# ---- design 1 ----
design_1/gate_families.png
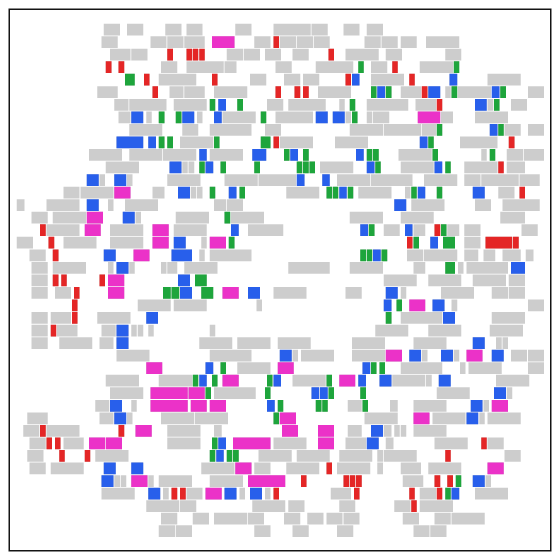

`config.mk`:
```
export PLATFORM = sky130hd
export DESIGN_NAME = csa_sub_pipe
export DESIGN_NICKNAME = d
export VERILOG_FILES = /design/src/rtl/csa_pkg.sv /design/src/rtl/csa_sub_pipe_csel_group.sv /design/src/rtl/csa_sub_pipe.sv
export SDC_FILE = /design/constraint.sdc
export NUM_CORES = 1
export LEC_CHECK = 0
export CORE_UTILIZATION = 35
export DETAILED_ROUTE_END_ITERATION = 8
export GPL_ROUTABILITY_DRIVEN = 0
export PLACE_DENSITY_LB_ADDON = 0.2
export RECOVER_POWER = 100
export SLEW_MARGIN = 20
export SYNTH_ARGS = -nofsm -noshare
export SYNTH_HDL_FRONTEND = slang
export SYNTH_SLANG_ARGS = --single-unit
```
`constraint.sdc`:
```
create_clock -name clk -period 6.5 [get_ports clk]
set_input_delay 1.625 -clock clk [delete_from_list [all_inputs] [get_ports clk]]
set_output_delay 1.625 -clock clk [all_outputs]
set_load 0.02 [all_outputs]
```
`src/rtl/csa_pkg.sv`:
```
`default_nettype none
// ============================================================================
//  Module   : csa_pkg
//  Brief    : Shared constants and stage-1 payload type for csa_sub_pipe.
//             With CSA_SUB_OVF_EN defined, the payload also carries the
//             operand sign bits that the signed-overflow flag needs.
//  Revision : 1.0  initial release
// ============================================================================
package csa_pkg;

  localparam int CSA_WIDTH = 32;
  localparam int CSA_GROUP = 4;
  localparam int CSA_HALF  = CSA_WIDTH / 2;

  // Everything stage 2 needs in order to finish the subtraction.
  typedef struct packed {
    logic [CSA_HALF-1:0] diff_lo;  // finished low half
    logic                c_lo;     // carry out of the low half
    logic [CSA_HALF-1:0] hi0;      // upper half, assuming carry-in 0
    logic [CSA_HALF-1:0] hi1;      // upper half, assuming carry-in 1
    logic                c0;       // upper carry-out for carry-in 0
    logic                c1;       // upper carry-out for carry-in 1
`ifdef CSA_SUB_OVF_EN
    logic                a_msb;    // minuend sign
    logic                b_msb;    // subtrahend sign
`endif
  } s1_payload_t;

endpackage : csa_pkg
`default_nettype wire

```
`src/rtl/csa_sub_pipe_csel_group.sv`:
```
`default_nettype none
// ============================================================================
//  Module   : csel_group
//  Brief    : GROUP-bit dual-rail ripple block. Produces the sum and carry
//             for both possible carry-in values so the caller only has to
//             select once the real carry is known.
//  Revision : 1.0  initial release
// ============================================================================
module csel_group #(
  parameter int GROUP = 4
) (
  input  logic [GROUP-1:0] i_a,
  input  logic [GROUP-1:0] i_b,
  output logic [GROUP-1:0] o_s0,
  output logic [GROUP-1:0] o_s1,
  output logic             o_c0,
  output logic             o_c1
);

  logic w_k0;
  logic w_k1;

  // Two parallel bit-serial ripples, one per assumed carry-in.
  always_comb begin
    w_k0 = 1'b0;
    w_k1 = 1'b1;
    o_s0 = '0;
    o_s1 = '0;
    for (int i = 0; i < GROUP; i++) begin
      o_s0[i] = i_a[i] ^ i_b[i] ^ w_k0;
      o_s1[i] = i_a[i] ^ i_b[i] ^ w_k1;
      w_k0    = (i_a[i] & i_b[i]) | (w_k0 & (i_a[i] ^ i_b[i]));
      w_k1    = (i_a[i] & i_b[i]) | (w_k1 & (i_a[i] ^ i_b[i]));
    end
    o_c0 = w_k0;
    o_c1 = w_k1;
  end

endmodule : csel_group
`default_nettype wire

```
`src/rtl/csa_sub_pipe.sv`:
```
`default_nettype none
// ============================================================================
//  Module   : csa_sub_pipe
//  Brief    : Two-stage pipelined carry-select subtractor, diff = a - b - bin,
//             with borrow-out and valid/ready handshake. Stage 1 resolves the
//             low half and both upper-half candidates; stage 2 selects.
//             Optional macro CSA_SUB_OVF_EN adds the signed-overflow port ovf.
//  Revision : 1.0  initial release
// ============================================================================
module csa_sub_pipe
  import csa_pkg::*;
#(
  parameter int WIDTH = CSA_WIDTH,  // must equal CSA_WIDTH (payload is sized by it)
  parameter int GROUP = CSA_GROUP
) (
  input  logic             clk,
  input  logic             rst,
  input  logic             in_valid,
  output logic             in_ready,
  input  logic [WIDTH-1:0] a,
  input  logic [WIDTH-1:0] b,
  input  logic             bin,
  output logic             out_valid,
  input  logic             out_ready,
  output logic [WIDTH-1:0] diff,
  output logic             bout
`ifdef CSA_SUB_OVF_EN
  ,
  output logic             ovf
`endif
);

  localparam int HALF = WIDTH / 2;
  localparam int NGRP = HALF / GROUP;

  // a - b - bin is computed as a + ~b + ~bin; borrow is the inverted carry.
  logic [WIDTH-1:0] w_bn;
  logic [HALF-1:0]  w_lo_s, w_h0_s, w_h1_s;
  logic [NGRP:0]    w_lo_c, w_h0_c, w_h1_c;

  assign w_bn      = ~b;
  assign w_lo_c[0] = ~bin;
  assign w_h0_c[0] = 1'b0;
  assign w_h1_c[0] = 1'b1;

  // Low half: one real carry rippled group to group through the selects.
  for (genvar g = 0; g < NGRP; g++) begin : g_lo
    logic [GROUP-1:0] w_s0, w_s1;
    logic             w_c0, w_c1;
    csel_group #(.GROUP(GROUP)) u_grp (
      .i_a  (a[g*GROUP +: GROUP]),
      .i_b  (w_bn[g*GROUP +: GROUP]),
      .o_s0 (w_s0),
      .o_s1 (w_s1),
      .o_c0 (w_c0),
      .o_c1 (w_c1)
    );
    assign w_lo_s[g*GROUP +: GROUP] = w_lo_c[g] ? w_s1 : w_s0;
    assign w_lo_c[g+1]              = w_lo_c[g] ? w_c1 : w_c0;
  end

  // Upper half: the same group outputs feed two chains, one per half carry-in.
  for (genvar g = 0; g < NGRP; g++) begin : g_hi
    logic [GROUP-1:0] w_s0, w_s1;
    logic             w_c0, w_c1;
    csel_group #(.GROUP(GROUP)) u_grp (
      .i_a  (a[HALF + g*GROUP +: GROUP]),
      .i_b  (w_bn[HALF + g*GROUP +: GROUP]),
      .o_s0 (w_s0),
      .o_s1 (w_s1),
      .o_c0 (w_c0),
      .o_c1 (w_c1)
    );
    assign w_h0_s[g*GROUP +: GROUP] = w_h0_c[g] ? w_s1 : w_s0;
    assign w_h0_c[g+1]              = w_h0_c[g] ? w_c1 : w_c0;
    assign w_h1_s[g*GROUP +: GROUP] = w_h1_c[g] ? w_s1 : w_s0;
    assign w_h1_c[g+1]              = w_h1_c[g] ? w_c1 : w_c0;
  end

  s1_payload_t w_s1_next;
  s1_payload_t r_s1;
  logic        r_s1_valid;
  logic        r_s2_valid;
  logic [WIDTH-1:0] r_diff;
  logic        r_bout;
  logic        w_s2_adv, w_s1_adv, w_accept;
  logic [WIDTH-1:0] w_diff_nx;
  logic        w_carry_nx;

  // Pack the stage-1 results.
  always_comb begin
    w_s1_next         = '0;
    w_s1_next.diff_lo = w_lo_s;
    w_s1_next.c_lo    = w_lo_c[NGRP];
    w_s1_next.hi0     = w_h0_s;
    w_s1_next.hi1     = w_h1_s;
    w_s1_next.c0      = w_h0_c[NGRP];
    w_s1_next.c1      = w_h1_c[NGRP];
`ifdef CSA_SUB_OVF_EN
    w_s1_next.a_msb   = a[WIDTH-1];
    w_s1_next.b_msb   = b[WIDTH-1];
`endif
  end

  // A stage advances when its successor can take data or it holds a bubble.
  assign w_s2_adv = out_ready | ~r_s2_valid;
  assign w_s1_adv = w_s2_adv | ~r_s1_valid;
  assign in_ready = w_s1_adv;
  assign w_accept = in_valid & w_s1_adv;

  // Stage 2 is a single mux level on the registered candidates.
  assign w_diff_nx  = {r_s1.c_lo ? r_s1.hi1 : r_s1.hi0, r_s1.diff_lo};
  assign w_carry_nx = r_s1.c_lo ? r_s1.c1 : r_s1.c0;

  // Stage-1 valid and payload; a bubble stage keeps its old data.
  always_ff @(posedge clk) begin
    if (rst) begin
      r_s1_valid <= 1'b0;
      r_s1       <= '0;
    end else begin
      if (w_s1_adv) r_s1_valid <= w_accept;
      if (w_accept) r_s1       <= w_s1_next;
    end
  end

  // Stage-2 valid and result registers; results only change on a real load.
  always_ff @(posedge clk) begin
    if (rst) begin
      r_s2_valid <= 1'b0;
      r_diff     <= '0;
      r_bout     <= 1'b0;
    end else if (w_s2_adv) begin
      r_s2_valid <= r_s1_valid;
      if (r_s1_valid) begin
        r_diff <= w_diff_nx;
        r_bout <= ~w_carry_nx;
      end
    end
  end

`ifdef CSA_SUB_OVF_EN
  logic r_ovf;

  // Overflow only when operand signs differ and the result sign leaves a's.
  always_ff @(posedge clk) begin
    if (rst) begin
      r_ovf <= 1'b0;
    end else if (w_s2_adv && r_s1_valid) begin
      r_ovf <= (r_s1.a_msb != r_s1.b_msb) && (w_diff_nx[WIDTH-1] != r_s1.a_msb);
    end
  end

  assign ovf = r_ovf;
`endif

  assign out_valid = r_s2_valid;
  assign diff      = r_diff;
  assign bout      = r_bout;

endmodule : csa_sub_pipe
`default_nettype wire

```
# ---- design 2 ----
===== config.mk =====
export PLATFORM = sky130hd
export DESIGN_NAME = instruction_sequencer_flat
export DESIGN_NICKNAME = d
export VERILOG_FILES = /design/src/rtl/instruction_sequencer_if.sv /design/src/rtl/instruction_sequencer.sv /design/src/flat_wrapper.sv
export SDC_FILE = /design/constraint.sdc
export NUM_CORES = 1
export LEC_CHECK = 0
export ABC_AREA = 0
export CORE_ASPECT_RATIO = 1.5
export CORE_MARGIN = 2
export CORE_UTILIZATION = 40
export CTS_BUF_LIST = sky130_fd_sc_hd__clkbuf_2
export DETAILED_ROUTE_END_ITERATION = 12
export PLACE_DENSITY_LB_ADDON = 0.12
export SYNTH_ARGS = -nofsm -noshare
export SYNTH_HDL_FRONTEND = slang
export SYNTH_SLANG_ARGS = --single-unit

===== constraint.sdc =====
create_clock -name Clock -period 2.5 [get_ports Clock]
set_input_delay 0.5 -clock Clock [delete_from_list [all_inputs] [get_ports Clock]]
set_output_delay 0.5 -clock Clock [all_outputs]
set_load 0.03 [all_outputs]

===== src/rtl/instruction_sequencer_if.sv =====
// -----------------------------------------------------------------------------
// instruction_sequencer_if
// Opcode handshake between the fetch stage and the instruction sequencer.
//   OpValid : fetch -> sequencer, an opcode is offered
//   OpCode  : fetch -> sequencer, 4-bit opcode, stable while OpValid && !OpReady
//   OpReady : sequencer -> fetch, the sequencer can take an opcode this cycle
// The opcode is transferred on a rising edge where OpValid && OpReady.
// -----------------------------------------------------------------------------
interface instruction_sequencer_if;
  logic       OpValid;
  logic [3:0] OpCode;
  logic       OpReady;

  modport master (output OpValid, output OpCode, input  OpReady);
  modport slave  (input  OpValid, input  OpCode, output OpReady);
endinterface


===== src/rtl/instruction_sequencer.sv =====
// -----------------------------------------------------------------------------
// instruction_sequencer
// Turns opcodes from the fetch stage into timed, registered one-hot enables
// for the 14 datapath units. One instruction is in flight at a time: short
// opcodes run for one cycle, long opcodes for LONG_CYCLES cycles, and the halt
// opcode parks the sequencer until Resume.
// Ports:
//   Clock      : rising-edge clock
//   Reset_n    : asynchronous active-low reset
//   op         : opcode handshake (OpValid / OpCode / OpReady)
//   Resume     : leave HALT (ignored in any other state)
//   F          : registered one-hot datapath enables, zero when idle
//   Done       : high in the final cycle of each retiring instruction
//   Illegal    : one-cycle pulse after an undefined opcode is accepted
//   Halted     : high while in HALT
//   InstrCount : retired-instruction counter, wraps
// -----------------------------------------------------------------------------
module instruction_sequencer #(
  parameter int LONG_CYCLES = 2,
  parameter int CNT_WIDTH   = 8
) (
  input  logic                     Clock,
  input  logic                     Reset_n,
  instruction_sequencer_if.slave   op,
  input  logic                     Resume,
  output logic [13:0]              F,
  output logic                     Done,
  output logic                     Illegal,
  output logic                     Halted,
  output logic [CNT_WIDTH-1:0]     InstrCount
);

  typedef enum logic [1:0] {
    IDLE = 2'd0,
    EXEC = 2'd1,
    HALT = 2'd2
  } state_t;

  // remain counts down to zero; the cycle where it is zero is the last one
  localparam logic [3:0]           LONG_REMAIN = 4'(LONG_CYCLES - 1);
  localparam logic [CNT_WIDTH-1:0] CNT_ONE     = CNT_WIDTH'(1'b1);

  // Opcode to one-hot enable; zero marks an undefined opcode
  function automatic logic [13:0] decode_onehot(input logic [3:0] code);
    logic [13:0] onehot;
    case (code)
      4'h0:    onehot = 14'h0001;
      4'h1:    onehot = 14'h0002;
      4'h2:    onehot = 14'h0004;
      4'h3:    onehot = 14'h0008;
      4'h4:    onehot = 14'h0010;
      4'h5:    onehot = 14'h0020;
      4'h6:    onehot = 14'h0040;
      4'h7:    onehot = 14'h0080;
      4'h8:    onehot = 14'h0100;
      4'hA:    onehot = 14'h0200;
      4'hB:    onehot = 14'h0400;
      4'hC:    onehot = 14'h0800;
      4'hD:    onehot = 14'h1000;
      4'hF:    onehot = 14'h2000;
      default: onehot = 14'h0000;
    endcase
    return onehot;
  endfunction

  // Opcodes that run for LONG_CYCLES instead of one cycle
  function automatic logic is_long(input logic [3:0] code);
    logic long_op;
    case (code)
      4'h8, 4'hA, 4'hB, 4'hC, 4'hD: long_op = 1'b1;
      default:                      long_op = 1'b0;
    endcase
    return long_op;
  endfunction

  state_t                 state_r, state_next_s;
  logic [13:0]            f_r, f_next_s;
  logic [3:0]             remain_r, remain_next_s;
  logic                   illegal_r, illegal_next_s;
  logic [CNT_WIDTH-1:0]   cnt_r, cnt_next_s;
  logic                   done_s;
  logic                   accept_s;
  logic [13:0]            decoded_s;

  assign accept_s  = op.OpValid && (state_r == IDLE);
  assign decoded_s = decode_onehot(op.OpCode);

  // State and datapath registers
  always_ff @(posedge Clock or negedge Reset_n) begin
    if (!Reset_n) begin
      state_r   <= IDLE;
      f_r       <= 14'h0000;
      remain_r  <= 4'h0;
      illegal_r <= 1'b0;
      cnt_r     <= '0;
    end else begin
      state_r   <= state_next_s;
      f_r       <= f_next_s;
      remain_r  <= remain_next_s;
      illegal_r <= illegal_next_s;
      cnt_r     <= cnt_next_s;
    end
  end

  // Next-state decision
  always_comb begin
    state_next_s = state_r;
    case (state_r)
      IDLE: begin
        if (accept_s) begin
          if (op.OpCode == 4'hF) begin
            state_next_s = HALT;
          end else if (decoded_s != 14'h0000) begin
            state_next_s = EXEC;
          end else begin
            state_next_s = IDLE;   // illegal opcode: stay ready
          end
        end else begin
          state_next_s = IDLE;
        end
      end
      EXEC: begin
        if (remain_r == 4'h0) begin
          state_next_s = IDLE;
        end else begin
          state_next_s = EXEC;
        end
      end
      HALT: begin
        if (Resume) begin
          state_next_s = IDLE;
        end else begin
          state_next_s = HALT;
        end
      end
      default: state_next_s = IDLE;
    endcase
  end

  // Enables, countdown, illegal flag, retire counter and Done
  always_comb begin
    f_next_s       = f_r;
    remain_next_s  = remain_r;
    illegal_next_s = 1'b0;
    cnt_next_s     = cnt_r;
    done_s         = 1'b0;
    case (state_r)
      IDLE: begin
        f_next_s      = 14'h0000;
        remain_next_s = 4'h0;
        if (accept_s) begin
          if (decoded_s == 14'h0000) begin
            illegal_next_s = 1'b1;
          end else begin
            f_next_s      = decoded_s;
            remain_next_s = is_long(op.OpCode) ? LONG_REMAIN : 4'h0;
          end
        end else begin
          illegal_next_s = 1'b0;
        end
      end
      EXEC: begin
        if (remain_r != 4'h0) begin
          remain_next_s = remain_r - 4'h1;
        end else begin
          done_s     = 1'b1;
          f_next_s   = 14'h0000;
          cnt_next_s = cnt_r + CNT_ONE;
        end
      end
      HALT: begin
        if (Resume) begin
          done_s     = 1'b1;
          f_next_s   = 14'h0000;
          cnt_next_s = cnt_r + CNT_ONE;
        end else begin
          f_next_s   = f_r;
        end
      end
      default: begin
        f_next_s      = 14'h0000;
        remain_next_s = 4'h0;
      end
    endcase
  end

  assign op.OpReady = (state_r == IDLE);
  assign F          = f_r;
  assign Done       = done_s;
  assign Illegal    = illegal_r;
  assign Halted     = (state_r == HALT);
  assign InstrCount = cnt_r;

endmodule


===== src/flat_wrapper.sv =====
// flat-port wrapper written by rule: the top's interface ports become plain ports
module instruction_sequencer_flat 
#(
  parameter int LONG_CYCLES = 2,
  parameter int CNT_WIDTH   = 8
)
  (Clock, Reset_n, Resume, F, Done, Illegal, Halted, InstrCount, op_OpValid, op_OpCode, op_OpReady);
  instruction_sequencer_if op_i ();
  input  logic Clock;
  input  logic Reset_n;
  input  logic Resume;
  output logic [13:0] F;
  output logic Done;
  output logic Illegal;
  output logic Halted;
  output logic [CNT_WIDTH-1:0] InstrCount;
  input wire logic [$bits(op_i.OpValid)-1:0] op_OpValid;
  input wire logic [$bits(op_i.OpCode)-1:0] op_OpCode;
  output wire logic [$bits(op_i.OpReady)-1:0] op_OpReady;
  assign op_i.OpValid = op_OpValid;
  assign op_i.OpCode = op_OpCode;
  assign op_OpReady = op_i.OpReady;
  instruction_sequencer #(.LONG_CYCLES(LONG_CYCLES), .CNT_WIDTH(CNT_WIDTH)) u_core (.Clock(Clock), .Reset_n(Reset_n), .op(op_i), .Resume(Resume), .F(F), .Done(Done), .Illegal(Illegal), .Halted(Halted), .InstrCount(InstrCount));
endmodule


==> notes/layouts.md <==
Pictures saved along the way, in no particular order.

Sequential cells colored by netlist name.
Scale bar: 20 um.
shot_01.png
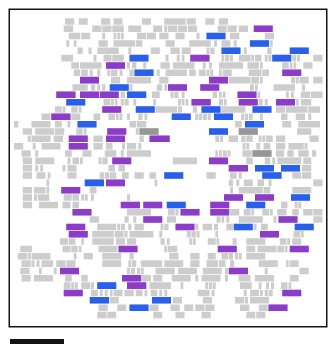
shot_02.png
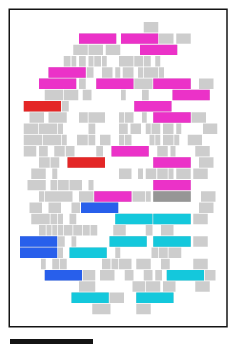
Of these, most cells: shot_01.png
Of these, most sequential cells: shot_01.png
shot_01.png -> design 1
shot_02.png -> design 2

Key to shot_02.png:
[blue] u_core.remain_r | placed flops: 4 | where: south-west
[red] u_core.state_r | placed flops: 2
[magenta] u_core.F | placed flops: 14
[cyan] u_core.InstrCount | placed flops: 8

design_2/drive_strength.png
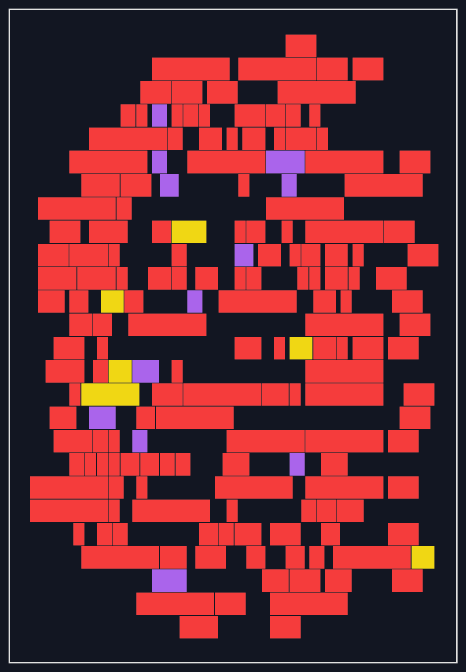
[purple] drive 2 | cells: 12
[red] drive 1 or less | cells: 157
[yellow] drive 3 to 4 | cells: 6

==> out/metrics.sh, design 2 <==
OUTCOME='finished clean'
YOSYS.AREA_SHARE.AOI_PCT=13.6
SWITCHINGPOWER_uW=712
TOP_METAL_LAYER_CARRYING_ROUTED_SIGNALS='met4'
DETAILED_PLACE.AREA_UM2=1790
SWITCHING_SHARE_PCT=42.7
WHS_PATH_DEPTH=1
YS_SH_XOR_PCT=4.40
SLACK_OF_THE_CRITICAL_PATH_NS=0.141
LAYOUT.CELLS.NON_FILLER=217
CORE_AREA_UM2=3380
MIN_TO='u_core.InstrCount[7]'
REGTOREGENDPOINT='u_core.F[9]'
MAX-SLEW-MARGIN-REL_PCT=68.8
PATH_MAX_FANOUT=4
SYNTH-EDFF-COUNT=0
LAYOUT.FILLER_CELLS=323
CTS.CLK_SLEW.WORST_PATHS_NS=0.14
AREA_FRACTION_IN_FULL_ADDERS_HALF_ADDERS_AND_MAJORITY_GATES_PCT=6.29
GRT_MAX_DEGREE=30
RSZ0062_AT_GRT='no'
FINAL_STAGE_NET_COUNT=189
YOSYS-TOP-CELLS-COUNT='29 x sky130_fd_sc_hd__dfrtp_1, 20 x sky130_fd_sc_hd__nand2_1, 7 x sky130_fd_sc_hd__ha_1, 7 x sky130_fd_sc_hd__o31ai_1'
LAYOUT_TOP_CELLS='31 x sky130_fd_sc_hd__clkdlybuf4s50_1, 29 x sky130_fd_sc_hd__dfrtp_1, 20 x sky130_fd_sc_hd__nand2_1'
MET1_USAGE_IN_GLOBAL_ROUTING_PCT=17.6
WIRE_LENGTH_ON_MET1_MM=1.16
POWER.TOTAL_uW=1670
WORST_SETUP_PATH_END_KIND='output pin'
==> design 2: worst register-to-register path: stages, from the launching register on <==
cell and delay [ns]:
sky130_fd_sc_hd__dfrtp_1 0.43, sky130_fd_sc_hd__inv_1 0.09, sky130_fd_sc_hd__ha_1 0.21, sky130_fd_sc_hd__nor3b_4 0.15, sky130_fd_sc_hd__buf_4 0.16, sky130_fd_sc_hd__o21ai_2 0.38, sky130_fd_sc_hd__buf_4 0.28, sky130_fd_sc_hd__nand2_1 0.07
sky130_fd_sc_hd__o41ai_1 0.05
==> design 2: final cells by class <==
class | count | area [um^2] | area share (%)
sequential | 29 | 726 | 39.7
multi-input combinational | 96 | 631 | 34.5
timing repair buffer | 37 | 362 | 19.8
tap | 42 | 52.6 | 2.88
clock buffer | 5 | 25.0 | 1.37
inverter | 5 | 18.8 | 1.03
clock inverter | 3 | 12.5 | 0.685
==> design 2: timing repair <==
action,in CTS,in global routing
cloned,0,0
pin swaps,0,0
gates resized,1,1
endpoints found under the hold margin,0,0
endpoints found under the setup margin,1,1
design_1/final_congestion.png
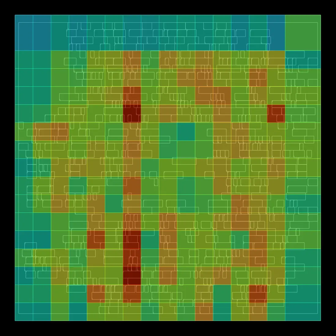
fraction of met3 tracks used by global routing: 2.27%
met1 usage in global routing: 17.6%
routing usage on met2: 27.6%
final core utilization: 48.1%

design_1/metal_stack.png
Only two layers are drawn.
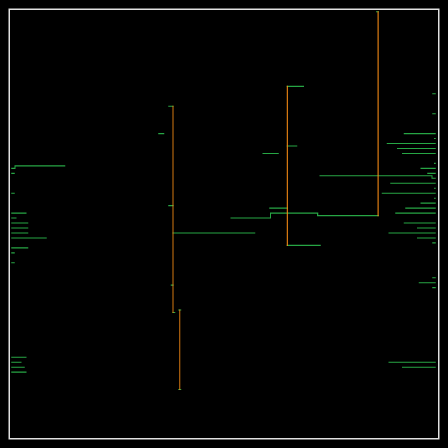
[orange] met4 | wire length: 178 um
[green] met3 | wire length: 348 um
vias after detailed routing: 3594
per-cell routed wire length: 12.7 um
final WL: 9.74 mm

Notes on design_1/gate_families.png above:
[green] NAND gates | cells: 81 | most used: nand2_1
[blue] inverting AOI/OAI gates | cells: 88 | most used: a211oi_1 | where: spread over the die
[red] inverters | cells: 59 | most used: inv_1 | where: spread over the die
[magenta] multiplexers | cells: 39 | most used: mux2i_1

==> out/metrics.sh, design 1 <==
LAYOUT_TOP_CELLS='85 x sky130_fd_sc_hd__dfxtp_1, 73 x sky130_fd_sc_hd__nand2_1, 69 x sky130_fd_sc_hd__clkdlybuf4s50_1'
VIOLATIONS='setup timing'
LAYOUT.CELLS.NON_FILLER=767
LARGEST_AREA_CELL='sky130_fd_sc_hd__dfxtp_1'
SEQUENTIALPOWERSHARE_PCT=43.5
PORTBUFFERS=103
OUTCOME='complete, but fails checks'
REPORT.FINAL.HOLD_VIOL_COUNT=0
SIGNAL_BUFFERS=110
SEQ_AREA_SHARE_PCT=28.0
CTS.CLK_SLEW.WORST_PATHS_NS=0.06
SLACK_OF_THE_CRITICAL_PATH_NS=-0.209
AVGSYNTHCELLAREA_UM2=9.24
DETAILEDROUTE.FIRSTPASSITERATIONCOUNT=4
NUMBER_OF_ANTENNA_VIOLATING_NETS_IN_THE_ROUTED_DESIGN=0
P_PER_AREA_nW_PER_UM2=224
ANTENNA_FOUND_INITIAL=0
TIMING.FINAL.SETUP_VIOLATIONS=1
FINAL.CLKBUF_COUNT=13
CRIT_BUF_INV=5
SYNTHARSTFLOPSHARE_PCT=0
WORST_HOLD_STARTPOINT='diff[3]'
[design 1: per-layer routing]
| metal | GRT usage, % | part of all wire, % | up-vias |
|---|---|---|---|
| met4 | 6.50 | 1.8 | 0 |
| met3 | 2.27 | 3.6 | 13 |
| met1 | 17.6 | 42 | 1715 |
| met2 | 27.6 | 53 | 62 |
| met5 | 0 | 0 | - |
| li1 | - | - | 1804 |
[design 1: cells by family after synthesis]
group	after synthesis	share of synthesized area, %
muxes	39	9.50
adders and majority gates	52	19.9
buffers and inverters	91	7.88
AOI/OAI and AO/OA	88	12.2
xor gates and xnor gates	10	1.89
DFF	86	37.1
and+or+nand+nor	136	11.6
[design 1: stage by stage]
stage / total power, uW / instance area [um^2]
finish: 1380 / 6150
detailed placement: 943 / 5840
global route: 1460 / 6150
floorplan: 822 / 4700
global placement: 933 / 5840
CTS: 1400 / 6130
[design 1: flip-flops by register name, summed over array words and instances (netlist names)]
name and flops:
bout 1, r_s1 51, r_s1_valid 1, diff 32, out_valid 1
[design 1: tightest hold or removal path: stages, from the launching register on]
cell and delay [ns]:
sky130_fd_sc_hd__dfxtp_1 0.31, sky130_fd_sc_hd__nand2_1 0.05, sky130_fd_sc_hd__a21oi_1 0.05

# ---- design 3 ----
$ cat config.mk
export PLATFORM = sky130hd
export DESIGN_NAME = fifo_uart_tx
export DESIGN_NICKNAME = d
export VERILOG_FILES = /design/src/rtl/uart_pkg.sv /design/src/rtl/uart_baud_cnt.sv /design/src/rtl/fifo_uart_tx.sv
export SDC_FILE = /design/constraint.sdc
export NUM_CORES = 1
export LEC_CHECK = 0
export CAP_MARGIN = 20
export CORE_ASPECT_RATIO = 1.5
export CORE_MARGIN = 3
export CORE_UTILIZATION = 51
export DETAILED_ROUTE_END_ITERATION = 8
export GPL_TIMING_DRIVEN = 0
export PLACE_DENSITY = 0.76
export SLEW_MARGIN = 20
export SYNTH_ARGS = -nofsm -noshare
export SYNTH_HDL_FRONTEND = slang
export SYNTH_SLANG_ARGS = --single-unit
$ cat constraint.sdc
create_clock -name clk -period 3.2 [get_ports clk]
set_clock_uncertainty 0.15 [all_clocks]
set_input_delay 0.64 -clock clk [delete_from_list [all_inputs] [get_ports clk]]
set_output_delay 0.64 -clock clk [all_outputs]
set_load 0.01 [all_outputs]
$ cat src/rtl/uart_pkg.sv
// Shared definitions for the FIFO-fed UART transmitter: FSM encoding,
// parity mode codes and frame geometry.
package uart_pkg;

  typedef enum logic [2:0] {
    ST_IDLE   = 3'd0,
    ST_FETCH  = 3'd1,
    ST_LOAD   = 3'd2,
    ST_START  = 3'd3,
    ST_DATA   = 3'd4,
    ST_PARITY = 3'd5,
    ST_STOP   = 3'd6
  } uart_state_e;

  localparam int PAR_NONE   = 0;
  localparam int PAR_EVEN   = 1;
  localparam int PAR_ODD    = 2;
  localparam int FRAME_BITS = 8;

endpackage

$ cat src/rtl/uart_baud_cnt.sv
// Bit-period counter: counts 0..CLKS_PER_BIT-1, wraps on the last cycle of a bit.
// pre_tick flags the cycle before tick so registered outputs can line up with it.
module uart_baud_cnt #(
  parameter int CLKS_PER_BIT = 16
) (
  input  logic clk,
  input  logic rst,
  input  logic clear,
  output logic tick,
  output logic pre_tick
);

  localparam int CW = $clog2(CLKS_PER_BIT);
  localparam logic [CW-1:0] LAST = CW'(CLKS_PER_BIT - 1);
  localparam logic [CW-1:0] PRE  = CW'(CLKS_PER_BIT - 2);

  logic [CW-1:0] cnt;

  always_ff @(posedge clk or posedge rst) begin
    if (rst) begin
      cnt <= '0;
    end else if (clear || tick) begin
      cnt <= '0;
    end else begin
      cnt <= cnt + 1'b1;
    end
  end

  assign tick     = (cnt == LAST);
  assign pre_tick = (cnt == PRE);

endmodule

$ cat src/rtl/fifo_uart_tx.sv
// UART transmitter that pulls bytes from a synchronous FIFO (1-cycle read latency)
// and sends start / 8 data LSB-first / optional parity / stop, all outputs registered.
module fifo_uart_tx
  import uart_pkg::*;
#(
  parameter int CLKS_PER_BIT = 16,
  parameter int PARITY       = 0
) (
  input  logic       clk,
  input  logic       rst,
  input  logic       fifo_empty,
  input  logic [7:0] fifo_data,
  output logic       fifo_rd_en,
  output logic       tx,
  output logic       busy,
  output logic       byte_done,
  output logic [2:0] dbg_state
);

  uart_state_e state;
  logic [7:0]  shreg;
  logic [2:0]  bit_idx;
  logic        par_bit;
  logic        tick;
  logic        pre_tick;
  logic        clear;

  // Handshake: fifo_rd_en is a one-cycle read strobe issued only while the FIFO
  // reports non-empty; the FIFO presents the word on fifo_data one cycle later.

  // The bit timer only runs in the timed states; it self-wraps at each bit boundary.
  assign clear     = (state == ST_IDLE) || (state == ST_FETCH) || (state == ST_LOAD);
  assign dbg_state = state;

  uart_baud_cnt #(.CLKS_PER_BIT(CLKS_PER_BIT)) u_baud (
    .clk      (clk),
    .rst      (rst),
    .clear    (clear),
    .tick     (tick),
    .pre_tick (pre_tick)
  );

  always_ff @(posedge clk or posedge rst) begin
    if (rst) begin
      state      <= ST_IDLE;
      tx         <= 1'b1;
      fifo_rd_en <= 1'b0;
      busy       <= 1'b0;
      byte_done  <= 1'b0;
      shreg      <= '0;
      bit_idx    <= '0;
      par_bit    <= 1'b0;
    end else begin
      fifo_rd_en <= 1'b0;
      byte_done  <= 1'b0;
      case (state)
        ST_IDLE: begin
          if (!fifo_empty) begin
            state      <= ST_FETCH;
            fifo_rd_en <= 1'b1;
            busy       <= 1'b1;
          end
        end
        ST_FETCH: state <= ST_LOAD;
        ST_LOAD: begin
          shreg   <= fifo_data;
          par_bit <= ^fifo_data;
          state   <= ST_START;
          tx      <= 1'b0;
        end
        ST_START: begin
          if (tick) begin
            state   <= ST_DATA;
            tx      <= shreg[0];
            bit_idx <= '0;
          end
        end
        ST_DATA: begin
          if (tick) begin
            shreg   <= {1'b0, shreg[7:1]};
            bit_idx <= bit_idx + 3'd1;
            if (bit_idx == 3'(FRAME_BITS - 1)) begin
              if (PARITY != PAR_NONE) begin
                state <= ST_PARITY;
                tx    <= par_bit ^ (PARITY == PAR_ODD);
              end else begin
                state <= ST_STOP;
                tx    <= 1'b1;
              end
            end else begin
              tx <= shreg[1];
            end
          end
        end
        ST_PARITY: begin
          if (tick) begin
            state <= ST_STOP;
            tx    <= 1'b1;
          end
        end
        ST_STOP: begin
          // byte_done is registered, so it is armed one cycle before the final stop cycle
          if (pre_tick) byte_done <= 1'b1;
          if (tick) begin
            if (!fifo_empty) begin
              state      <= ST_FETCH;
              fifo_rd_en <= 1'b1;
            end else begin
              state <= ST_IDLE;
              busy  <= 1'b0;
            end
          end
        end
        default: begin
          state <= ST_IDLE;
          tx    <= 1'b1;
          busy  <= 1'b0;
        end
      endcase
    end
  end

endmodule

# ---- design 4 ----
===== config.mk =====
export PLATFORM = sky130hd
export DESIGN_NAME = ysyx_22050598_wbu
export DESIGN_NICKNAME = d
export VERILOG_FILES = /design/src/rtl/ysyx_22050598_wbu.sv
export SDC_FILE = /design/constraint.sdc
export NUM_CORES = 1
export LEC_CHECK = 0
export CAP_MARGIN = 0
export CORE_AREA = 2 2 215 217
export CTS_CLUSTER_SIZE = 24
export DETAILED_ROUTE_END_ITERATION = 8
export DIE_AREA = 0 0 217 219
export GPL_TIMING_DRIVEN = 0
export MAX_ROUTING_LAYER = met4
export SKIP_LAST_GASP = 1
export SYNTH_ARGS = -nofsm -noshare
export SYNTH_HDL_FRONTEND = slang
export SYNTH_SLANG_ARGS = --single-unit

===== constraint.sdc =====
create_clock -name clk -period 11.9 [get_ports clk]
set_clock_uncertainty 0.2 [all_clocks]
set_input_delay 2.38 -clock clk [delete_from_list [all_inputs] [get_ports clk]]
set_output_delay 2.38 -clock clk [all_outputs]
set_load 0.02 [all_outputs]

===== src/rtl/ysyx_22050598_wbu.sv =====
// Write-back unit: 2-entry retire FIFO, load extension, RF write-port arbitration
// against the MDU, and decode bypass. Commit trace outputs need YSYX_22050598_DIFFTEST_EN.
module ysyx_22050598_wbu (
    input  logic        clk,
    input  logic        rst,
    input  logic        in_valid,
    output logic        in_ready,
    input  logic [63:0] in_pc,
    input  logic [4:0]  in_rd,
    input  logic        in_rf_wen,
    input  logic        in_is_load,
    input  logic [2:0]  in_ld_funct3,
    input  logic [2:0]  in_ld_off,
    input  logic [63:0] in_alu_res,
    input  logic [63:0] in_ld_raw,
    input  logic        mdu_valid,
    output logic        mdu_ready,
    input  logic [4:0]  mdu_rd,
    input  logic [63:0] mdu_data,
    output logic        rf_wen,
    output logic [4:0]  rf_waddr,
    output logic [63:0] rf_wdata,
    input  logic [4:0]  fwd_raddr,
    output logic        fwd_hit,
    output logic [63:0] fwd_data,
    output logic        commit_valid,
    output logic [63:0] commit_pc,
    output logic [63:0] retire_cnt
);
    typedef struct packed {
        logic        wr;    // rf_wen && rd != 0, resolved once at enqueue
        logic [4:0]  rd;
        logic [63:0] data;
    } entry_t;

    entry_t     fifo_q [2];
    logic       head_q, tail_q;
    logic [1:0] count_q, blk_q;
    entry_t     head, new_entry;
    logic       head_valid, starve, head_retire, push;

    function automatic logic [63:0] load_ext(input logic [2:0] f3, input logic [63:0] raw,
                                             input logic [2:0] off);
        logic [63:0] s;
        s = raw >> {off, 3'b000};
        case (f3)
            3'b000:  return {{56{s[7]}}, s[7:0]};
            3'b001:  return {{48{s[15]}}, s[15:0]};
            3'b010:  return {{32{s[31]}}, s[31:0]};
            3'b011:  return s;
            3'b100:  return {56'd0, s[7:0]};
            3'b101:  return {48'd0, s[15:0]};
            3'b110:  return {32'd0, s[31:0]};
            default: return 64'd0;
        endcase
    endfunction

    assign in_ready   = !rst && (count_q != 2'd2);
    assign push       = in_valid && in_ready;
    assign head       = fifo_q[head_q];
    assign head_valid = (count_q != 2'd0);
    assign starve     = (blk_q == 2'd2);
    // A non-writing head never competes for the port; a writing one waits for the MDU unless starved.
    assign head_retire = head_valid && (!head.wr || starve || !mdu_valid);
    assign mdu_ready   = !rst && mdu_valid && !starve;

    always_comb begin
        new_entry.wr   = in_rf_wen && (in_rd != 5'd0);
        new_entry.rd   = in_rd;
        new_entry.data = in_is_load ? load_ext(in_ld_funct3, in_ld_raw, in_ld_off) : in_alu_res;
    end

    always_comb begin
        // NOTE: every output of a combinational block gets a default first so no path can infer a latch.
        rf_wen   = 1'b0;
        rf_waddr = 5'd0;
        rf_wdata = 64'd0;
        if (head_retire && head.wr) begin
            rf_wen   = 1'b1;
            rf_waddr = head.rd;
            rf_wdata = head.data;
        end else if (mdu_ready && (mdu_rd != 5'd0)) begin
            rf_wen   = 1'b1;
            rf_waddr = mdu_rd;
            rf_wdata = mdu_data;
        end
    end

    // Older slot first so the younger match overrides it.
    always_comb begin
        fwd_hit  = 1'b0;
        fwd_data = 64'd0;
        if (fwd_raddr != 5'd0) begin
            if (head_valid && fifo_q[head_q].wr && fifo_q[head_q].rd == fwd_raddr) begin
                fwd_hit  = 1'b1;
                fwd_data = fifo_q[head_q].data;
            end
            if (count_q == 2'd2 && fifo_q[~head_q].wr && fifo_q[~head_q].rd == fwd_raddr) begin
                fwd_hit  = 1'b1;
                fwd_data = fifo_q[~head_q].data;
            end
        end
    end

    always_ff @(posedge clk or posedge rst) begin
        if (rst) begin
            // NOTE: validity lives in count_q alone; the two slots are cleared only because it is cheap.
            fifo_q[0] <= '0;
            fifo_q[1] <= '0;
            head_q    <= 1'b0;
            tail_q    <= 1'b0;
            count_q   <= 2'd0;
            blk_q     <= 2'd0;
        end else begin
            if (push) begin
                fifo_q[tail_q] <= new_entry;
                tail_q         <= ~tail_q;
            end
            if (head_retire) head_q <= ~head_q;
            count_q <= count_q + {1'b0, push} - {1'b0, head_retire};
            if (head_retire)     blk_q <= 2'd0;
            else if (head_valid) blk_q <= blk_q + 2'd1;
        end
    end

`ifdef YSYX_22050598_DIFFTEST_EN
    logic [63:0] pc_q [2];
    logic [63:0] retire_q;

    always_ff @(posedge clk or posedge rst) begin
        if (rst) begin
            pc_q[0]  <= 64'd0;
            pc_q[1]  <= 64'd0;
            retire_q <= 64'd0;
        end else begin
            if (push)        pc_q[tail_q] <= in_pc;
            if (head_retire) retire_q     <= retire_q + 64'd1;
        end
    end

    assign commit_valid = head_retire;
    assign commit_pc    = head_retire ? pc_q[head_q] : 64'd0;
    assign retire_cnt   = retire_q;
`else
    logic unused_pc;
    assign unused_pc    = ^in_pc;
    assign commit_valid = 1'b0;
    assign commit_pc    = 64'd0;
    assign retire_cnt   = 64'd0;
`endif
endmodule


# ---- design 5 ----
`src/rtl/layer_tile_sequencer.sv`:
```
// Network-pass scheduler: walks layers x tiles, pulses the pipeline controller once per tile,
// flips the weight ping-pong select at each layer boundary and flags missing acknowledges.
module layer_tile_sequencer #(
    parameter int LAYER_W     = 4,
    parameter int TILE_W      = 8,
    parameter int ACK_TIMEOUT = 4
) (
    input  logic               clk,
    input  logic               rst,
    input  logic               cmd_valid,
    output logic               cmd_ready,
    input  logic [LAYER_W-1:0] cmd_layers,
    input  logic [TILE_W-1:0]  cmd_tiles,
    input  logic               abort,
    output logic               pipe_start,
    input  logic               pipe_busy,
    output logic               buf_sel,
    output logic [LAYER_W-1:0] layer_idx,
    output logic [TILE_W-1:0]  tile_idx,
    output logic               busy,
    output logic               done,
    output logic               err
);

    localparam int ACK_W = $clog2(ACK_TIMEOUT + 1);

    typedef enum logic [2:0] {
        IDLE      = 3'd0,
        ISSUE     = 3'd1,
        WAIT_ACK  = 3'd2,
        WAIT_DONE = 3'd3,
        ADVANCE   = 3'd4,
        DONE      = 3'd5
    } state_t;

    state_t             state;
    logic [LAYER_W-1:0] layers_r;
    logic [TILE_W-1:0]  tiles_r;
    logic [ACK_W-1:0]   ack_cnt_r;

    // The start pulse must vanish in the very cycle abort or rst is seen, so it cannot be registered.
    assign pipe_start = (state == ISSUE) && !abort && !rst;

    // Sequencer FSM with registered status outputs.
    always_ff @(posedge clk) begin
        if (rst) begin
            state     <= IDLE;
            cmd_ready <= 1'b1;
            busy      <= 1'b0;
            done      <= 1'b0;
            err       <= 1'b0;
            buf_sel   <= 1'b0;
            layer_idx <= {LAYER_W{1'b0}};
            tile_idx  <= {TILE_W{1'b0}};
            layers_r  <= {LAYER_W{1'b0}};
            tiles_r   <= {TILE_W{1'b0}};
            ack_cnt_r <= {ACK_W{1'b0}};
        end else begin
            done <= 1'b0;
            err  <= 1'b0;
            if ((state != IDLE) && abort) begin
                state     <= IDLE;
                cmd_ready <= 1'b1;
                busy      <= 1'b0;
            end else begin
                case (state)
                    IDLE: begin
                        if (cmd_valid) begin
                            if ((cmd_layers == {LAYER_W{1'b0}}) || (cmd_tiles == {TILE_W{1'b0}})) begin
                                err <= 1'b1;
                            end else begin
                                layers_r  <= cmd_layers;
                                tiles_r   <= cmd_tiles;
                                layer_idx <= {LAYER_W{1'b0}};
                                tile_idx  <= {TILE_W{1'b0}};
                                buf_sel   <= 1'b0;
                                state     <= ISSUE;
                                cmd_ready <= 1'b0;
                                busy      <= 1'b1;
                            end
                        end
                    end
                    ISSUE: begin
                        ack_cnt_r <= {ACK_W{1'b0}};
                        state     <= WAIT_ACK;
                    end
                    WAIT_ACK: begin
                        if (pipe_busy) begin
                            state <= WAIT_DONE;
                        end else if (ack_cnt_r == ACK_W'(ACK_TIMEOUT - 1)) begin
                            err       <= 1'b1;
                            state     <= IDLE;
                            cmd_ready <= 1'b1;
                            busy      <= 1'b0;
                        end else begin
                            ack_cnt_r <= ack_cnt_r + ACK_W'(1);
                        end
                    end
                    WAIT_DONE: begin
                        if (!pipe_busy) begin
                            state <= ADVANCE;
                        end
                    end
                    // Bounds are checked before any increment, so the indices never wrap.
                    ADVANCE: begin
                        if (tile_idx != (tiles_r - TILE_W'(1))) begin
                            tile_idx <= tile_idx + TILE_W'(1);
                            state    <= ISSUE;
                        end else if (layer_idx != (layers_r - LAYER_W'(1))) begin
                            tile_idx  <= {TILE_W{1'b0}};
                            layer_idx <= layer_idx + LAYER_W'(1);
                            buf_sel   <= ~buf_sel;
                            state     <= ISSUE;
                        end else begin
                            done  <= 1'b1;
                            state <= DONE;
                        end
                    end
                    DONE: begin
                        state     <= IDLE;
                        cmd_ready <= 1'b1;
                        busy      <= 1'b0;
                    end
                    default: begin
                        state     <= IDLE;
                        cmd_ready <= 1'b1;
                        busy      <= 1'b0;
                    end
                endcase
            end
        end
    end

endmodule

```
`config.mk`:
```
export PLATFORM = sky130hd
export DESIGN_NAME = layer_tile_sequencer
export DESIGN_NICKNAME = d
export VERILOG_FILES = /design/src/rtl/layer_tile_sequencer.sv
export SDC_FILE = /design/constraint.sdc
export NUM_CORES = 1
export LEC_CHECK = 0
export ABC_AREA = 0
export ABC_CLOCK_PERIOD_IN_PS = 2200
export CORE_MARGIN = 10
export CORE_UTILIZATION = 35
export CTS_CLUSTER_DIAMETER = 50
export DETAILED_ROUTE_END_ITERATION = 7
export PLACE_DENSITY = 0.55
export SLEW_MARGIN = 25
export SYNTH_ARGS = -nofsm -noshare
export SYNTH_HDL_FRONTEND = slang
export SYNTH_SLANG_ARGS = --single-unit
```
`constraint.sdc`:
```
create_clock -name clk -period 2.2 [get_ports clk]
set_input_delay 0.44 -clock clk [delete_from_list [all_inputs] [get_ports clk]]
set_output_delay 0.44 -clock clk [all_outputs]
set_load 0.05 [all_outputs]
```
design_3/drive_strength.png
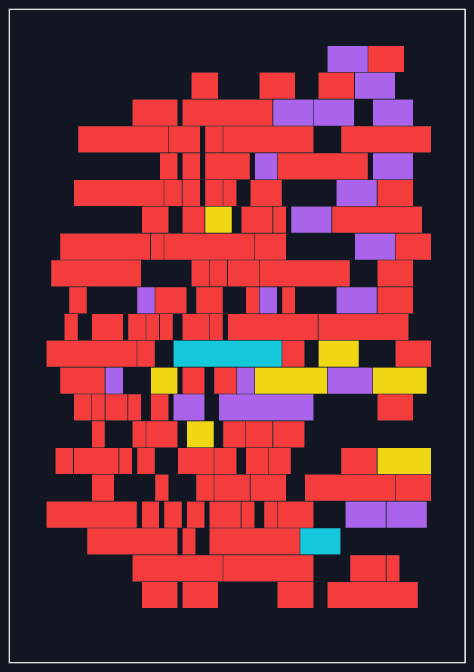
[yellow] drive 3 to 4 | cells: 7
[cyan] drive 6 and up | cells: 2
[red] drive 1 or less | cells: 107
[purple] drive 2 | cells: 20
Repair and plain buffers: 27
Final Instance Area: 1480 um^2
slack of the critical path: 1.00 ns
synth-to-layout area growth: 20.4%

design_3/final_congestion.png
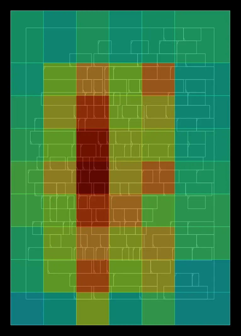
global-route usage over all layers: 19.0%
fraction of met3 tracks used by global routing: 1.63%
busiest grt layer: met2

==> out/metrics.sh, design 3 <==
REGTOREGENDPOINT='dbg_state[1]'
CTS.HTREE.LEVELS=1
TOP_AREA_CELL_CLASS='logic gates'
ROUTED-VIA-COUNT=956
MET3_LENGTH_UM=74
POSTSYNTHSEQSHARE_PCT=44.8
REPORT.FINAL.SLEW_VIOL_COUNT=0
PERIOD_MINUS_SLACK_NS=2.20
FP.DIEH_UM=66.2
TRITONCTS_CLOCK_TREE='built'
FINAL_LAYOUT_SIZE_SUFFIX_GT1_SHARE_PCT=21.3
COMB_POWER_SHARE_PCT=5.8
YOSYS-TOP-CELLS-COUNT='21 x sky130_fd_sc_hd__dfrtp_1, 12 x sky130_fd_sc_hd__mux2_2, 9 x sky130_fd_sc_hd__nor2_1'
MAX_STAGE_DELAY_NS=0.57
MAX_FREQ_GHz=0.455
TOP_METAL_LAYER_CARRYING_ROUTED_SIGNALS='met4'
SYNTHDISTINCTLIBCELLS=42
LARGEST_REGISTER_FFS=8
OUTCOME='finished clean'
HPWL_MM=1.94
DRT_FIRST_ITER_VIOLATIONS=26
CP-STARTPOINT='tx'
CRIT-REG2REG-LAUNCH='u_baud.cnt[0]'
GRT_FIRST_PASS_WIRELENGTH_MM=4.25
WL_MET2_MM=1.42
PATH_DELAY_FAMILY='flip-flops'
CHIPAREA_UM2=3050
WHS_PATH_DEPTH=1
## design 3: layout by cell type, fill, tap and decap left out, types with 3 or more instances in the layout
master,count
sky130_fd_sc_hd__dfrtp_1,21
sky130_fd_sc_hd__clkbuf_4,3
sky130_fd_sc_hd__inv_1,3
sky130_fd_sc_hd__buf_2,3
sky130_fd_sc_hd__nor2_1,9
sky130_fd_sc_hd__nor3_1,6
sky130_fd_sc_hd__a21oi_1,6
sky130_fd_sc_hd__clkbuf_1,4
sky130_fd_sc_hd__ha_1,4
sky130_fd_sc_hd__clkdlybuf4s50_1,17
sky130_fd_sc_hd__o21ai_0,6
sky130_fd_sc_hd__mux2_2,12
## design 3: power groups by stage
stage,combinational [uW],sequential (uW),clock [uW]
2_1_floorplan,14.5,291,0
3_3_place_gp,31.2,292,0
3_5_place_dp,31.8,292,0
4_1_cts,32.0,287,217
5_1_grt,34.4,288,230
6_report,31.0,287,217
## design 3: stage by stage
stage / util [%] / instances / setup slack (ns)
floorplan: - / 115 / 1.42
global route: 65.6 / 159 / 0.942
finish: 65.6 / 159 / 1.00
CTS: 65.6 / 159 / 0.994
global placement: 63.3 / 155 / 1.34
detailed placement: 63.3 / 155 / 1.31
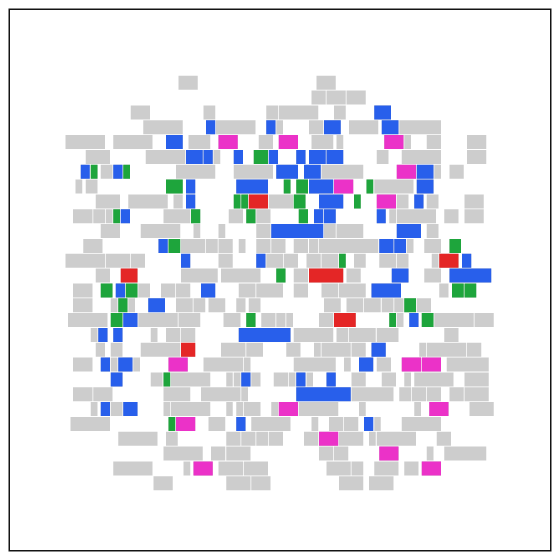
design_5/gate_families.png
[blue] inverting AOI/OAI gates | cells: 61 | most used: a21oi_1
[green] NAND gates | cells: 31 | most used: nand2_1
[magenta] multiplexers | cells: 16 | most used: mux2i_1
[red] AND-OR and OR-AND gates | cells: 6
most frequent standard cell in the layout excluding fill and tap cells: sky130_fd_sc_hd__buf_4
multi-input combinational area share: 45.5%
count of non-filler cells in the finished layout: 424

==> out/metrics.sh, design 5 <==
HPWL_MM=4.54
TIMING.FINAL.SETUP_VIOLATIONS=1
WL_PER_CELL_UM=14.8
YOSYS.AREA_SHARE.AOI_PCT=20.5
INVERTERS=9
CTS_ROOT_BUFFER='sky130_fd_sc_hd__clkbuf_8'
FINAL_LAYOUT_SIZE_SUFFIX_GT1_SHARE_PCT=29.2
RSZ0062_AT_GRT='yes'
SYNTH_FLOPS=35
WHS_PATH_DEPTH=3
CRIT_REQUIRED_NS=2.41
OUTCOME='complete, but fails checks'
NETLIST_TOP_CELLS_AREA='sky130_fd_sc_hd__dfxtp_1 32%, sky130_fd_sc_hd__mux2i_1 7.3%, sky130_fd_sc_hd__nor2_1 6.0%'
PERIOD_MINUS_SLACK_NS=2.22
VIOLATIONS='setup timing'
SEQ_CELLS=35
POSTSYNTHSEQSHARE_PCT=32.1
LAYOUT.FILLER_CELLS=545
GRT_PASS1_VIAS=2106
YOSYS_CHIP_AREA_UM2=2190
YOSYS.AREA.TOP_TYPE_SHARE_PCT=32.1
TRITONCTS_CLOCK_TREE='built'
VDD.IR_DROP.WORST_mV=0.397
NMULTIINPUTCOMBCELLS=208
WORST-SETUP-PATH-TYPE='reg -> reg'
SYNTHDISTINCTLIBCELLS=48
REPORT.FINAL.HOLD_VIOL_COUNT=0
SEQ_AREA_SHARE_PCT=21.4
TIGHTEST_SLEW_NS=0.507
P_PER_AREA_nW_PER_UM2=573
CP.DEPTH=6
BOUNDARY_PINS=35
TOOL_WARNINGS=27
PORTBUFFERS=34
MI_LOGIC_AREA_UM2=1500
SYNTH-EDFF-COUNT=0
SLACK_OF_THE_CRITICAL_PATH_NS=-0.0233
TIMING.SETUP.TNS_NS=-0.0233
SYNTHARSTFLOPSHARE_PCT=0
design 5: routing by layer:
layer / routed length [um] / global-route usage, % / up-vias
li1: - / - / 1125
met1: 2900 / 15.1 / 1036
met2: 3020 / 20.3 / 38
met3: 310 / 4.26 / 6
met4: 60 / 3.31 / 0
met5: 0 / 0 / -
design 5: path summary, 6_finish.rpt:
| kind | startpoint | end | slack (ns) |
|---|---|---|---|
| worst max-delay path | tiles_r[5] | tile_idx[3] | -0.02 |
| worst min-delay path | cmd_tiles[6] | tiles_r[6] | 0.44 |
| worst max register to register | tiles_r[5] | tile_idx[3] | -0.02 |
| worst min register to register | ack_cnt_r[1] | ack_cnt_r[1] | 0.46 |
design 5: stage by stage:
step	power (uW)	instance area (um^2)	utilization (%)	hold slack (ns)
2_1_floorplan	1020	2200	-	0.432
3_3_place_gp	1210	2930	49.0	0.445
3_5_place_dp	1220	2930	49.0	0.453
4_1_cts	1850	3100	51.7	0.464
5_1_grt	2000	3300	55.1	0.451
6_report	1890	3300	55.1	0.435
design 5: where the power goes:
part / internal, uW / switching, uW / total [uW]
Sequential: 668 / 35.3 / 703
Clock: 367 / 245 / 612
Combinational: 289 / 289 / 577
Total: 1320 / 569 / 1890
design_4/final_congestion.png
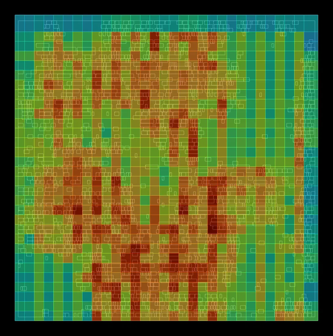
per-cell routed wire length: 22.2 um
routing usage on met2: 38.6%

==> out/metrics.sh, design 4 <==
SEQUENTIALPOWERSHARE_PCT=29.5
NUMBER_OF_DIODES=8
OUTCOME='finished clean'
GRT_PASS1_VIAS=12765
LAYOUT.FILLER_CELLS=4620
LAYOUT.CLOCK.CELL_AREA_SHARE_PCT=3.39
AREA_FRACTION_IN_FULL_ADDERS_HALF_ADDERS_AND_MAJORITY_GATES_PCT=0.299
POSTSYNTHSEQSHARE_PCT=29.1
INVERTERS=9
CTS_NUM_SINKS=146
GRT_FIRST_PASS_WIRELENGTH_MM=83.4
WORST_SETUP_PATH_END_KIND='output pin'
DATA_ARRIVAL_CRITICAL_PATH_NS=5.67
COMB_POWER_SHARE_PCT=52.6
P_INT_uW=1810
DETAIL_ROUTE.DRC_VIOLATIONS=0
VDD.IR_DROP.WORST_mV=0.101
SYNTH-CELLS-YOSYS=1467
FINAL-SEQ-AREA_UM2=3650
NUMBER_OF_ANTENNA_VIOLATING_NETS_IN_THE_ROUTED_DESIGN=0
CLOCK_LATENCY_NS=0.43
FINAL.CLKBUF_COUNT=20
CRITPATHLAUNCHTYPE='input pin'
CRIT_REQUIRED_NS=9.32
YOSYS.AREA_SHARE.SIMPLE_PCT=14.8
LAYOUT.CELLS.MOST_COMMON='sky130_fd_sc_hd__clkdlybuf4s50_1'
COMB_AREA_SHARE_PCT=43.0
PRE_CTS_SLACK_NS=3.49
LARGEST_AREA_CELL='sky130_fd_sc_hd__dfrtp_1'
WORSTREGTOREGCELLS=6
FIN_UTIL_PCT=39.9
CTS.HOLD.BUFFERS_ADDED=0
NETLIST_INSTANCES=1467
SYNTH.YOSYS.WARNINGS=0
MAX_CAP_VIOL_COUNT=0
WHS_PATH_DEPTH=1
POST-PLACE-CELLS=2549
ROUTABILITYCONGESTION=0.980
TOP_AREA_CELL_CLASS='logic gates'
design 4: routing by layer:
layer	global-route usage, %	share of wire (%)
met5	-	0
met3	4.52	7.3
met4	8.24	3.0
met2	38.6	47
met1	30.9	43
design 4: critical path: cells and delay by family:
family	cells	cell delay, ns
AOI/OAI and AO/OA	2	0.30
buffers and inverters	4	2.39
and+or+nand+nor	2	0.59
design 4: flip-flops by register name (all words and copies together) (netlist names):
register and cells:
blk_q 2, count_q 2, fifo_q 140, head_q 1, tail_q 1
design 4: final timing paths:
| path | start | end | slack, ns |
|---|---|---|---|
| setup / recovery | rst | rf_wdata[33] | 3.65 |
| hold / removal | count_q[1] | count_q[1] | 0.29 |
| setup reg to reg | count_q[1] | fifo_q[99] | 8.70 |
| hold reg to reg | count_q[1] | count_q[1] | 0.29 |
| max in group asynchronous | rst | fifo_q[22] | 8.31 |
| min in group asynchronous | rst | count_q[1] | 2.37 |
design 4: power groups by stage:
stage	combinational [uW]	sequential, uW	clock, uW
4_1_cts	1690	931	575
2_1_floorplan	1110	868	0
3_3_place_gp	1660	928	0
3_5_place_dp	1680	939	0
6_report	1670	938	569
5_1_grt	1820	964	597

# ---- design 6 ----
`src/rtl/fila_scheduler_if.sv`:
```
// Handshake bundle between the fila scheduler and its queue/deserializer/user environment.
// master = scheduler side, slave = environment side.
interface fila_scheduler_if #(
  parameter int unsigned LEN_W = 3
);
  logic [LEN_W-1:0] len_in;
  logic             data_ready_in;
  logic             dequeue_req_in;
  logic             auto_en_in;
  logic             enqueue_out;
  logic             dequeue_out;
  logic             ack_out;
  logic             busy_out;
  logic             overflow_out;
  logic [2:0]       burst_cnt_out;

  modport master (
    input  len_in, data_ready_in, dequeue_req_in, auto_en_in,
    output enqueue_out, dequeue_out, ack_out, busy_out, overflow_out, burst_cnt_out
  );

  modport slave (
    output len_in, data_ready_in, dequeue_req_in, auto_en_in,
    input  enqueue_out, dequeue_out, ack_out, busy_out, overflow_out, burst_cnt_out
  );
endinterface

```
`src/rtl/fila_scheduler.sv`:
```
// Byte-queue sequencer in the clk_10KHz domain: turns data_ready edges into enqueue/ack pulses
// and issues manual or watermark-triggered burst dequeues, never overlapping with an enqueue.
module fila_scheduler #(
  parameter int unsigned LEN_W      = 3,
  parameter int unsigned FULL_LEVEL = 7,
  parameter int unsigned HIGH_WM    = 6,
  parameter int unsigned BURST_MAX  = 4,
  parameter int unsigned GAP_CYCLES = 2
) (
  input logic              clk_10KHz,
  input logic              reset,
  fila_scheduler_if.master bus
);
  localparam int unsigned GapW = (GAP_CYCLES < 2) ? 1 : $clog2(GAP_CYCLES + 1);
  localparam logic [LEN_W-1:0] FullLvl  = LEN_W'(FULL_LEVEL);
  localparam logic [LEN_W-1:0] HighWm   = LEN_W'(HIGH_WM);
  localparam logic [2:0]       BurstMax = 3'(BURST_MAX);
  localparam logic [GapW-1:0]  GapLoad  = GapW'(GAP_CYCLES);
  localparam logic [GapW-1:0]  GapOne   = GapW'(1);

  typedef enum logic [1:0] {StIdle, StIssue, StGap} state_e;

  state_e          state_q;
  logic            data_ready_q, req_q;
  logic            enqueue_q, dequeue_q, ack_q, busy_q, overflow_q, auto_q;
  logic [2:0]      burst_cnt_q;
  logic [GapW-1:0] gap_cnt_q;

  logic       ready_rise, req_rise, has_room, not_empty;
  logic       enq_d, auto_start, manual_start, may_continue;
  logic [2:0] limit;

  assign ready_rise   = bus.data_ready_in & ~data_ready_q;
  assign req_rise     = bus.dequeue_req_in & ~req_q;
  assign has_room     = bus.len_in < FullLvl;
  assign not_empty    = bus.len_in != '0;
  assign enq_d        = ready_rise & has_room;
  assign auto_start   = bus.auto_en_in & (bus.len_in >= HighWm);
  assign manual_start = req_rise & not_empty;
  assign limit        = auto_q ? BurstMax : 3'd1;
  assign may_continue = (burst_cnt_q < limit) & not_empty & (~auto_q | bus.auto_en_in);

  always_ff @(posedge clk_10KHz) begin
    if (reset) begin
      state_q      <= StIdle;
      data_ready_q <= 1'b0;
      req_q        <= 1'b0;
      enqueue_q    <= 1'b0;
      dequeue_q    <= 1'b0;
      ack_q        <= 1'b0;
      busy_q       <= 1'b0;
      overflow_q   <= 1'b0;
      auto_q       <= 1'b0;
      burst_cnt_q  <= 3'd0;
      gap_cnt_q    <= '0;
    end else begin
      data_ready_q <= bus.data_ready_in;
      req_q        <= bus.dequeue_req_in;
      enqueue_q    <= enq_d;
      ack_q        <= enqueue_q;
      dequeue_q    <= 1'b0;
      if (ready_rise && !has_room) begin
        overflow_q <= 1'b1;
      end
      unique case (state_q)
        StIdle: begin
          if (auto_start || manual_start) begin
            state_q <= StIssue;
            busy_q  <= 1'b1;
            auto_q  <= auto_start;
          end
        end
        StIssue: begin
          // Strobes are registered, so an enqueue launching now would share the next cycle.
          if (!enq_d) begin
            dequeue_q <= 1'b1;
            gap_cnt_q <= GapLoad;
            state_q   <= StGap;
            if (burst_cnt_q < BurstMax) begin
              burst_cnt_q <= burst_cnt_q + 3'd1;
            end
          end
        end
        StGap: begin
          gap_cnt_q <= gap_cnt_q - GapOne;
          if (gap_cnt_q == GapOne) begin
            if (may_continue) begin
              state_q <= StIssue;
            end else begin
              state_q     <= StIdle;
              busy_q      <= 1'b0;
              burst_cnt_q <= 3'd0;
            end
          end
        end
        default: begin
          state_q <= StIdle;
          busy_q  <= 1'b0;
        end
      endcase
    end
  end

  assign bus.enqueue_out   = enqueue_q;
  assign bus.dequeue_out   = dequeue_q;
  assign bus.ack_out       = ack_q;
  assign bus.busy_out      = busy_q;
  assign bus.overflow_out  = overflow_q;
  assign bus.burst_cnt_out = burst_cnt_q;
endmodule

```
`src/flat_wrapper.sv`:
```
// flat-port wrapper written by rule: the top's interface ports become plain ports
module fila_scheduler_flat 
#(
  parameter int unsigned LEN_W      = 3,
  parameter int unsigned FULL_LEVEL = 7,
  parameter int unsigned HIGH_WM    = 6,
  parameter int unsigned BURST_MAX  = 4,
  parameter int unsigned GAP_CYCLES = 2
)
  (clk_10KHz, reset, bus_len_in, bus_data_ready_in, bus_dequeue_req_in, bus_auto_en_in, bus_enqueue_out, bus_dequeue_out, bus_ack_out, bus_busy_out, bus_overflow_out, bus_burst_cnt_out);
  fila_scheduler_if #(.LEN_W(LEN_W)) bus_i ();
  input logic clk_10KHz;
  input logic reset;
  input wire logic [$bits(bus_i.len_in)-1:0] bus_len_in;
  input wire logic [$bits(bus_i.data_ready_in)-1:0] bus_data_ready_in;
  input wire logic [$bits(bus_i.dequeue_req_in)-1:0] bus_dequeue_req_in;
  input wire logic [$bits(bus_i.auto_en_in)-1:0] bus_auto_en_in;
  output wire logic [$bits(bus_i.enqueue_out)-1:0] bus_enqueue_out;
  output wire logic [$bits(bus_i.dequeue_out)-1:0] bus_dequeue_out;
  output wire logic [$bits(bus_i.ack_out)-1:0] bus_ack_out;
  output wire logic [$bits(bus_i.busy_out)-1:0] bus_busy_out;
  output wire logic [$bits(bus_i.overflow_out)-1:0] bus_overflow_out;
  output wire logic [$bits(bus_i.burst_cnt_out)-1:0] bus_burst_cnt_out;
  assign bus_i.len_in = bus_len_in;
  assign bus_i.data_ready_in = bus_data_ready_in;
  assign bus_i.dequeue_req_in = bus_dequeue_req_in;
  assign bus_i.auto_en_in = bus_auto_en_in;
  assign bus_enqueue_out = bus_i.enqueue_out;
  assign bus_dequeue_out = bus_i.dequeue_out;
  assign bus_ack_out = bus_i.ack_out;
  assign bus_busy_out = bus_i.busy_out;
  assign bus_overflow_out = bus_i.overflow_out;
  assign bus_burst_cnt_out = bus_i.burst_cnt_out;
  fila_scheduler #(.LEN_W(LEN_W), .FULL_LEVEL(FULL_LEVEL), .HIGH_WM(HIGH_WM), .BURST_MAX(BURST_MAX), .GAP_CYCLES(GAP_CYCLES)) u_core (.clk_10KHz(clk_10KHz), .reset(reset), .bus(bus_i));
endmodule
```
`config.mk`:
```
export PLATFORM = sky130hd
export DESIGN_NAME = fila_scheduler_flat
export DESIGN_NICKNAME = d
export VERILOG_FILES = /design/src/rtl/fila_scheduler_if.sv /design/src/rtl/fila_scheduler.sv /design/src/flat_wrapper.sv
export SDC_FILE = /design/constraint.sdc
export NUM_CORES = 1
export LEC_CHECK = 0
export CORE_ASPECT_RATIO = 0.8
export CORE_UTILIZATION = 49
export CTS_CLUSTER_DIAMETER = 120
export CTS_CLUSTER_SIZE = 20
export DETAILED_ROUTE_END_ITERATION = 10
export GPL_ROUTABILITY_DRIVEN = 0
export PLACE_DENSITY_LB_ADDON = 0.05
export SETUP_SLACK_MARGIN = 0.15
export SYNTH_ARGS = -nofsm -noshare
export SYNTH_HDL_FRONTEND = slang
export SYNTH_SLANG_ARGS = --single-unit
```
`constraint.sdc`:
```
create_clock -name clk_10KHz -period 2.1 [get_ports clk_10KHz]
set_input_delay 0.21 -clock clk_10KHz [delete_from_list [all_inputs] [get_ports clk_10KHz]]
set_output_delay 0.21 -clock clk_10KHz [all_outputs]
set_load 0.05 [all_outputs]
```
# ---- design 7 ----
File: src/rtl/dc_seq.sv
// DC303 microsequencer: registered {AX, microaddress} for the MicROM with branch,
// call/return, PLA dispatch, trap entry and stall. Optional macro DC_SEQ_STACK_EN.
module dc_seq #(
  parameter logic [8:0] RST_ADDR  = 9'h180,
  parameter logic [8:0] TRAP_ADDR = 9'h1C0,
  parameter int         STK_DEPTH = 4
) (
  input  logic       clk,
  input  logic       rst_n,
  input  logic [8:0] ma_in,
  input  logic [2:0] seq_op,
  input  logic [8:0] sub_tgt,
  input  logic [8:0] pla_addr,
  input  logic       cond,
  input  logic       ax_in,
  input  logic       stall,
  input  logic       trap_req,
  output logic [9:0] a_out,
  output logic       trap_ack,
  output logic [3:0] stk_lvl,
  output logic       stk_err
);

  typedef enum logic [2:0] {
    OP_NEXT = 3'd0,
    OP_BRC  = 3'd1,
    OP_CALL = 3'd2,
    OP_RET  = 3'd3,
    OP_DISP = 3'd4,
    OP_WAIT = 3'd5
  } op_e;

`ifdef DC_SEQ_STACK_EN
  localparam logic [3:0] LVL_MAX = 4'(STK_DEPTH);
  localparam int         IW      = $clog2(STK_DEPTH);
`else
  localparam logic [3:0] LVL_MAX = 4'd1;
`endif

  logic [8:0] ma_q, ma_d;
  logic       ax_q, ax_d;
  logic       ack_q, ack_d;
  logic [3:0] lvl_q, lvl_d;
  logic       err_q, err_d;
  logic       push, pop;
  logic [8:0] top;
  op_e        op;

  // Return storage carries no reset; stk_lvl alone defines what is valid.
`ifdef DC_SEQ_STACK_EN
  logic [8:0]    stk_q [STK_DEPTH];
  logic [3:0]    lvl_m1;
  logic [IW-1:0] wr_idx, rd_idx;

  assign lvl_m1 = lvl_q - 4'd1;
  assign wr_idx = lvl_q[IW-1:0];
  assign rd_idx = lvl_m1[IW-1:0];
  assign top    = stk_q[rd_idx];

  always_ff @(posedge clk) begin
    if (push) stk_q[wr_idx] <= ma_in;
  end
`else
  logic [8:0] ret_q;

  assign top = ret_q;

  always_ff @(posedge clk) begin
    if (push) ret_q <= ma_in;
  end
`endif

  always_comb begin
    ma_d  = ma_q;
    ax_d  = ax_q;
    ack_d = 1'b0;
    lvl_d = lvl_q;
    err_d = err_q;
    push  = 1'b0;
    pop   = 1'b0;
    op    = op_e'(seq_op);
    if (rst_n && !stall) begin
      ax_d = ax_in;
      if (op == OP_DISP && trap_req) begin
        ma_d  = TRAP_ADDR;
        ack_d = 1'b1;
      end else begin
        case (op)
          OP_BRC:  ma_d = {ma_in[8:1], ma_in[0] | cond};
          OP_CALL: begin
            ma_d = sub_tgt;
            if (lvl_q == LVL_MAX) err_d = 1'b1;
            else                  push  = 1'b1;
          end
          OP_RET: begin
            if (lvl_q == 4'd0) begin
              ma_d  = ma_in;
              err_d = 1'b1;
            end else begin
              ma_d = top;
              pop  = 1'b1;
            end
          end
          OP_DISP: ma_d = pla_addr;
          OP_WAIT: begin
            // Holding re-presents the same word, AX included.
            if (cond) ma_d = ma_in;
            else      ax_d = ax_q;
          end
          default: ma_d = ma_in;
        endcase
      end
      if (push)     lvl_d = lvl_q + 4'd1;
      else if (pop) lvl_d = lvl_q - 4'd1;
    end
  end

  always_ff @(posedge clk) begin
    if (!rst_n) begin
      ma_q  <= RST_ADDR;
      ax_q  <= 1'b0;
      ack_q <= 1'b0;
      lvl_q <= 4'd0;
      err_q <= 1'b0;
    end else begin
      ma_q  <= ma_d;
      ax_q  <= ax_d;
      ack_q <= ack_d;
      lvl_q <= lvl_d;
      err_q <= err_d;
    end
  end

  assign a_out    = {ax_q, ma_q};
  assign trap_ack = ack_q;
  assign stk_lvl  = lvl_q;
  assign stk_err  = err_q;

endmodule

File: config.mk
export PLATFORM = sky130hd
export DESIGN_NAME = dc_seq
export DESIGN_NICKNAME = d
export VERILOG_FILES = /design/src/rtl/dc_seq.sv
export SDC_FILE = /design/constraint.sdc
export NUM_CORES = 1
export LEC_CHECK = 0
export ABC_CLOCK_PERIOD_IN_PS = 1700
export CORE_UTILIZATION = 35
export DETAILED_ROUTE_END_ITERATION = 6
export GPL_TIMING_DRIVEN = 0
export PLACE_DENSITY = 0.68
export REMOVE_ABC_BUFFERS = 1
export SKIP_CTS_REPAIR_TIMING = 1
export SLEW_MARGIN = 20
export SYNTH_ARGS = -nofsm -noshare
export SYNTH_HDL_FRONTEND = slang
export SYNTH_SLANG_ARGS = --single-unit
File: constraint.sdc
create_clock -name clk -period 1.7 [get_ports clk]
set_input_delay 0.255 -clock clk [delete_from_list [all_inputs] [get_ports clk]]
set_output_delay 0.255 -clock clk [all_outputs]
set_load 0.05 [all_outputs]
# ---- design 8 ----
--- src/rtl/hb_pkg.sv ---
// Shared heartbeat/CH-advertisement definitions, used by both the transmit and receive sides.
package hb_pkg;

  localparam int          WORD_WIDTH   = 16;
  localparam logic [15:0] PKT_TYPE_HB  = 16'h00A5;
  localparam logic [15:0] HOPS_UNKNOWN = 16'hFFFF;
  localparam logic [15:0] HOPS_MAX     = 16'hFFFE;
  localparam logic [15:0] Q_ONE        = 16'h4000;

  typedef enum logic [2:0] {
    ST_IDLE,
    ST_LOAD,
    ST_SEND,
    ST_GAP,
    ST_FIN
  } hb_state_t;

  typedef enum logic [2:0] {
    W_TYPE = 3'd0,
    W_ID   = 3'd1,
    W_CH   = 3'd2,
    W_HOP  = 3'd3,
    W_Q    = 3'd4
  } hb_word_t;

  // A member advertises its CH one hop further out; HOPS_UNKNOWN stays reserved.
  function automatic logic [WORD_WIDTH-1:0] relay_hops(input logic [WORD_WIDTH-1:0] h);
    return (h >= HOPS_MAX) ? HOPS_MAX : h + 16'd1;
  endfunction

endpackage

--- src/rtl/hb_gap_timer.sv ---
// Loadable down-counter with zero flag; timing of the idle gap between packet copies.
// Counts down one per dec cycle and stops at zero; clr has priority over load.
module hb_gap_timer #(
  parameter int W = 4
) (
  input  logic         clk,
  input  logic         rst_n,
  input  logic         clr,
  input  logic         load,
  input  logic [W-1:0] load_val,
  input  logic         dec,
  output logic         zero
);

  logic [W-1:0] cnt;

  always_ff @(posedge clk or negedge rst_n) begin
    if (!rst_n) begin
      cnt <= '0;
    end else if (clr) begin
      cnt <= '0;
    end else if (load) begin
      cnt <= load_val;
    end else if (dec && (cnt != '0)) begin
      cnt <= cnt - 1'b1;
    end
  end

  assign zero = (cnt == '0);

endmodule

--- src/rtl/hb_tx.sv ---
// Heartbeat/CH announcement transmitter: snapshots the CH view on start, sends REPEAT 5-word copies.
// First word 2 cycles after start; valid/ready stream, words held stable while tx_ready is low.
module hb_tx
  import hb_pkg::*;
#(
  parameter int REPEAT     = 3,
  parameter int GAP_CYCLES = 8
) (
  input  logic                  clk,
  input  logic                  nrst,
  input  logic                  en_HBTX,
  input  logic                  HB_reset,
  input  logic                  is_CH,
  input  logic [WORD_WIDTH-1:0] my_ID,
  input  logic [WORD_WIDTH-1:0] my_QValue,
  input  logic [WORD_WIDTH-1:0] chosenCH,
  input  logic [WORD_WIDTH-1:0] hopsFromCH,
  input  logic                  tx_ready,
  output logic [WORD_WIDTH-1:0] tx_data,
  output logic                  tx_valid,
  output logic                  tx_last,
  output logic                  busy,
  output logic                  done,
  output logic                  drop
);

  localparam int          GW    = (GAP_CYCLES > 1) ? $clog2(GAP_CYCLES) : 1;
  localparam logic [3:0]  REP_L = 4'(REPEAT);

  hb_state_t             state_q, state_d;
  hb_word_t              idx_q, idx_d;
  logic [3:0]            copies_q, copies_d;
  logic                  drop_q, drop_d;
  logic                  capture, gap_load, gap_dec, gap_zero;
  logic [WORD_WIDTH-1:0] id_q, ch_q, hop_q, qv_q;
  logic [WORD_WIDTH-1:0] word_d;

  hb_gap_timer #(.W(GW)) u_gap (
    .clk      (clk),
    .rst_n    (nrst),
    .clr      (HB_reset),
    .load     (gap_load),
    .load_val (GW'(GAP_CYCLES - 1)),
    .dec      (gap_dec),
    .zero     (gap_zero)
  );

  always_comb begin
    state_d  = state_q;
    idx_d    = idx_q;
    copies_d = copies_q;
    drop_d   = drop_q;
    capture  = 1'b0;
    gap_load = 1'b0;
    gap_dec  = 1'b0;
    if (HB_reset) begin
      state_d  = ST_IDLE;
      idx_d    = W_TYPE;
      copies_d = '0;
      drop_d   = 1'b0;
    end else begin
      case (state_q)
        ST_IDLE: if (en_HBTX) state_d = ST_LOAD;
        ST_LOAD: begin
          capture  = 1'b1;
          idx_d    = W_TYPE;
          copies_d = '0;
          if (!is_CH && (hopsFromCH == HOPS_UNKNOWN)) begin
            drop_d  = 1'b1;
            state_d = ST_FIN;
          end else begin
            state_d = ST_SEND;
          end
        end
        ST_SEND: begin
          // tx_valid is always high in SEND, so tx_ready alone marks a transfer
          if (tx_ready) begin
            if (idx_q == W_Q) begin
              copies_d = copies_q + 4'd1;
              idx_d    = W_TYPE;
              if (copies_q + 4'd1 == REP_L) begin
                state_d = ST_FIN;
              end else begin
                state_d  = ST_GAP;
                gap_load = 1'b1;
              end
            end else begin
              idx_d = hb_word_t'(idx_q + 3'd1);
            end
          end
        end
        ST_GAP: begin
          if (gap_zero) begin
            state_d = ST_SEND;
            idx_d   = W_TYPE;
          end else begin
            gap_dec = 1'b1;
          end
        end
        ST_FIN: begin
          state_d  = ST_IDLE;
          copies_d = '0;
          drop_d   = 1'b0;
        end
        default: state_d = ST_IDLE;
      endcase
    end
  end

  always_comb begin
    word_d = '0;
    case (idx_d)
      W_TYPE:  word_d = PKT_TYPE_HB;
      W_ID:    word_d = id_q;
      W_CH:    word_d = ch_q;
      W_HOP:   word_d = hop_q;
      W_Q:     word_d = qv_q;
      default: word_d = '0;
    endcase
  end

  always_ff @(posedge clk or negedge nrst) begin
    if (!nrst) begin
      state_q  <= ST_IDLE;
      idx_q    <= W_TYPE;
      copies_q <= '0;
      drop_q   <= 1'b0;
      id_q     <= '0;
      ch_q     <= '0;
      hop_q    <= '0;
      qv_q     <= '0;
      tx_data  <= '0;
      tx_valid <= 1'b0;
      tx_last  <= 1'b0;
      busy     <= 1'b0;
      done     <= 1'b0;
      drop     <= 1'b0;
    end else begin
      state_q  <= state_d;
      idx_q    <= idx_d;
      copies_q <= copies_d;
      drop_q   <= drop_d;
      if (capture) begin
        id_q  <= my_ID;
        ch_q  <= is_CH ? my_ID : chosenCH;
        hop_q <= is_CH ? 16'd1 : relay_hops(hopsFromCH);
        qv_q  <= my_QValue;
      end
      // Outputs follow the next state; word 0 is a constant, so the snapshot landing on the same edge is safe.
      tx_valid <= (state_d == ST_SEND);
      tx_last  <= (state_d == ST_SEND) && (idx_d == W_Q);
      tx_data  <= (state_d == ST_SEND) ? word_d : '0;
      busy     <= (state_d != ST_IDLE);
      done     <= (state_d == ST_FIN);
      drop     <= (state_d == ST_FIN) && drop_d;
    end
  end

endmodule

--- config.mk ---
export PLATFORM = sky130hd
export DESIGN_NAME = hb_tx
export DESIGN_NICKNAME = d
export VERILOG_FILES = /design/src/rtl/hb_pkg.sv /design/src/rtl/hb_gap_timer.sv /design/src/rtl/hb_tx.sv
export SDC_FILE = /design/constraint.sdc
export NUM_CORES = 1
export LEC_CHECK = 0
export ABC_AREA = 1
export CAP_MARGIN = 10
export CORE_MARGIN = 3
export CORE_UTILIZATION = 50
export DETAILED_ROUTE_END_ITERATION = 8
export MAX_ROUTING_LAYER = met4
export PLACE_DENSITY = 0.76
export SLEW_MARGIN = 10
export SYNTH_ARGS = -nofsm -noshare
export SYNTH_HDL_FRONTEND = slang
export SYNTH_SLANG_ARGS = --single-unit
--- constraint.sdc ---
create_clock -name clk -period 2.1 [get_ports clk]
set_input_delay 0.63 -clock clk [delete_from_list [all_inputs] [get_ports clk]]
set_output_delay 0.63 -clock clk [all_outputs]
set_load 0.02 [all_outputs]
# ---- design 9 ----
$ cat config.mk
export PLATFORM = sky130hd
export DESIGN_NAME = pong_render_datapath
export DESIGN_NICKNAME = d
export VERILOG_FILES = /design/src/rtl/pong_pkg.sv /design/src/rtl/pong_ball_motion.sv /design/src/rtl/pong_render_datapath.sv
export SDC_FILE = /design/constraint.sdc
export NUM_CORES = 1
export LEC_CHECK = 0
export ABC_AREA = 1
export CAP_MARGIN = 20
export CORE_AREA = 2 2 102 104
export CTS_CLUSTER_SIZE = 25
export DETAILED_ROUTE_END_ITERATION = 7
export DIE_AREA = 0 0 104 106
export PLACE_DENSITY_LB_ADDON = 0.3
export RECOVER_POWER = 50
export SYNTH_ARGS = -nofsm -noshare
export SYNTH_HDL_FRONTEND = slang
export SYNTH_HIERARCHICAL = 1
export SYNTH_SLANG_ARGS = --single-unit
$ cat constraint.sdc
create_clock -name clk -period 3.34 [get_ports clk]
set_clock_uncertainty 0.15 [all_clocks]
set_input_delay 0.668 -clock clk [delete_from_list [all_inputs] [get_ports clk]]
set_output_delay 0.668 -clock clk [all_outputs]
set_load 0.02 [all_outputs]
$ cat src/rtl/pong_pkg.sv
// Shared geometry, start positions and colours for the Pong render datapath.
// Optional ball speed-up is selected with the PONG_BALL_SPEEDUP_EN macro.
package pong_pkg;

  localparam int DEF_SCREEN_W = 160;
  localparam int DEF_SCREEN_H = 120;

  localparam logic [7:0] PAD_W       = 8'd2;
  localparam logic [6:0] PAD_H       = 7'd16;
  localparam logic [7:0] BALL_W      = 8'd4;
  localparam logic [6:0] BALL_H      = 7'd4;

  localparam logic [7:0] LEFT_PAD_X  = 8'd0;
  localparam logic [7:0] RIGHT_PAD_X = 8'd158;
  localparam logic [6:0] PAD_Y_MAX   = 7'd104;
  localparam logic [6:0] PAD_MOVE    = 7'd2;

  // Contact columns: the ball touches a paddle face at these x positions.
  localparam logic [7:0] BALL_X_MIN  = 8'd2;
  localparam logic [7:0] BALL_X_MAX  = 8'd154;
  localparam logic [6:0] BALL_Y_MAX  = 7'd116;

  localparam logic [6:0] PAD_Y_START  = 7'd52;
  localparam logic [7:0] BALL_X_START = 8'd78;
  localparam logic [6:0] BALL_Y_START = 7'd58;

  localparam logic [2:0] COL_BLACK = 3'b000;
  localparam logic [2:0] COL_WHITE = 3'b111;
  localparam logic [2:0] COL_GREEN = 3'b010;

  // One paddle move: 2 px toward the pressed key, clamped; both keys cancel.
  function automatic logic [6:0] pad_next(input logic [6:0] y, input logic up,
                                          input logic down);
    pad_next = y;
    if (up && !down)
      pad_next = (y < PAD_MOVE) ? 7'd0 : y - PAD_MOVE;
    else if (down && !up)
      pad_next = (y > PAD_Y_MAX - PAD_MOVE) ? PAD_Y_MAX : y + PAD_MOVE;
  endfunction

endpackage

$ cat src/rtl/pong_ball_motion.sv
// Ball position/direction, wall reflection, paddle contact and miss detection.
// With PONG_BALL_SPEEDUP_EN a saturating hit counter raises the step to 3 px.
module pong_ball_motion
  import pong_pkg::*;
(
  input  logic       clk,
  input  logic       resetn,
  input  logic       menu,
  input  logic       move_ball,
  input  logic [6:0] left_y,
  input  logic [6:0] right_y,
  output logic [7:0] ball_x,
  output logic [6:0] ball_y,
  output logic       gameover
);

  logic       dir_x;  // 1 = moving right
  logic       dir_y;  // 1 = moving down
  logic [1:0] step;
  logic [7:0] step_x;
  logic [6:0] step_y;
  logic [7:0] next_x;
  logic [6:0] next_y;
  logic [6:0] pad_y;
  logic       contact;
  logic       hit;
  logic       flip_y;

`ifdef PONG_BALL_SPEEDUP_EN
  logic [3:0] hits;
  assign step = 2'd1 + ((hits[3:2] > 2'd2) ? 2'd2 : hits[3:2]);
`else
  assign step = 2'd1;
`endif

  assign step_x = {6'd0, step};
  assign step_y = {5'd0, step};

  always_comb begin
    next_x  = ball_x;
    next_y  = ball_y;
    contact = 1'b0;
    pad_y   = left_y;
    if (dir_x) begin
      pad_y = right_y;
      if (ball_x >= BALL_X_MAX - step_x) begin
        next_x  = BALL_X_MAX;
        contact = 1'b1;
      end else begin
        next_x = ball_x + step_x;
      end
    end else begin
      if (ball_x <= BALL_X_MIN + step_x) begin
        next_x  = BALL_X_MIN;
        contact = 1'b1;
      end else begin
        next_x = ball_x - step_x;
      end
    end
    if (dir_y)
      next_y = (ball_y >= BALL_Y_MAX - step_y) ? BALL_Y_MAX : ball_y + step_y;
    else
      next_y = (ball_y <= step_y) ? 7'd0 : ball_y - step_y;
    // Reflection is decided on the position the ball already sits at.
    flip_y = dir_y ? (ball_y == BALL_Y_MAX) : (ball_y == 7'd0);
    hit    = (ball_y + (BALL_H - 7'd1) >= pad_y) && (ball_y <= pad_y + (PAD_H - 7'd1));
  end

  always_ff @(posedge clk) begin
    if (!resetn || menu) begin
      ball_x   <= BALL_X_START;
      ball_y   <= BALL_Y_START;
      dir_x    <= 1'b1;
      dir_y    <= 1'b1;
      gameover <= 1'b0;
`ifdef PONG_BALL_SPEEDUP_EN
      hits     <= 4'd0;
`endif
    end else if (move_ball && !gameover) begin
      ball_x <= next_x;
      ball_y <= next_y;
      if (flip_y) dir_y <= ~dir_y;
      if (contact) begin
        if (hit) begin
          dir_x <= ~dir_x;
`ifdef PONG_BALL_SPEEDUP_EN
          if (hits != 4'hf) hits <= hits + 4'd1;
`endif
        end else begin
          gameover <= 1'b1;
        end
      end
    end
  end

endmodule

$ cat src/rtl/pong_render_datapath.sv
// Pong datapath: paddles, ball motion, shape latches, offset counters and the
// registered framebuffer write port. Option macro: PONG_BALL_SPEEDUP_EN.
module pong_render_datapath
  import pong_pkg::*;
#(
  parameter int SCREEN_W = DEF_SCREEN_W,
  parameter int SCREEN_H = DEF_SCREEN_H
) (
  input  logic       clk,
  input  logic       resetn,
  input  logic       menu,
  input  logic       move_pads,
  input  logic       move_ball,
  input  logic       load_clear_screen,
  input  logic       load_left_pad,
  input  logic       load_right_pad,
  input  logic       load_ball,
  input  logic       clear_screen,
  input  logic       draw_left_pad,
  input  logic       draw_right_pad,
  input  logic       draw_ball,
  input  logic       reset_delta,
  input  logic       plot,
  input  logic       left_up,
  input  logic       left_down,
  input  logic       right_up,
  input  logic       right_down,
  output logic [7:0] x,
  output logic [6:0] y,
  output logic [2:0] colour,
  output logic       writeEn,
  output logic       gameover
);

  localparam logic [7:0] CLEAR_W = 8'(SCREEN_W);
  localparam logic [6:0] CLEAR_H = 7'(SCREEN_H);

  logic [6:0] left_y, right_y;
  logic [7:0] ball_x;
  logic [6:0] ball_y;
  logic [7:0] base_x, shape_w, cur_w, dx;
  logic [6:0] base_y, shape_h, cur_h, dy;
  logic [2:0] shape_col;
  logic       last_x, last_y;

  pong_ball_motion u_ball (
    .clk      (clk),
    .resetn   (resetn),
    .menu     (menu),
    .move_ball(move_ball),
    .left_y   (left_y),
    .right_y  (right_y),
    .ball_x   (ball_x),
    .ball_y   (ball_y),
    .gameover (gameover)
  );

  always_ff @(posedge clk) begin
    if (!resetn || menu) begin
      left_y  <= PAD_Y_START;
      right_y <= PAD_Y_START;
    end else if (move_pads) begin
      left_y  <= pad_next(left_y, left_up, left_down);
      right_y <= pad_next(right_y, right_up, right_down);
    end
  end

  // The active draw select fixes the shape size; latched size is the fallback.
  always_comb begin
    cur_w = shape_w;
    cur_h = shape_h;
    if (clear_screen) begin
      cur_w = CLEAR_W;
      cur_h = CLEAR_H;
    end else if (draw_left_pad || draw_right_pad) begin
      cur_w = PAD_W;
      cur_h = PAD_H;
    end else if (draw_ball) begin
      cur_w = BALL_W;
      cur_h = BALL_H;
    end
    last_x = (dx == cur_w - 8'd1);
    last_y = (dy == cur_h - 7'd1);
  end

  // Write port: a plot cycle with offset (dx,dy) yields writeEn=1 and the
  // pixel (base+offset, colour) on the following cycle; no back-pressure.
  always_ff @(posedge clk) begin
    if (!resetn) begin
      base_x    <= 8'd0;
      base_y    <= 7'd0;
      shape_w   <= 8'd0;
      shape_h   <= 7'd0;
      shape_col <= COL_BLACK;
      dx        <= 8'd0;
      dy        <= 7'd0;
      x         <= 8'd0;
      y         <= 7'd0;
      colour    <= 3'd0;
      writeEn   <= 1'b0;
    end else begin
      if (load_clear_screen) begin
        base_x <= 8'd0;        base_y <= 7'd0;
        shape_w <= CLEAR_W;    shape_h <= CLEAR_H;   shape_col <= COL_BLACK;
      end else if (load_left_pad) begin
        base_x <= LEFT_PAD_X;  base_y <= left_y;
        shape_w <= PAD_W;      shape_h <= PAD_H;     shape_col <= COL_WHITE;
      end else if (load_right_pad) begin
        base_x <= RIGHT_PAD_X; base_y <= right_y;
        shape_w <= PAD_W;      shape_h <= PAD_H;     shape_col <= COL_WHITE;
      end else if (load_ball) begin
        base_x <= ball_x;      base_y <= ball_y;
        shape_w <= BALL_W;     shape_h <= BALL_H;    shape_col <= COL_GREEN;
      end

      writeEn <= plot;
      if (plot) begin
        x      <= base_x + dx;
        y      <= base_y + dy;
        colour <= shape_col;
      end

      if (reset_delta) begin
        dx <= 8'd0;
        dy <= 7'd0;
      end else if (plot) begin
        if (last_x) begin
          dx <= 8'd0;
          dy <= last_y ? 7'd0 : dy + 7'd1;
        end else begin
          dx <= dx + 8'd1;
        end
      end
    end
  end

endmodule


==> layout pictures side by side <==
Selected gate families.
(a)
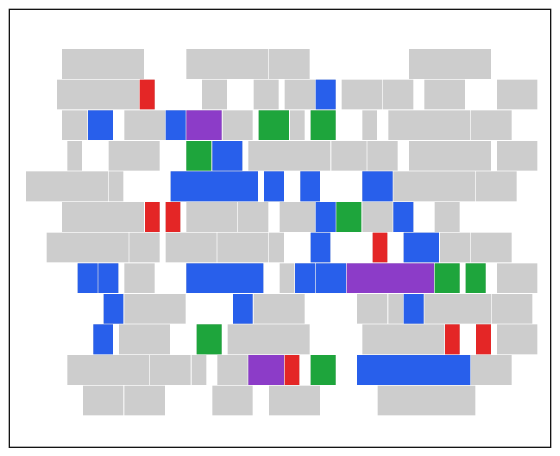
(b)
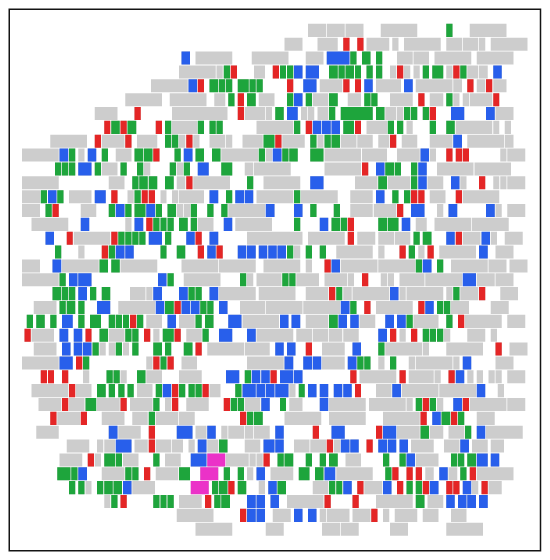
(c)
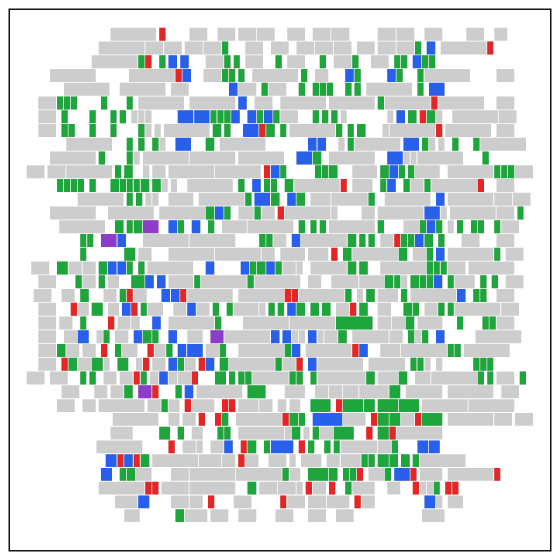
(d)
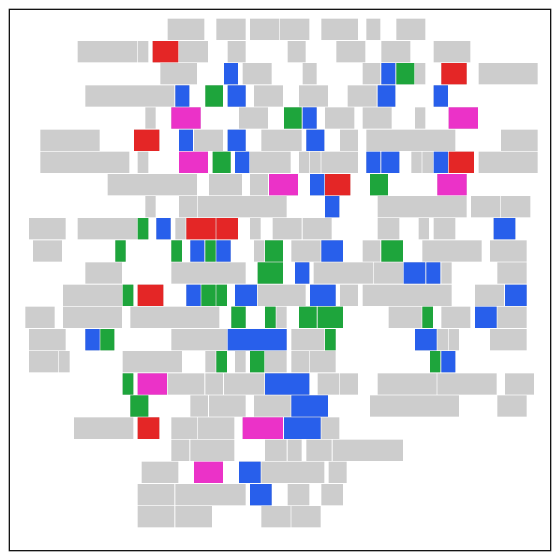
(b) is design 9.
(a) is design 6.
(d) is design 7.
(c) is design 8.

design_7/final_congestion.png
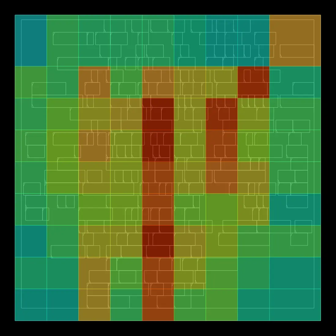
final core utilization: 55.4%
busiest grt layer: met2

design_7/drive_strength.png
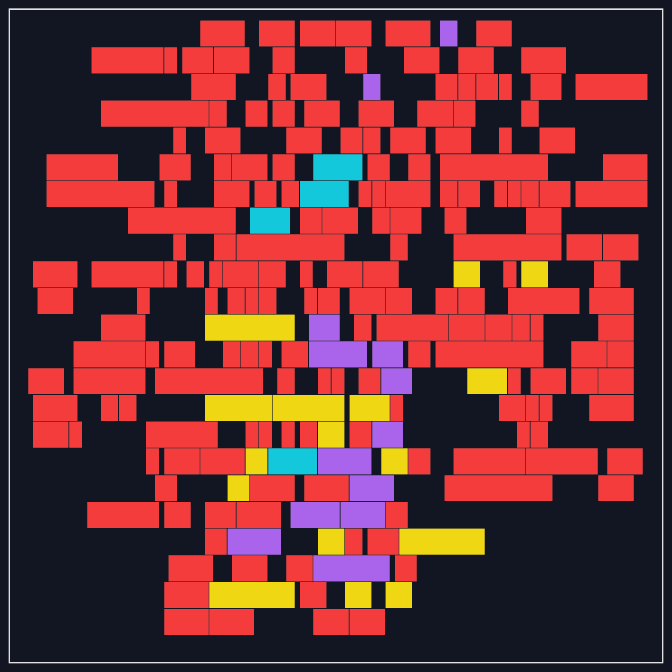
[cyan] drive 6 and up | cells: 4
[yellow] drive 3 to 4 | cells: 16
[red] drive 1 or less | cells: 184
[purple] drive 2 | cells: 13

==> out/metrics.sh, design 7 <==
OUTCOME='complete, but fails checks'
VIOLATIONS='setup timing'
WIRE_LENGTH_ON_MET1_MM=1.74
NUMBER_OF_DIODES=0
ROUTING_USAGE_ON_MET2_PCT=26.8
VDD.IR_DROP.WORST_mV=0.453
TRITONCTS_CLOCK_TREE='built'
SLACK_OF_THE_CRITICAL_PATH_NS=-0.00983
MET3_LENGTH_UM=250
REPORT.FINAL.HOLD_VIOL_COUNT=0
WORST_SETUP_PATH_END_KIND='flip-flop'
CP_SLOWEST_CELL='sky130_fd_sc_hd__dfxtp_4'
FINAL_LAYOUT_SIZE_SUFFIX_GT1_SHARE_PCT=15.2
TIMING.FINAL.SETUP_VIOLATIONS=9
ROUTE.FINAL.WIRE_LENGTH_MM=3.91
CORE_AREA_UM2=3970
FP_UTIL_PCT=36.5
ANTENNA_FOUND_INITIAL=0
design 7: stage by stage:
step           hold WS (ns)  setup TNS [ns]  setup WS, ns  total power [uW]
2_1_floorplan         0.354          -11.67        -0.815               899
3_3_place_gp          0.458          -21.83         -1.19              1080
3_5_place_dp          0.469          -20.31        -0.942              1090
4_1_cts               0.493          -13.77        -0.648              1450
5_1_grt               0.460          -0.590       -0.0557              1530
6_report              0.433         -0.0440      -0.00983              1460
design 7: area by class of cell:
class | count | area, um^2 | share of cell area (%)
sequential | 25 | 599 | 27.2
timing repair buffer | 59 | 607 | 27.6
clock buffer | 4 | 45.0 | 2.05
multi-input combinational | 126 | 871 | 39.6
inverter | 3 | 16.3 | 0.739
tap | 50 | 62.6 | 2.84
design 7: final timing paths:
kind                    from  endpoint  cells after the start
setup reg to reg  stk_lvl[1]  ret_q[6]                      5
setup / recovery  stk_lvl[1]  ret_q[6]                      5
hold reg to reg      ma_q[1]   ma_q[1]                      1
hold / removal         rst_n   ma_q[0]                      2
design 7: report_power, final:
group,internal [uW],leakage [uW],switching [uW]
registers,645,0.000215,16.4
logic,197,0.000812,234
clock network,168,0.0000228,201
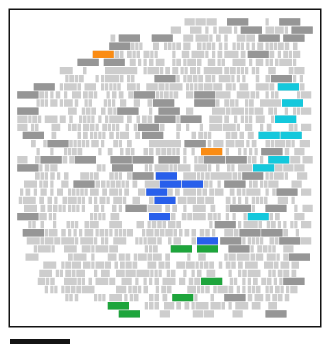
design_9/registers.png
Scale bar: 20 um.
[green] right_y | placed flops: 6 | where: south
[blue] base_y | placed flops: 7 | where: center
[orange] shape_h | placed flops: 2
[cyan] x | placed flops: 8 | where: east
not colored: 60
storage element area: 1660 um^2
register fraction of the total cell area: 25.1%
total sequential power: 1070 uW
final core utilization: 66.1%

==> out/metrics.sh, design 9 <==
OUTCOME='finished clean'
ROUTE.FINAL.WIRE_LENGTH_MM=14.2
POSTSYNTHSEQSHARE_PCT=28.3
SEQUENTIALPOWERSHARE_PCT=46.1
DETAIL_ROUTE.DRC_VIOLATIONS=0
NUMBER_OF_ANTENNA_VIOLATING_NETS_IN_THE_ROUTED_DESIGN=0
TOOL_WARNINGS=34
REPORT.FINAL.HOLD_VIOL_COUNT=0
LAYOUT.CELLS.MOST_COMMON='sky130_fd_sc_hd__nand2_1'
AREA_FRACTION_IN_FULL_ADDERS_HALF_ADDERS_AND_MAJORITY_GATES_PCT=10.5
ANTENNA_FOUND_INITIAL=0
FLOORPLAN.TAPCELLS=136
YOSYS.AREA_SHARE.AOI_PCT=16.0
FP-ROW-COUNT=37
INVERTERS=124
TRITONCTS_CLOCK_TREE='built'
POST_SYNTH_MUX_AREA_SHARE_PCT=0.511
CTS.HOLD.BUFFERS_ADDED=0
CTS.CLK_SLEW.WORST_PATHS_NS=0.09
REPORT.FINAL.SLEW_VIOL_COUNT=0
CTS_INSERTED_BUFFERS=9
WORST_SETUP_PATH_END_KIND='flip-flop'
SWITCHINGPOWER_uW=681
[design 9: path summary, 6_finish.rpt]
check	slack, ns	endpoint	depth (start not counted)
max	0.33	u_ball/dir_x	14
min	0.33	u_ball/gameover	2
max reg2reg	0.33	u_ball/dir_x	14
min reg2reg	0.33	u_ball/gameover	2
[design 9: cell families (layout without fill, tap and decap cells)]
logic type	count (synthesis)	after routing
other	1	2
xor gates and xnor gates	50	50
DFF	83	83
and+or+nand+nor	372	372
AOI/OAI and AO/OA	172	172
adders and majority gates	48	48
muxes	3	3
buffers and inverters	147	188
[design 9: routing by layer]
metal  vias to the layer above  routed length [um]  track usage [%]  part of all wire, %
met2                       181                6440             43.6                   45
li1                       2924                   -                -                    -
met3                        26                 813             3.19                  5.7
met5                         -                   0                0                    0
met4                         0                 283             8.30                  2.0
met1                      2627                6640             35.9                   47
[design 9: worst max-delay path, delay by kind of cell, from the launching register on]
family                   cells  cell delay, ns
buffers and inverters        2            0.26
adder cells (fa/ha/maj)      2            0.54
flip-flops                   1            0.61
AND-OR/OR-AND                3            0.65
XOR/XNOR                     1            0.07
AND/OR/NAND/NOR              6            0.59
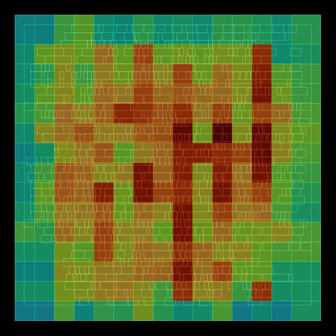
design_8/final_congestion.png
met1 usage in global routing: 31.2%
busiest grt layer: met2
routing usage on met2: 42.5%

design_8/drive_strength.png
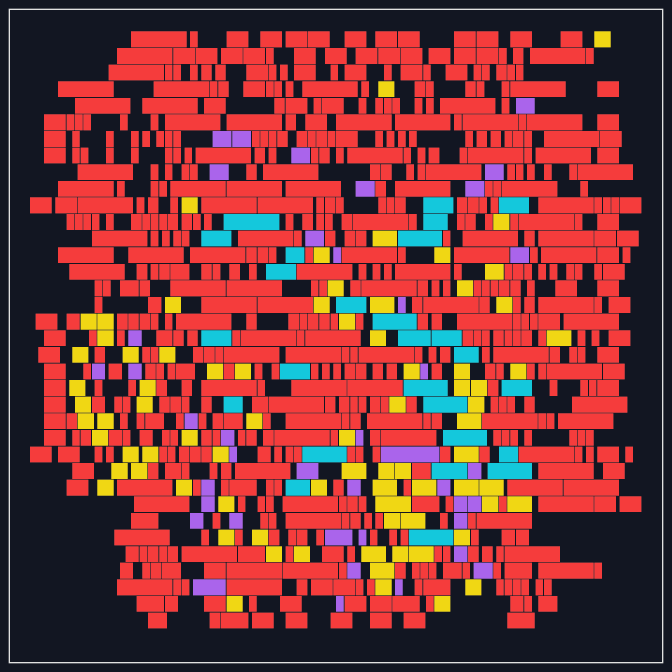
[cyan] drive 6 and up | cells: 26
[red] drive 1 or less | cells: 645
[purple] drive 2 | cells: 40
[yellow] drive 3 to 4 | cells: 78
synth-to-layout area growth: 35.6%
Repair and plain buffers: 158
slack of the critical path: 0.101 ns

==> out/metrics.sh, design 8 <==
OUTCOME='finished clean'
CTS_BUFFER_DEPTH=2
SWITCHINGPOWER_uW=1680
COMB_AREA_SHARE_PCT=33.5
SWITCHING_SHARE_PCT=33.4
P_INT_uW=3350
POWER.TOTAL_uW=5030
TIGHTEST_SLEW_NS=0.495
CORE_AREA_UM2=9820
CRIT_REQUIRED_NS=1.47
TIMING.FINAL.SETUP_VIOLATIONS=0
SEQ_CELLS=99
CRITPATHLAUNCHTYPE='flip-flop'
SYN_NETS=713
SYNTH-EDFF-COUNT=0
GRT_USE_MET3_PCT=4.88
LAYOUT.CELLS.NON_FILLER=922
PRE_CTS_SLACK_NS=-0.457
CP_SLOWEST_CELL='sky130_fd_sc_hd__clkdlybuf4s50_1'
DIE_WIDTH_UM=107
REPORT.FINAL.HOLD_VIOL_COUNT=0
TRITONCTS_CLOCK_TREE='built'
LAYOUT.FILLER_CELLS=803
YOSYS_CHIP_AREA_UM2=5080
MAX_FREQ_GHz=0.500
SYNTH.YOSYS.WARNINGS=0
WIRE_LENGTH_ON_MET1_MM=5.65
POWER_CLOCK_uW=1230
HPWL_MM=10.0
CTS.HTREE.LEVELS=3
MET3_LENGTH_UM=836
LAYOUT.CELLS.MOST_COMMON='sky130_fd_sc_hd__nand2_1'
design 8: state kept, by name, indices dropped and copies added, names as in the netlist:
| register | cells |
|---|---|
| qv_q | 16 |
| tx_data | 16 |
| busy | 1 |
| id_q | 16 |
| drop | 1 |
| hop_q | 16 |
| tx_valid | 1 |
| tx_last | 1 |
| idx_q | 3 |
| ch_q | 16 |
| drop_q | 1 |
| state_q | 3 |
| copies_q | 4 |
| done | 1 |
| u_gap.cnt | 3 |
design 8: cells by family (layout without fill, tap and decap cells):
family | count (synthesis) | count (layout) | synth area share [%]
buffers and inverters | 84 | 236 | 6.97
xor gates and xnor gates | 7 | 7 | 1.21
and+or+nand+nor | 352 | 354 | 31.2
DFF | 99 | 99 | 48.8
adders and majority gates | 8 | 8 | 1.97
AOI/OAI and AO/OA | 85 | 85 | 9.95
design 8: repair_timing:
| action | 4_1_cts | 5_1_grt |
|---|---|---|
| gates cloned | 0 | 4 |
| hold buffers | 0 | 0 |
| pin swaps | 1 | 7 |
| setup buffers | 1 | 6 |
| gates resized | 2 | 22 |
| setup endpoints to repair | 4 | 28 |
design_6/metal_stack.png
Only two layers are drawn.
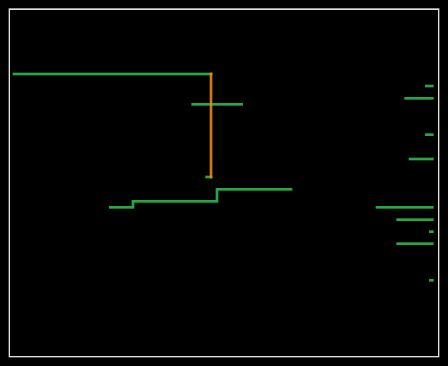
[green] met3 | wire length: 71.5 um
[orange] met4 | wire length: 11.6 um
per-cell routed wire length: 12.7 um
global-route usage over all layers: 21.4%

design_6/final_congestion.png
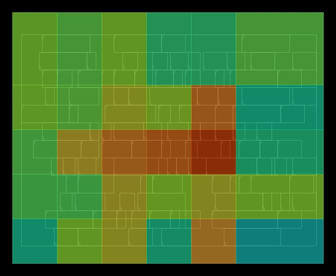
final core utilization: 71.6%
fraction of met3 tracks used by global routing: 8.41%
busiest grt layer: met2
routing usage on met2: 30.7%

==> out/metrics.sh, design 6 <==
OUTCOME='finished clean'
TOP_METAL_LAYER_CARRYING_ROUTED_SIGNALS='met4'
POWER.LARGEST_GROUP='combinational cells'
SYNTH-EDFF-COUNT=0
MI_LOGIC_AREA_UM2=502
PERIOD_MINUS_SLACK_NS=1.82
POSTSYNTHSEQSHARE_PCT=36.2
GRT_PASS1_VIAS=588
RSZ0062_AT_GRT='no'
HPWL_MM=1.16
WHS_PATH_DEPTH=2
POWER.TOTAL_uW=1110
FP_UTIL_PCT=55.8
INVERTERS=7
MAX_STAGE_DELAY_NS=0.48
ROUTED-VIA-COUNT=677
MET3_LENGTH_UM=71
SEQUENTIALPOWERSHARE_PCT=34.9
YOSYS.AREA.TOP_TYPE_SHARE_PCT=36.2
SYNTHARSTFLOPSHARE_PCT=0
TRITONCTS_CLOCK_TREE='built'
CTS.HOLD.BUFFERS_ADDED=0
POST_CTS_RESIZED=0
CTS_NUM_SINKS=15
LAYOUT.CELLS.NON_FILLER=127
LAYOUT.CELLS.MOST_COMMON='sky130_fd_sc_hd__clkdlybuf4s50_1'
VIAS_PER_CELL=5.33
ROUTE.FINAL.WIRE_LENGTH_MM=1.62
PORTBUFFERS=15
POST-ROUTE-CELL-AREA_UM2=1060
POWERCOMB_uW=559
CHIPAREA_UM2=1860
FINAL_STAGE_NET_COUNT=123
AVGSYNTHCELLAREA_UM2=9.88
WL_MET2_UM=689
FINAL_LAYOUT_SIZE_SUFFIX_GT1_SHARE_PCT=14.2
TOP_AREA_CELL_CLASS='logic gates'
MET1_USAGE_IN_GLOBAL_ROUTING_PCT=29.3
FP.DIEH_UM=38.8
CP_SLOWEST_CELL='sky130_fd_sc_hd__or4b_1'
CP.DEPTH=6
NUMBER_OF_ANTENNA_VIOLATING_NETS_IN_THE_ROUTED_DESIGN=0
==> design 6: synth_stat cells, drive strengths merged (3+ instances only) <==
cell,number
nor2b,4
dfxtp,15
o31ai,3
inv,7
ha,8
o21ai,7
a21oi,7
nand2b,5
or4,3
nor2,7
==> design 6: sequential cells by signal, summed over array words and instances, names as in the netlist <==
register / count
u_core.data_ready_q: 1
u_core.bus.burst_cnt_out: 3
u_core.bus.overflow_out: 1
u_core.bus.ack_out: 1
u_core.bus.dequeue_out: 1
u_core.auto_q: 1
u_core.gap_cnt_q: 2
u_core.bus.enqueue_out: 1
u_core.req_q: 1
u_core.state_q: 2
u_core.bus.busy_out: 1
==> design 6: worst paths after layout <==
| kind | from | end | slack (ns) |
|---|---|---|---|
| worst max register to register | u_core.state_q[1] | u_core.bus.burst_cnt_out[1] | 0.28 |
| worst min register to register | u_core.bus.busy_out | u_core.bus.busy_out | 0.48 |
| worst min-delay path | u_core.bus.busy_out | u_core.bus.busy_out | 0.48 |
| worst max-delay path | u_core.state_q[1] | u_core.bus.burst_cnt_out[1] | 0.28 |


==> screenshots <==
Selected gate families.
picture 1
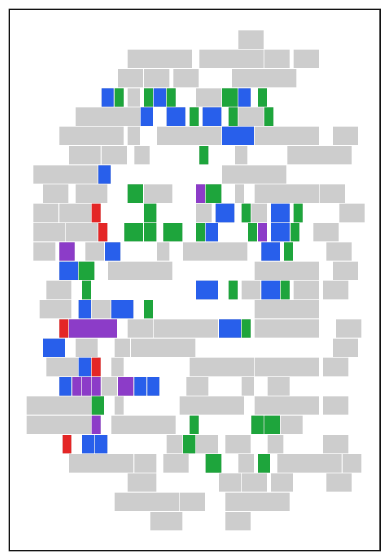
picture 2
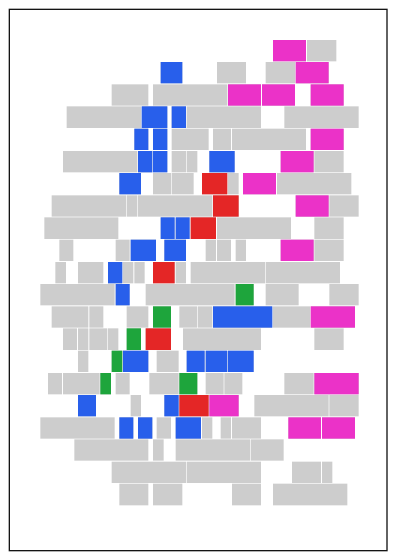
picture 3
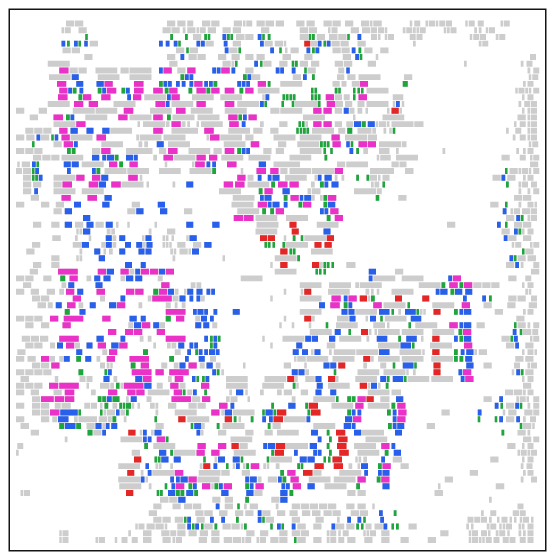
Picture 3 is design 4.
Picture 1 is design 2.
Picture 2 is design 3.

Key to picture 1:
[purple] NOR gates | cells: 9 | most used: nor2_1
[blue] inverting AOI/OAI gates | cells: 27 | most used: o31ai_1
[red] inverters | cells: 5 | most used: inv_1
[green] NAND gates | cells: 34 | most used: nand2_1


==> notes/layouts.md <==
Pictures saved along the way, in no particular order.

Routing congestion.
Plate I
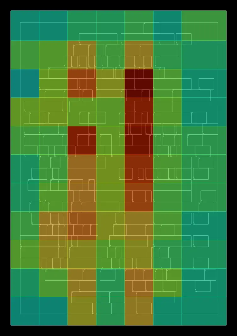
Plate II
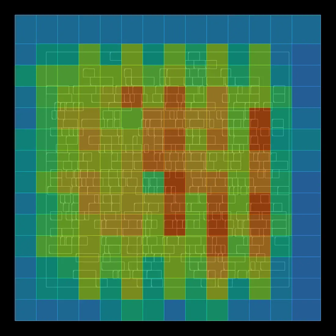
Plate III
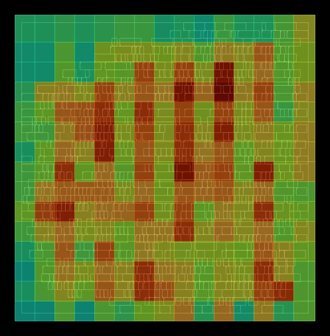
- highest utilization: Plate III
- highest track usage: Plate III
Plate I: design 2
Plate II: design 5
Plate III: design 9

No activity file was given, so power comes from the tool's default toggle rates.
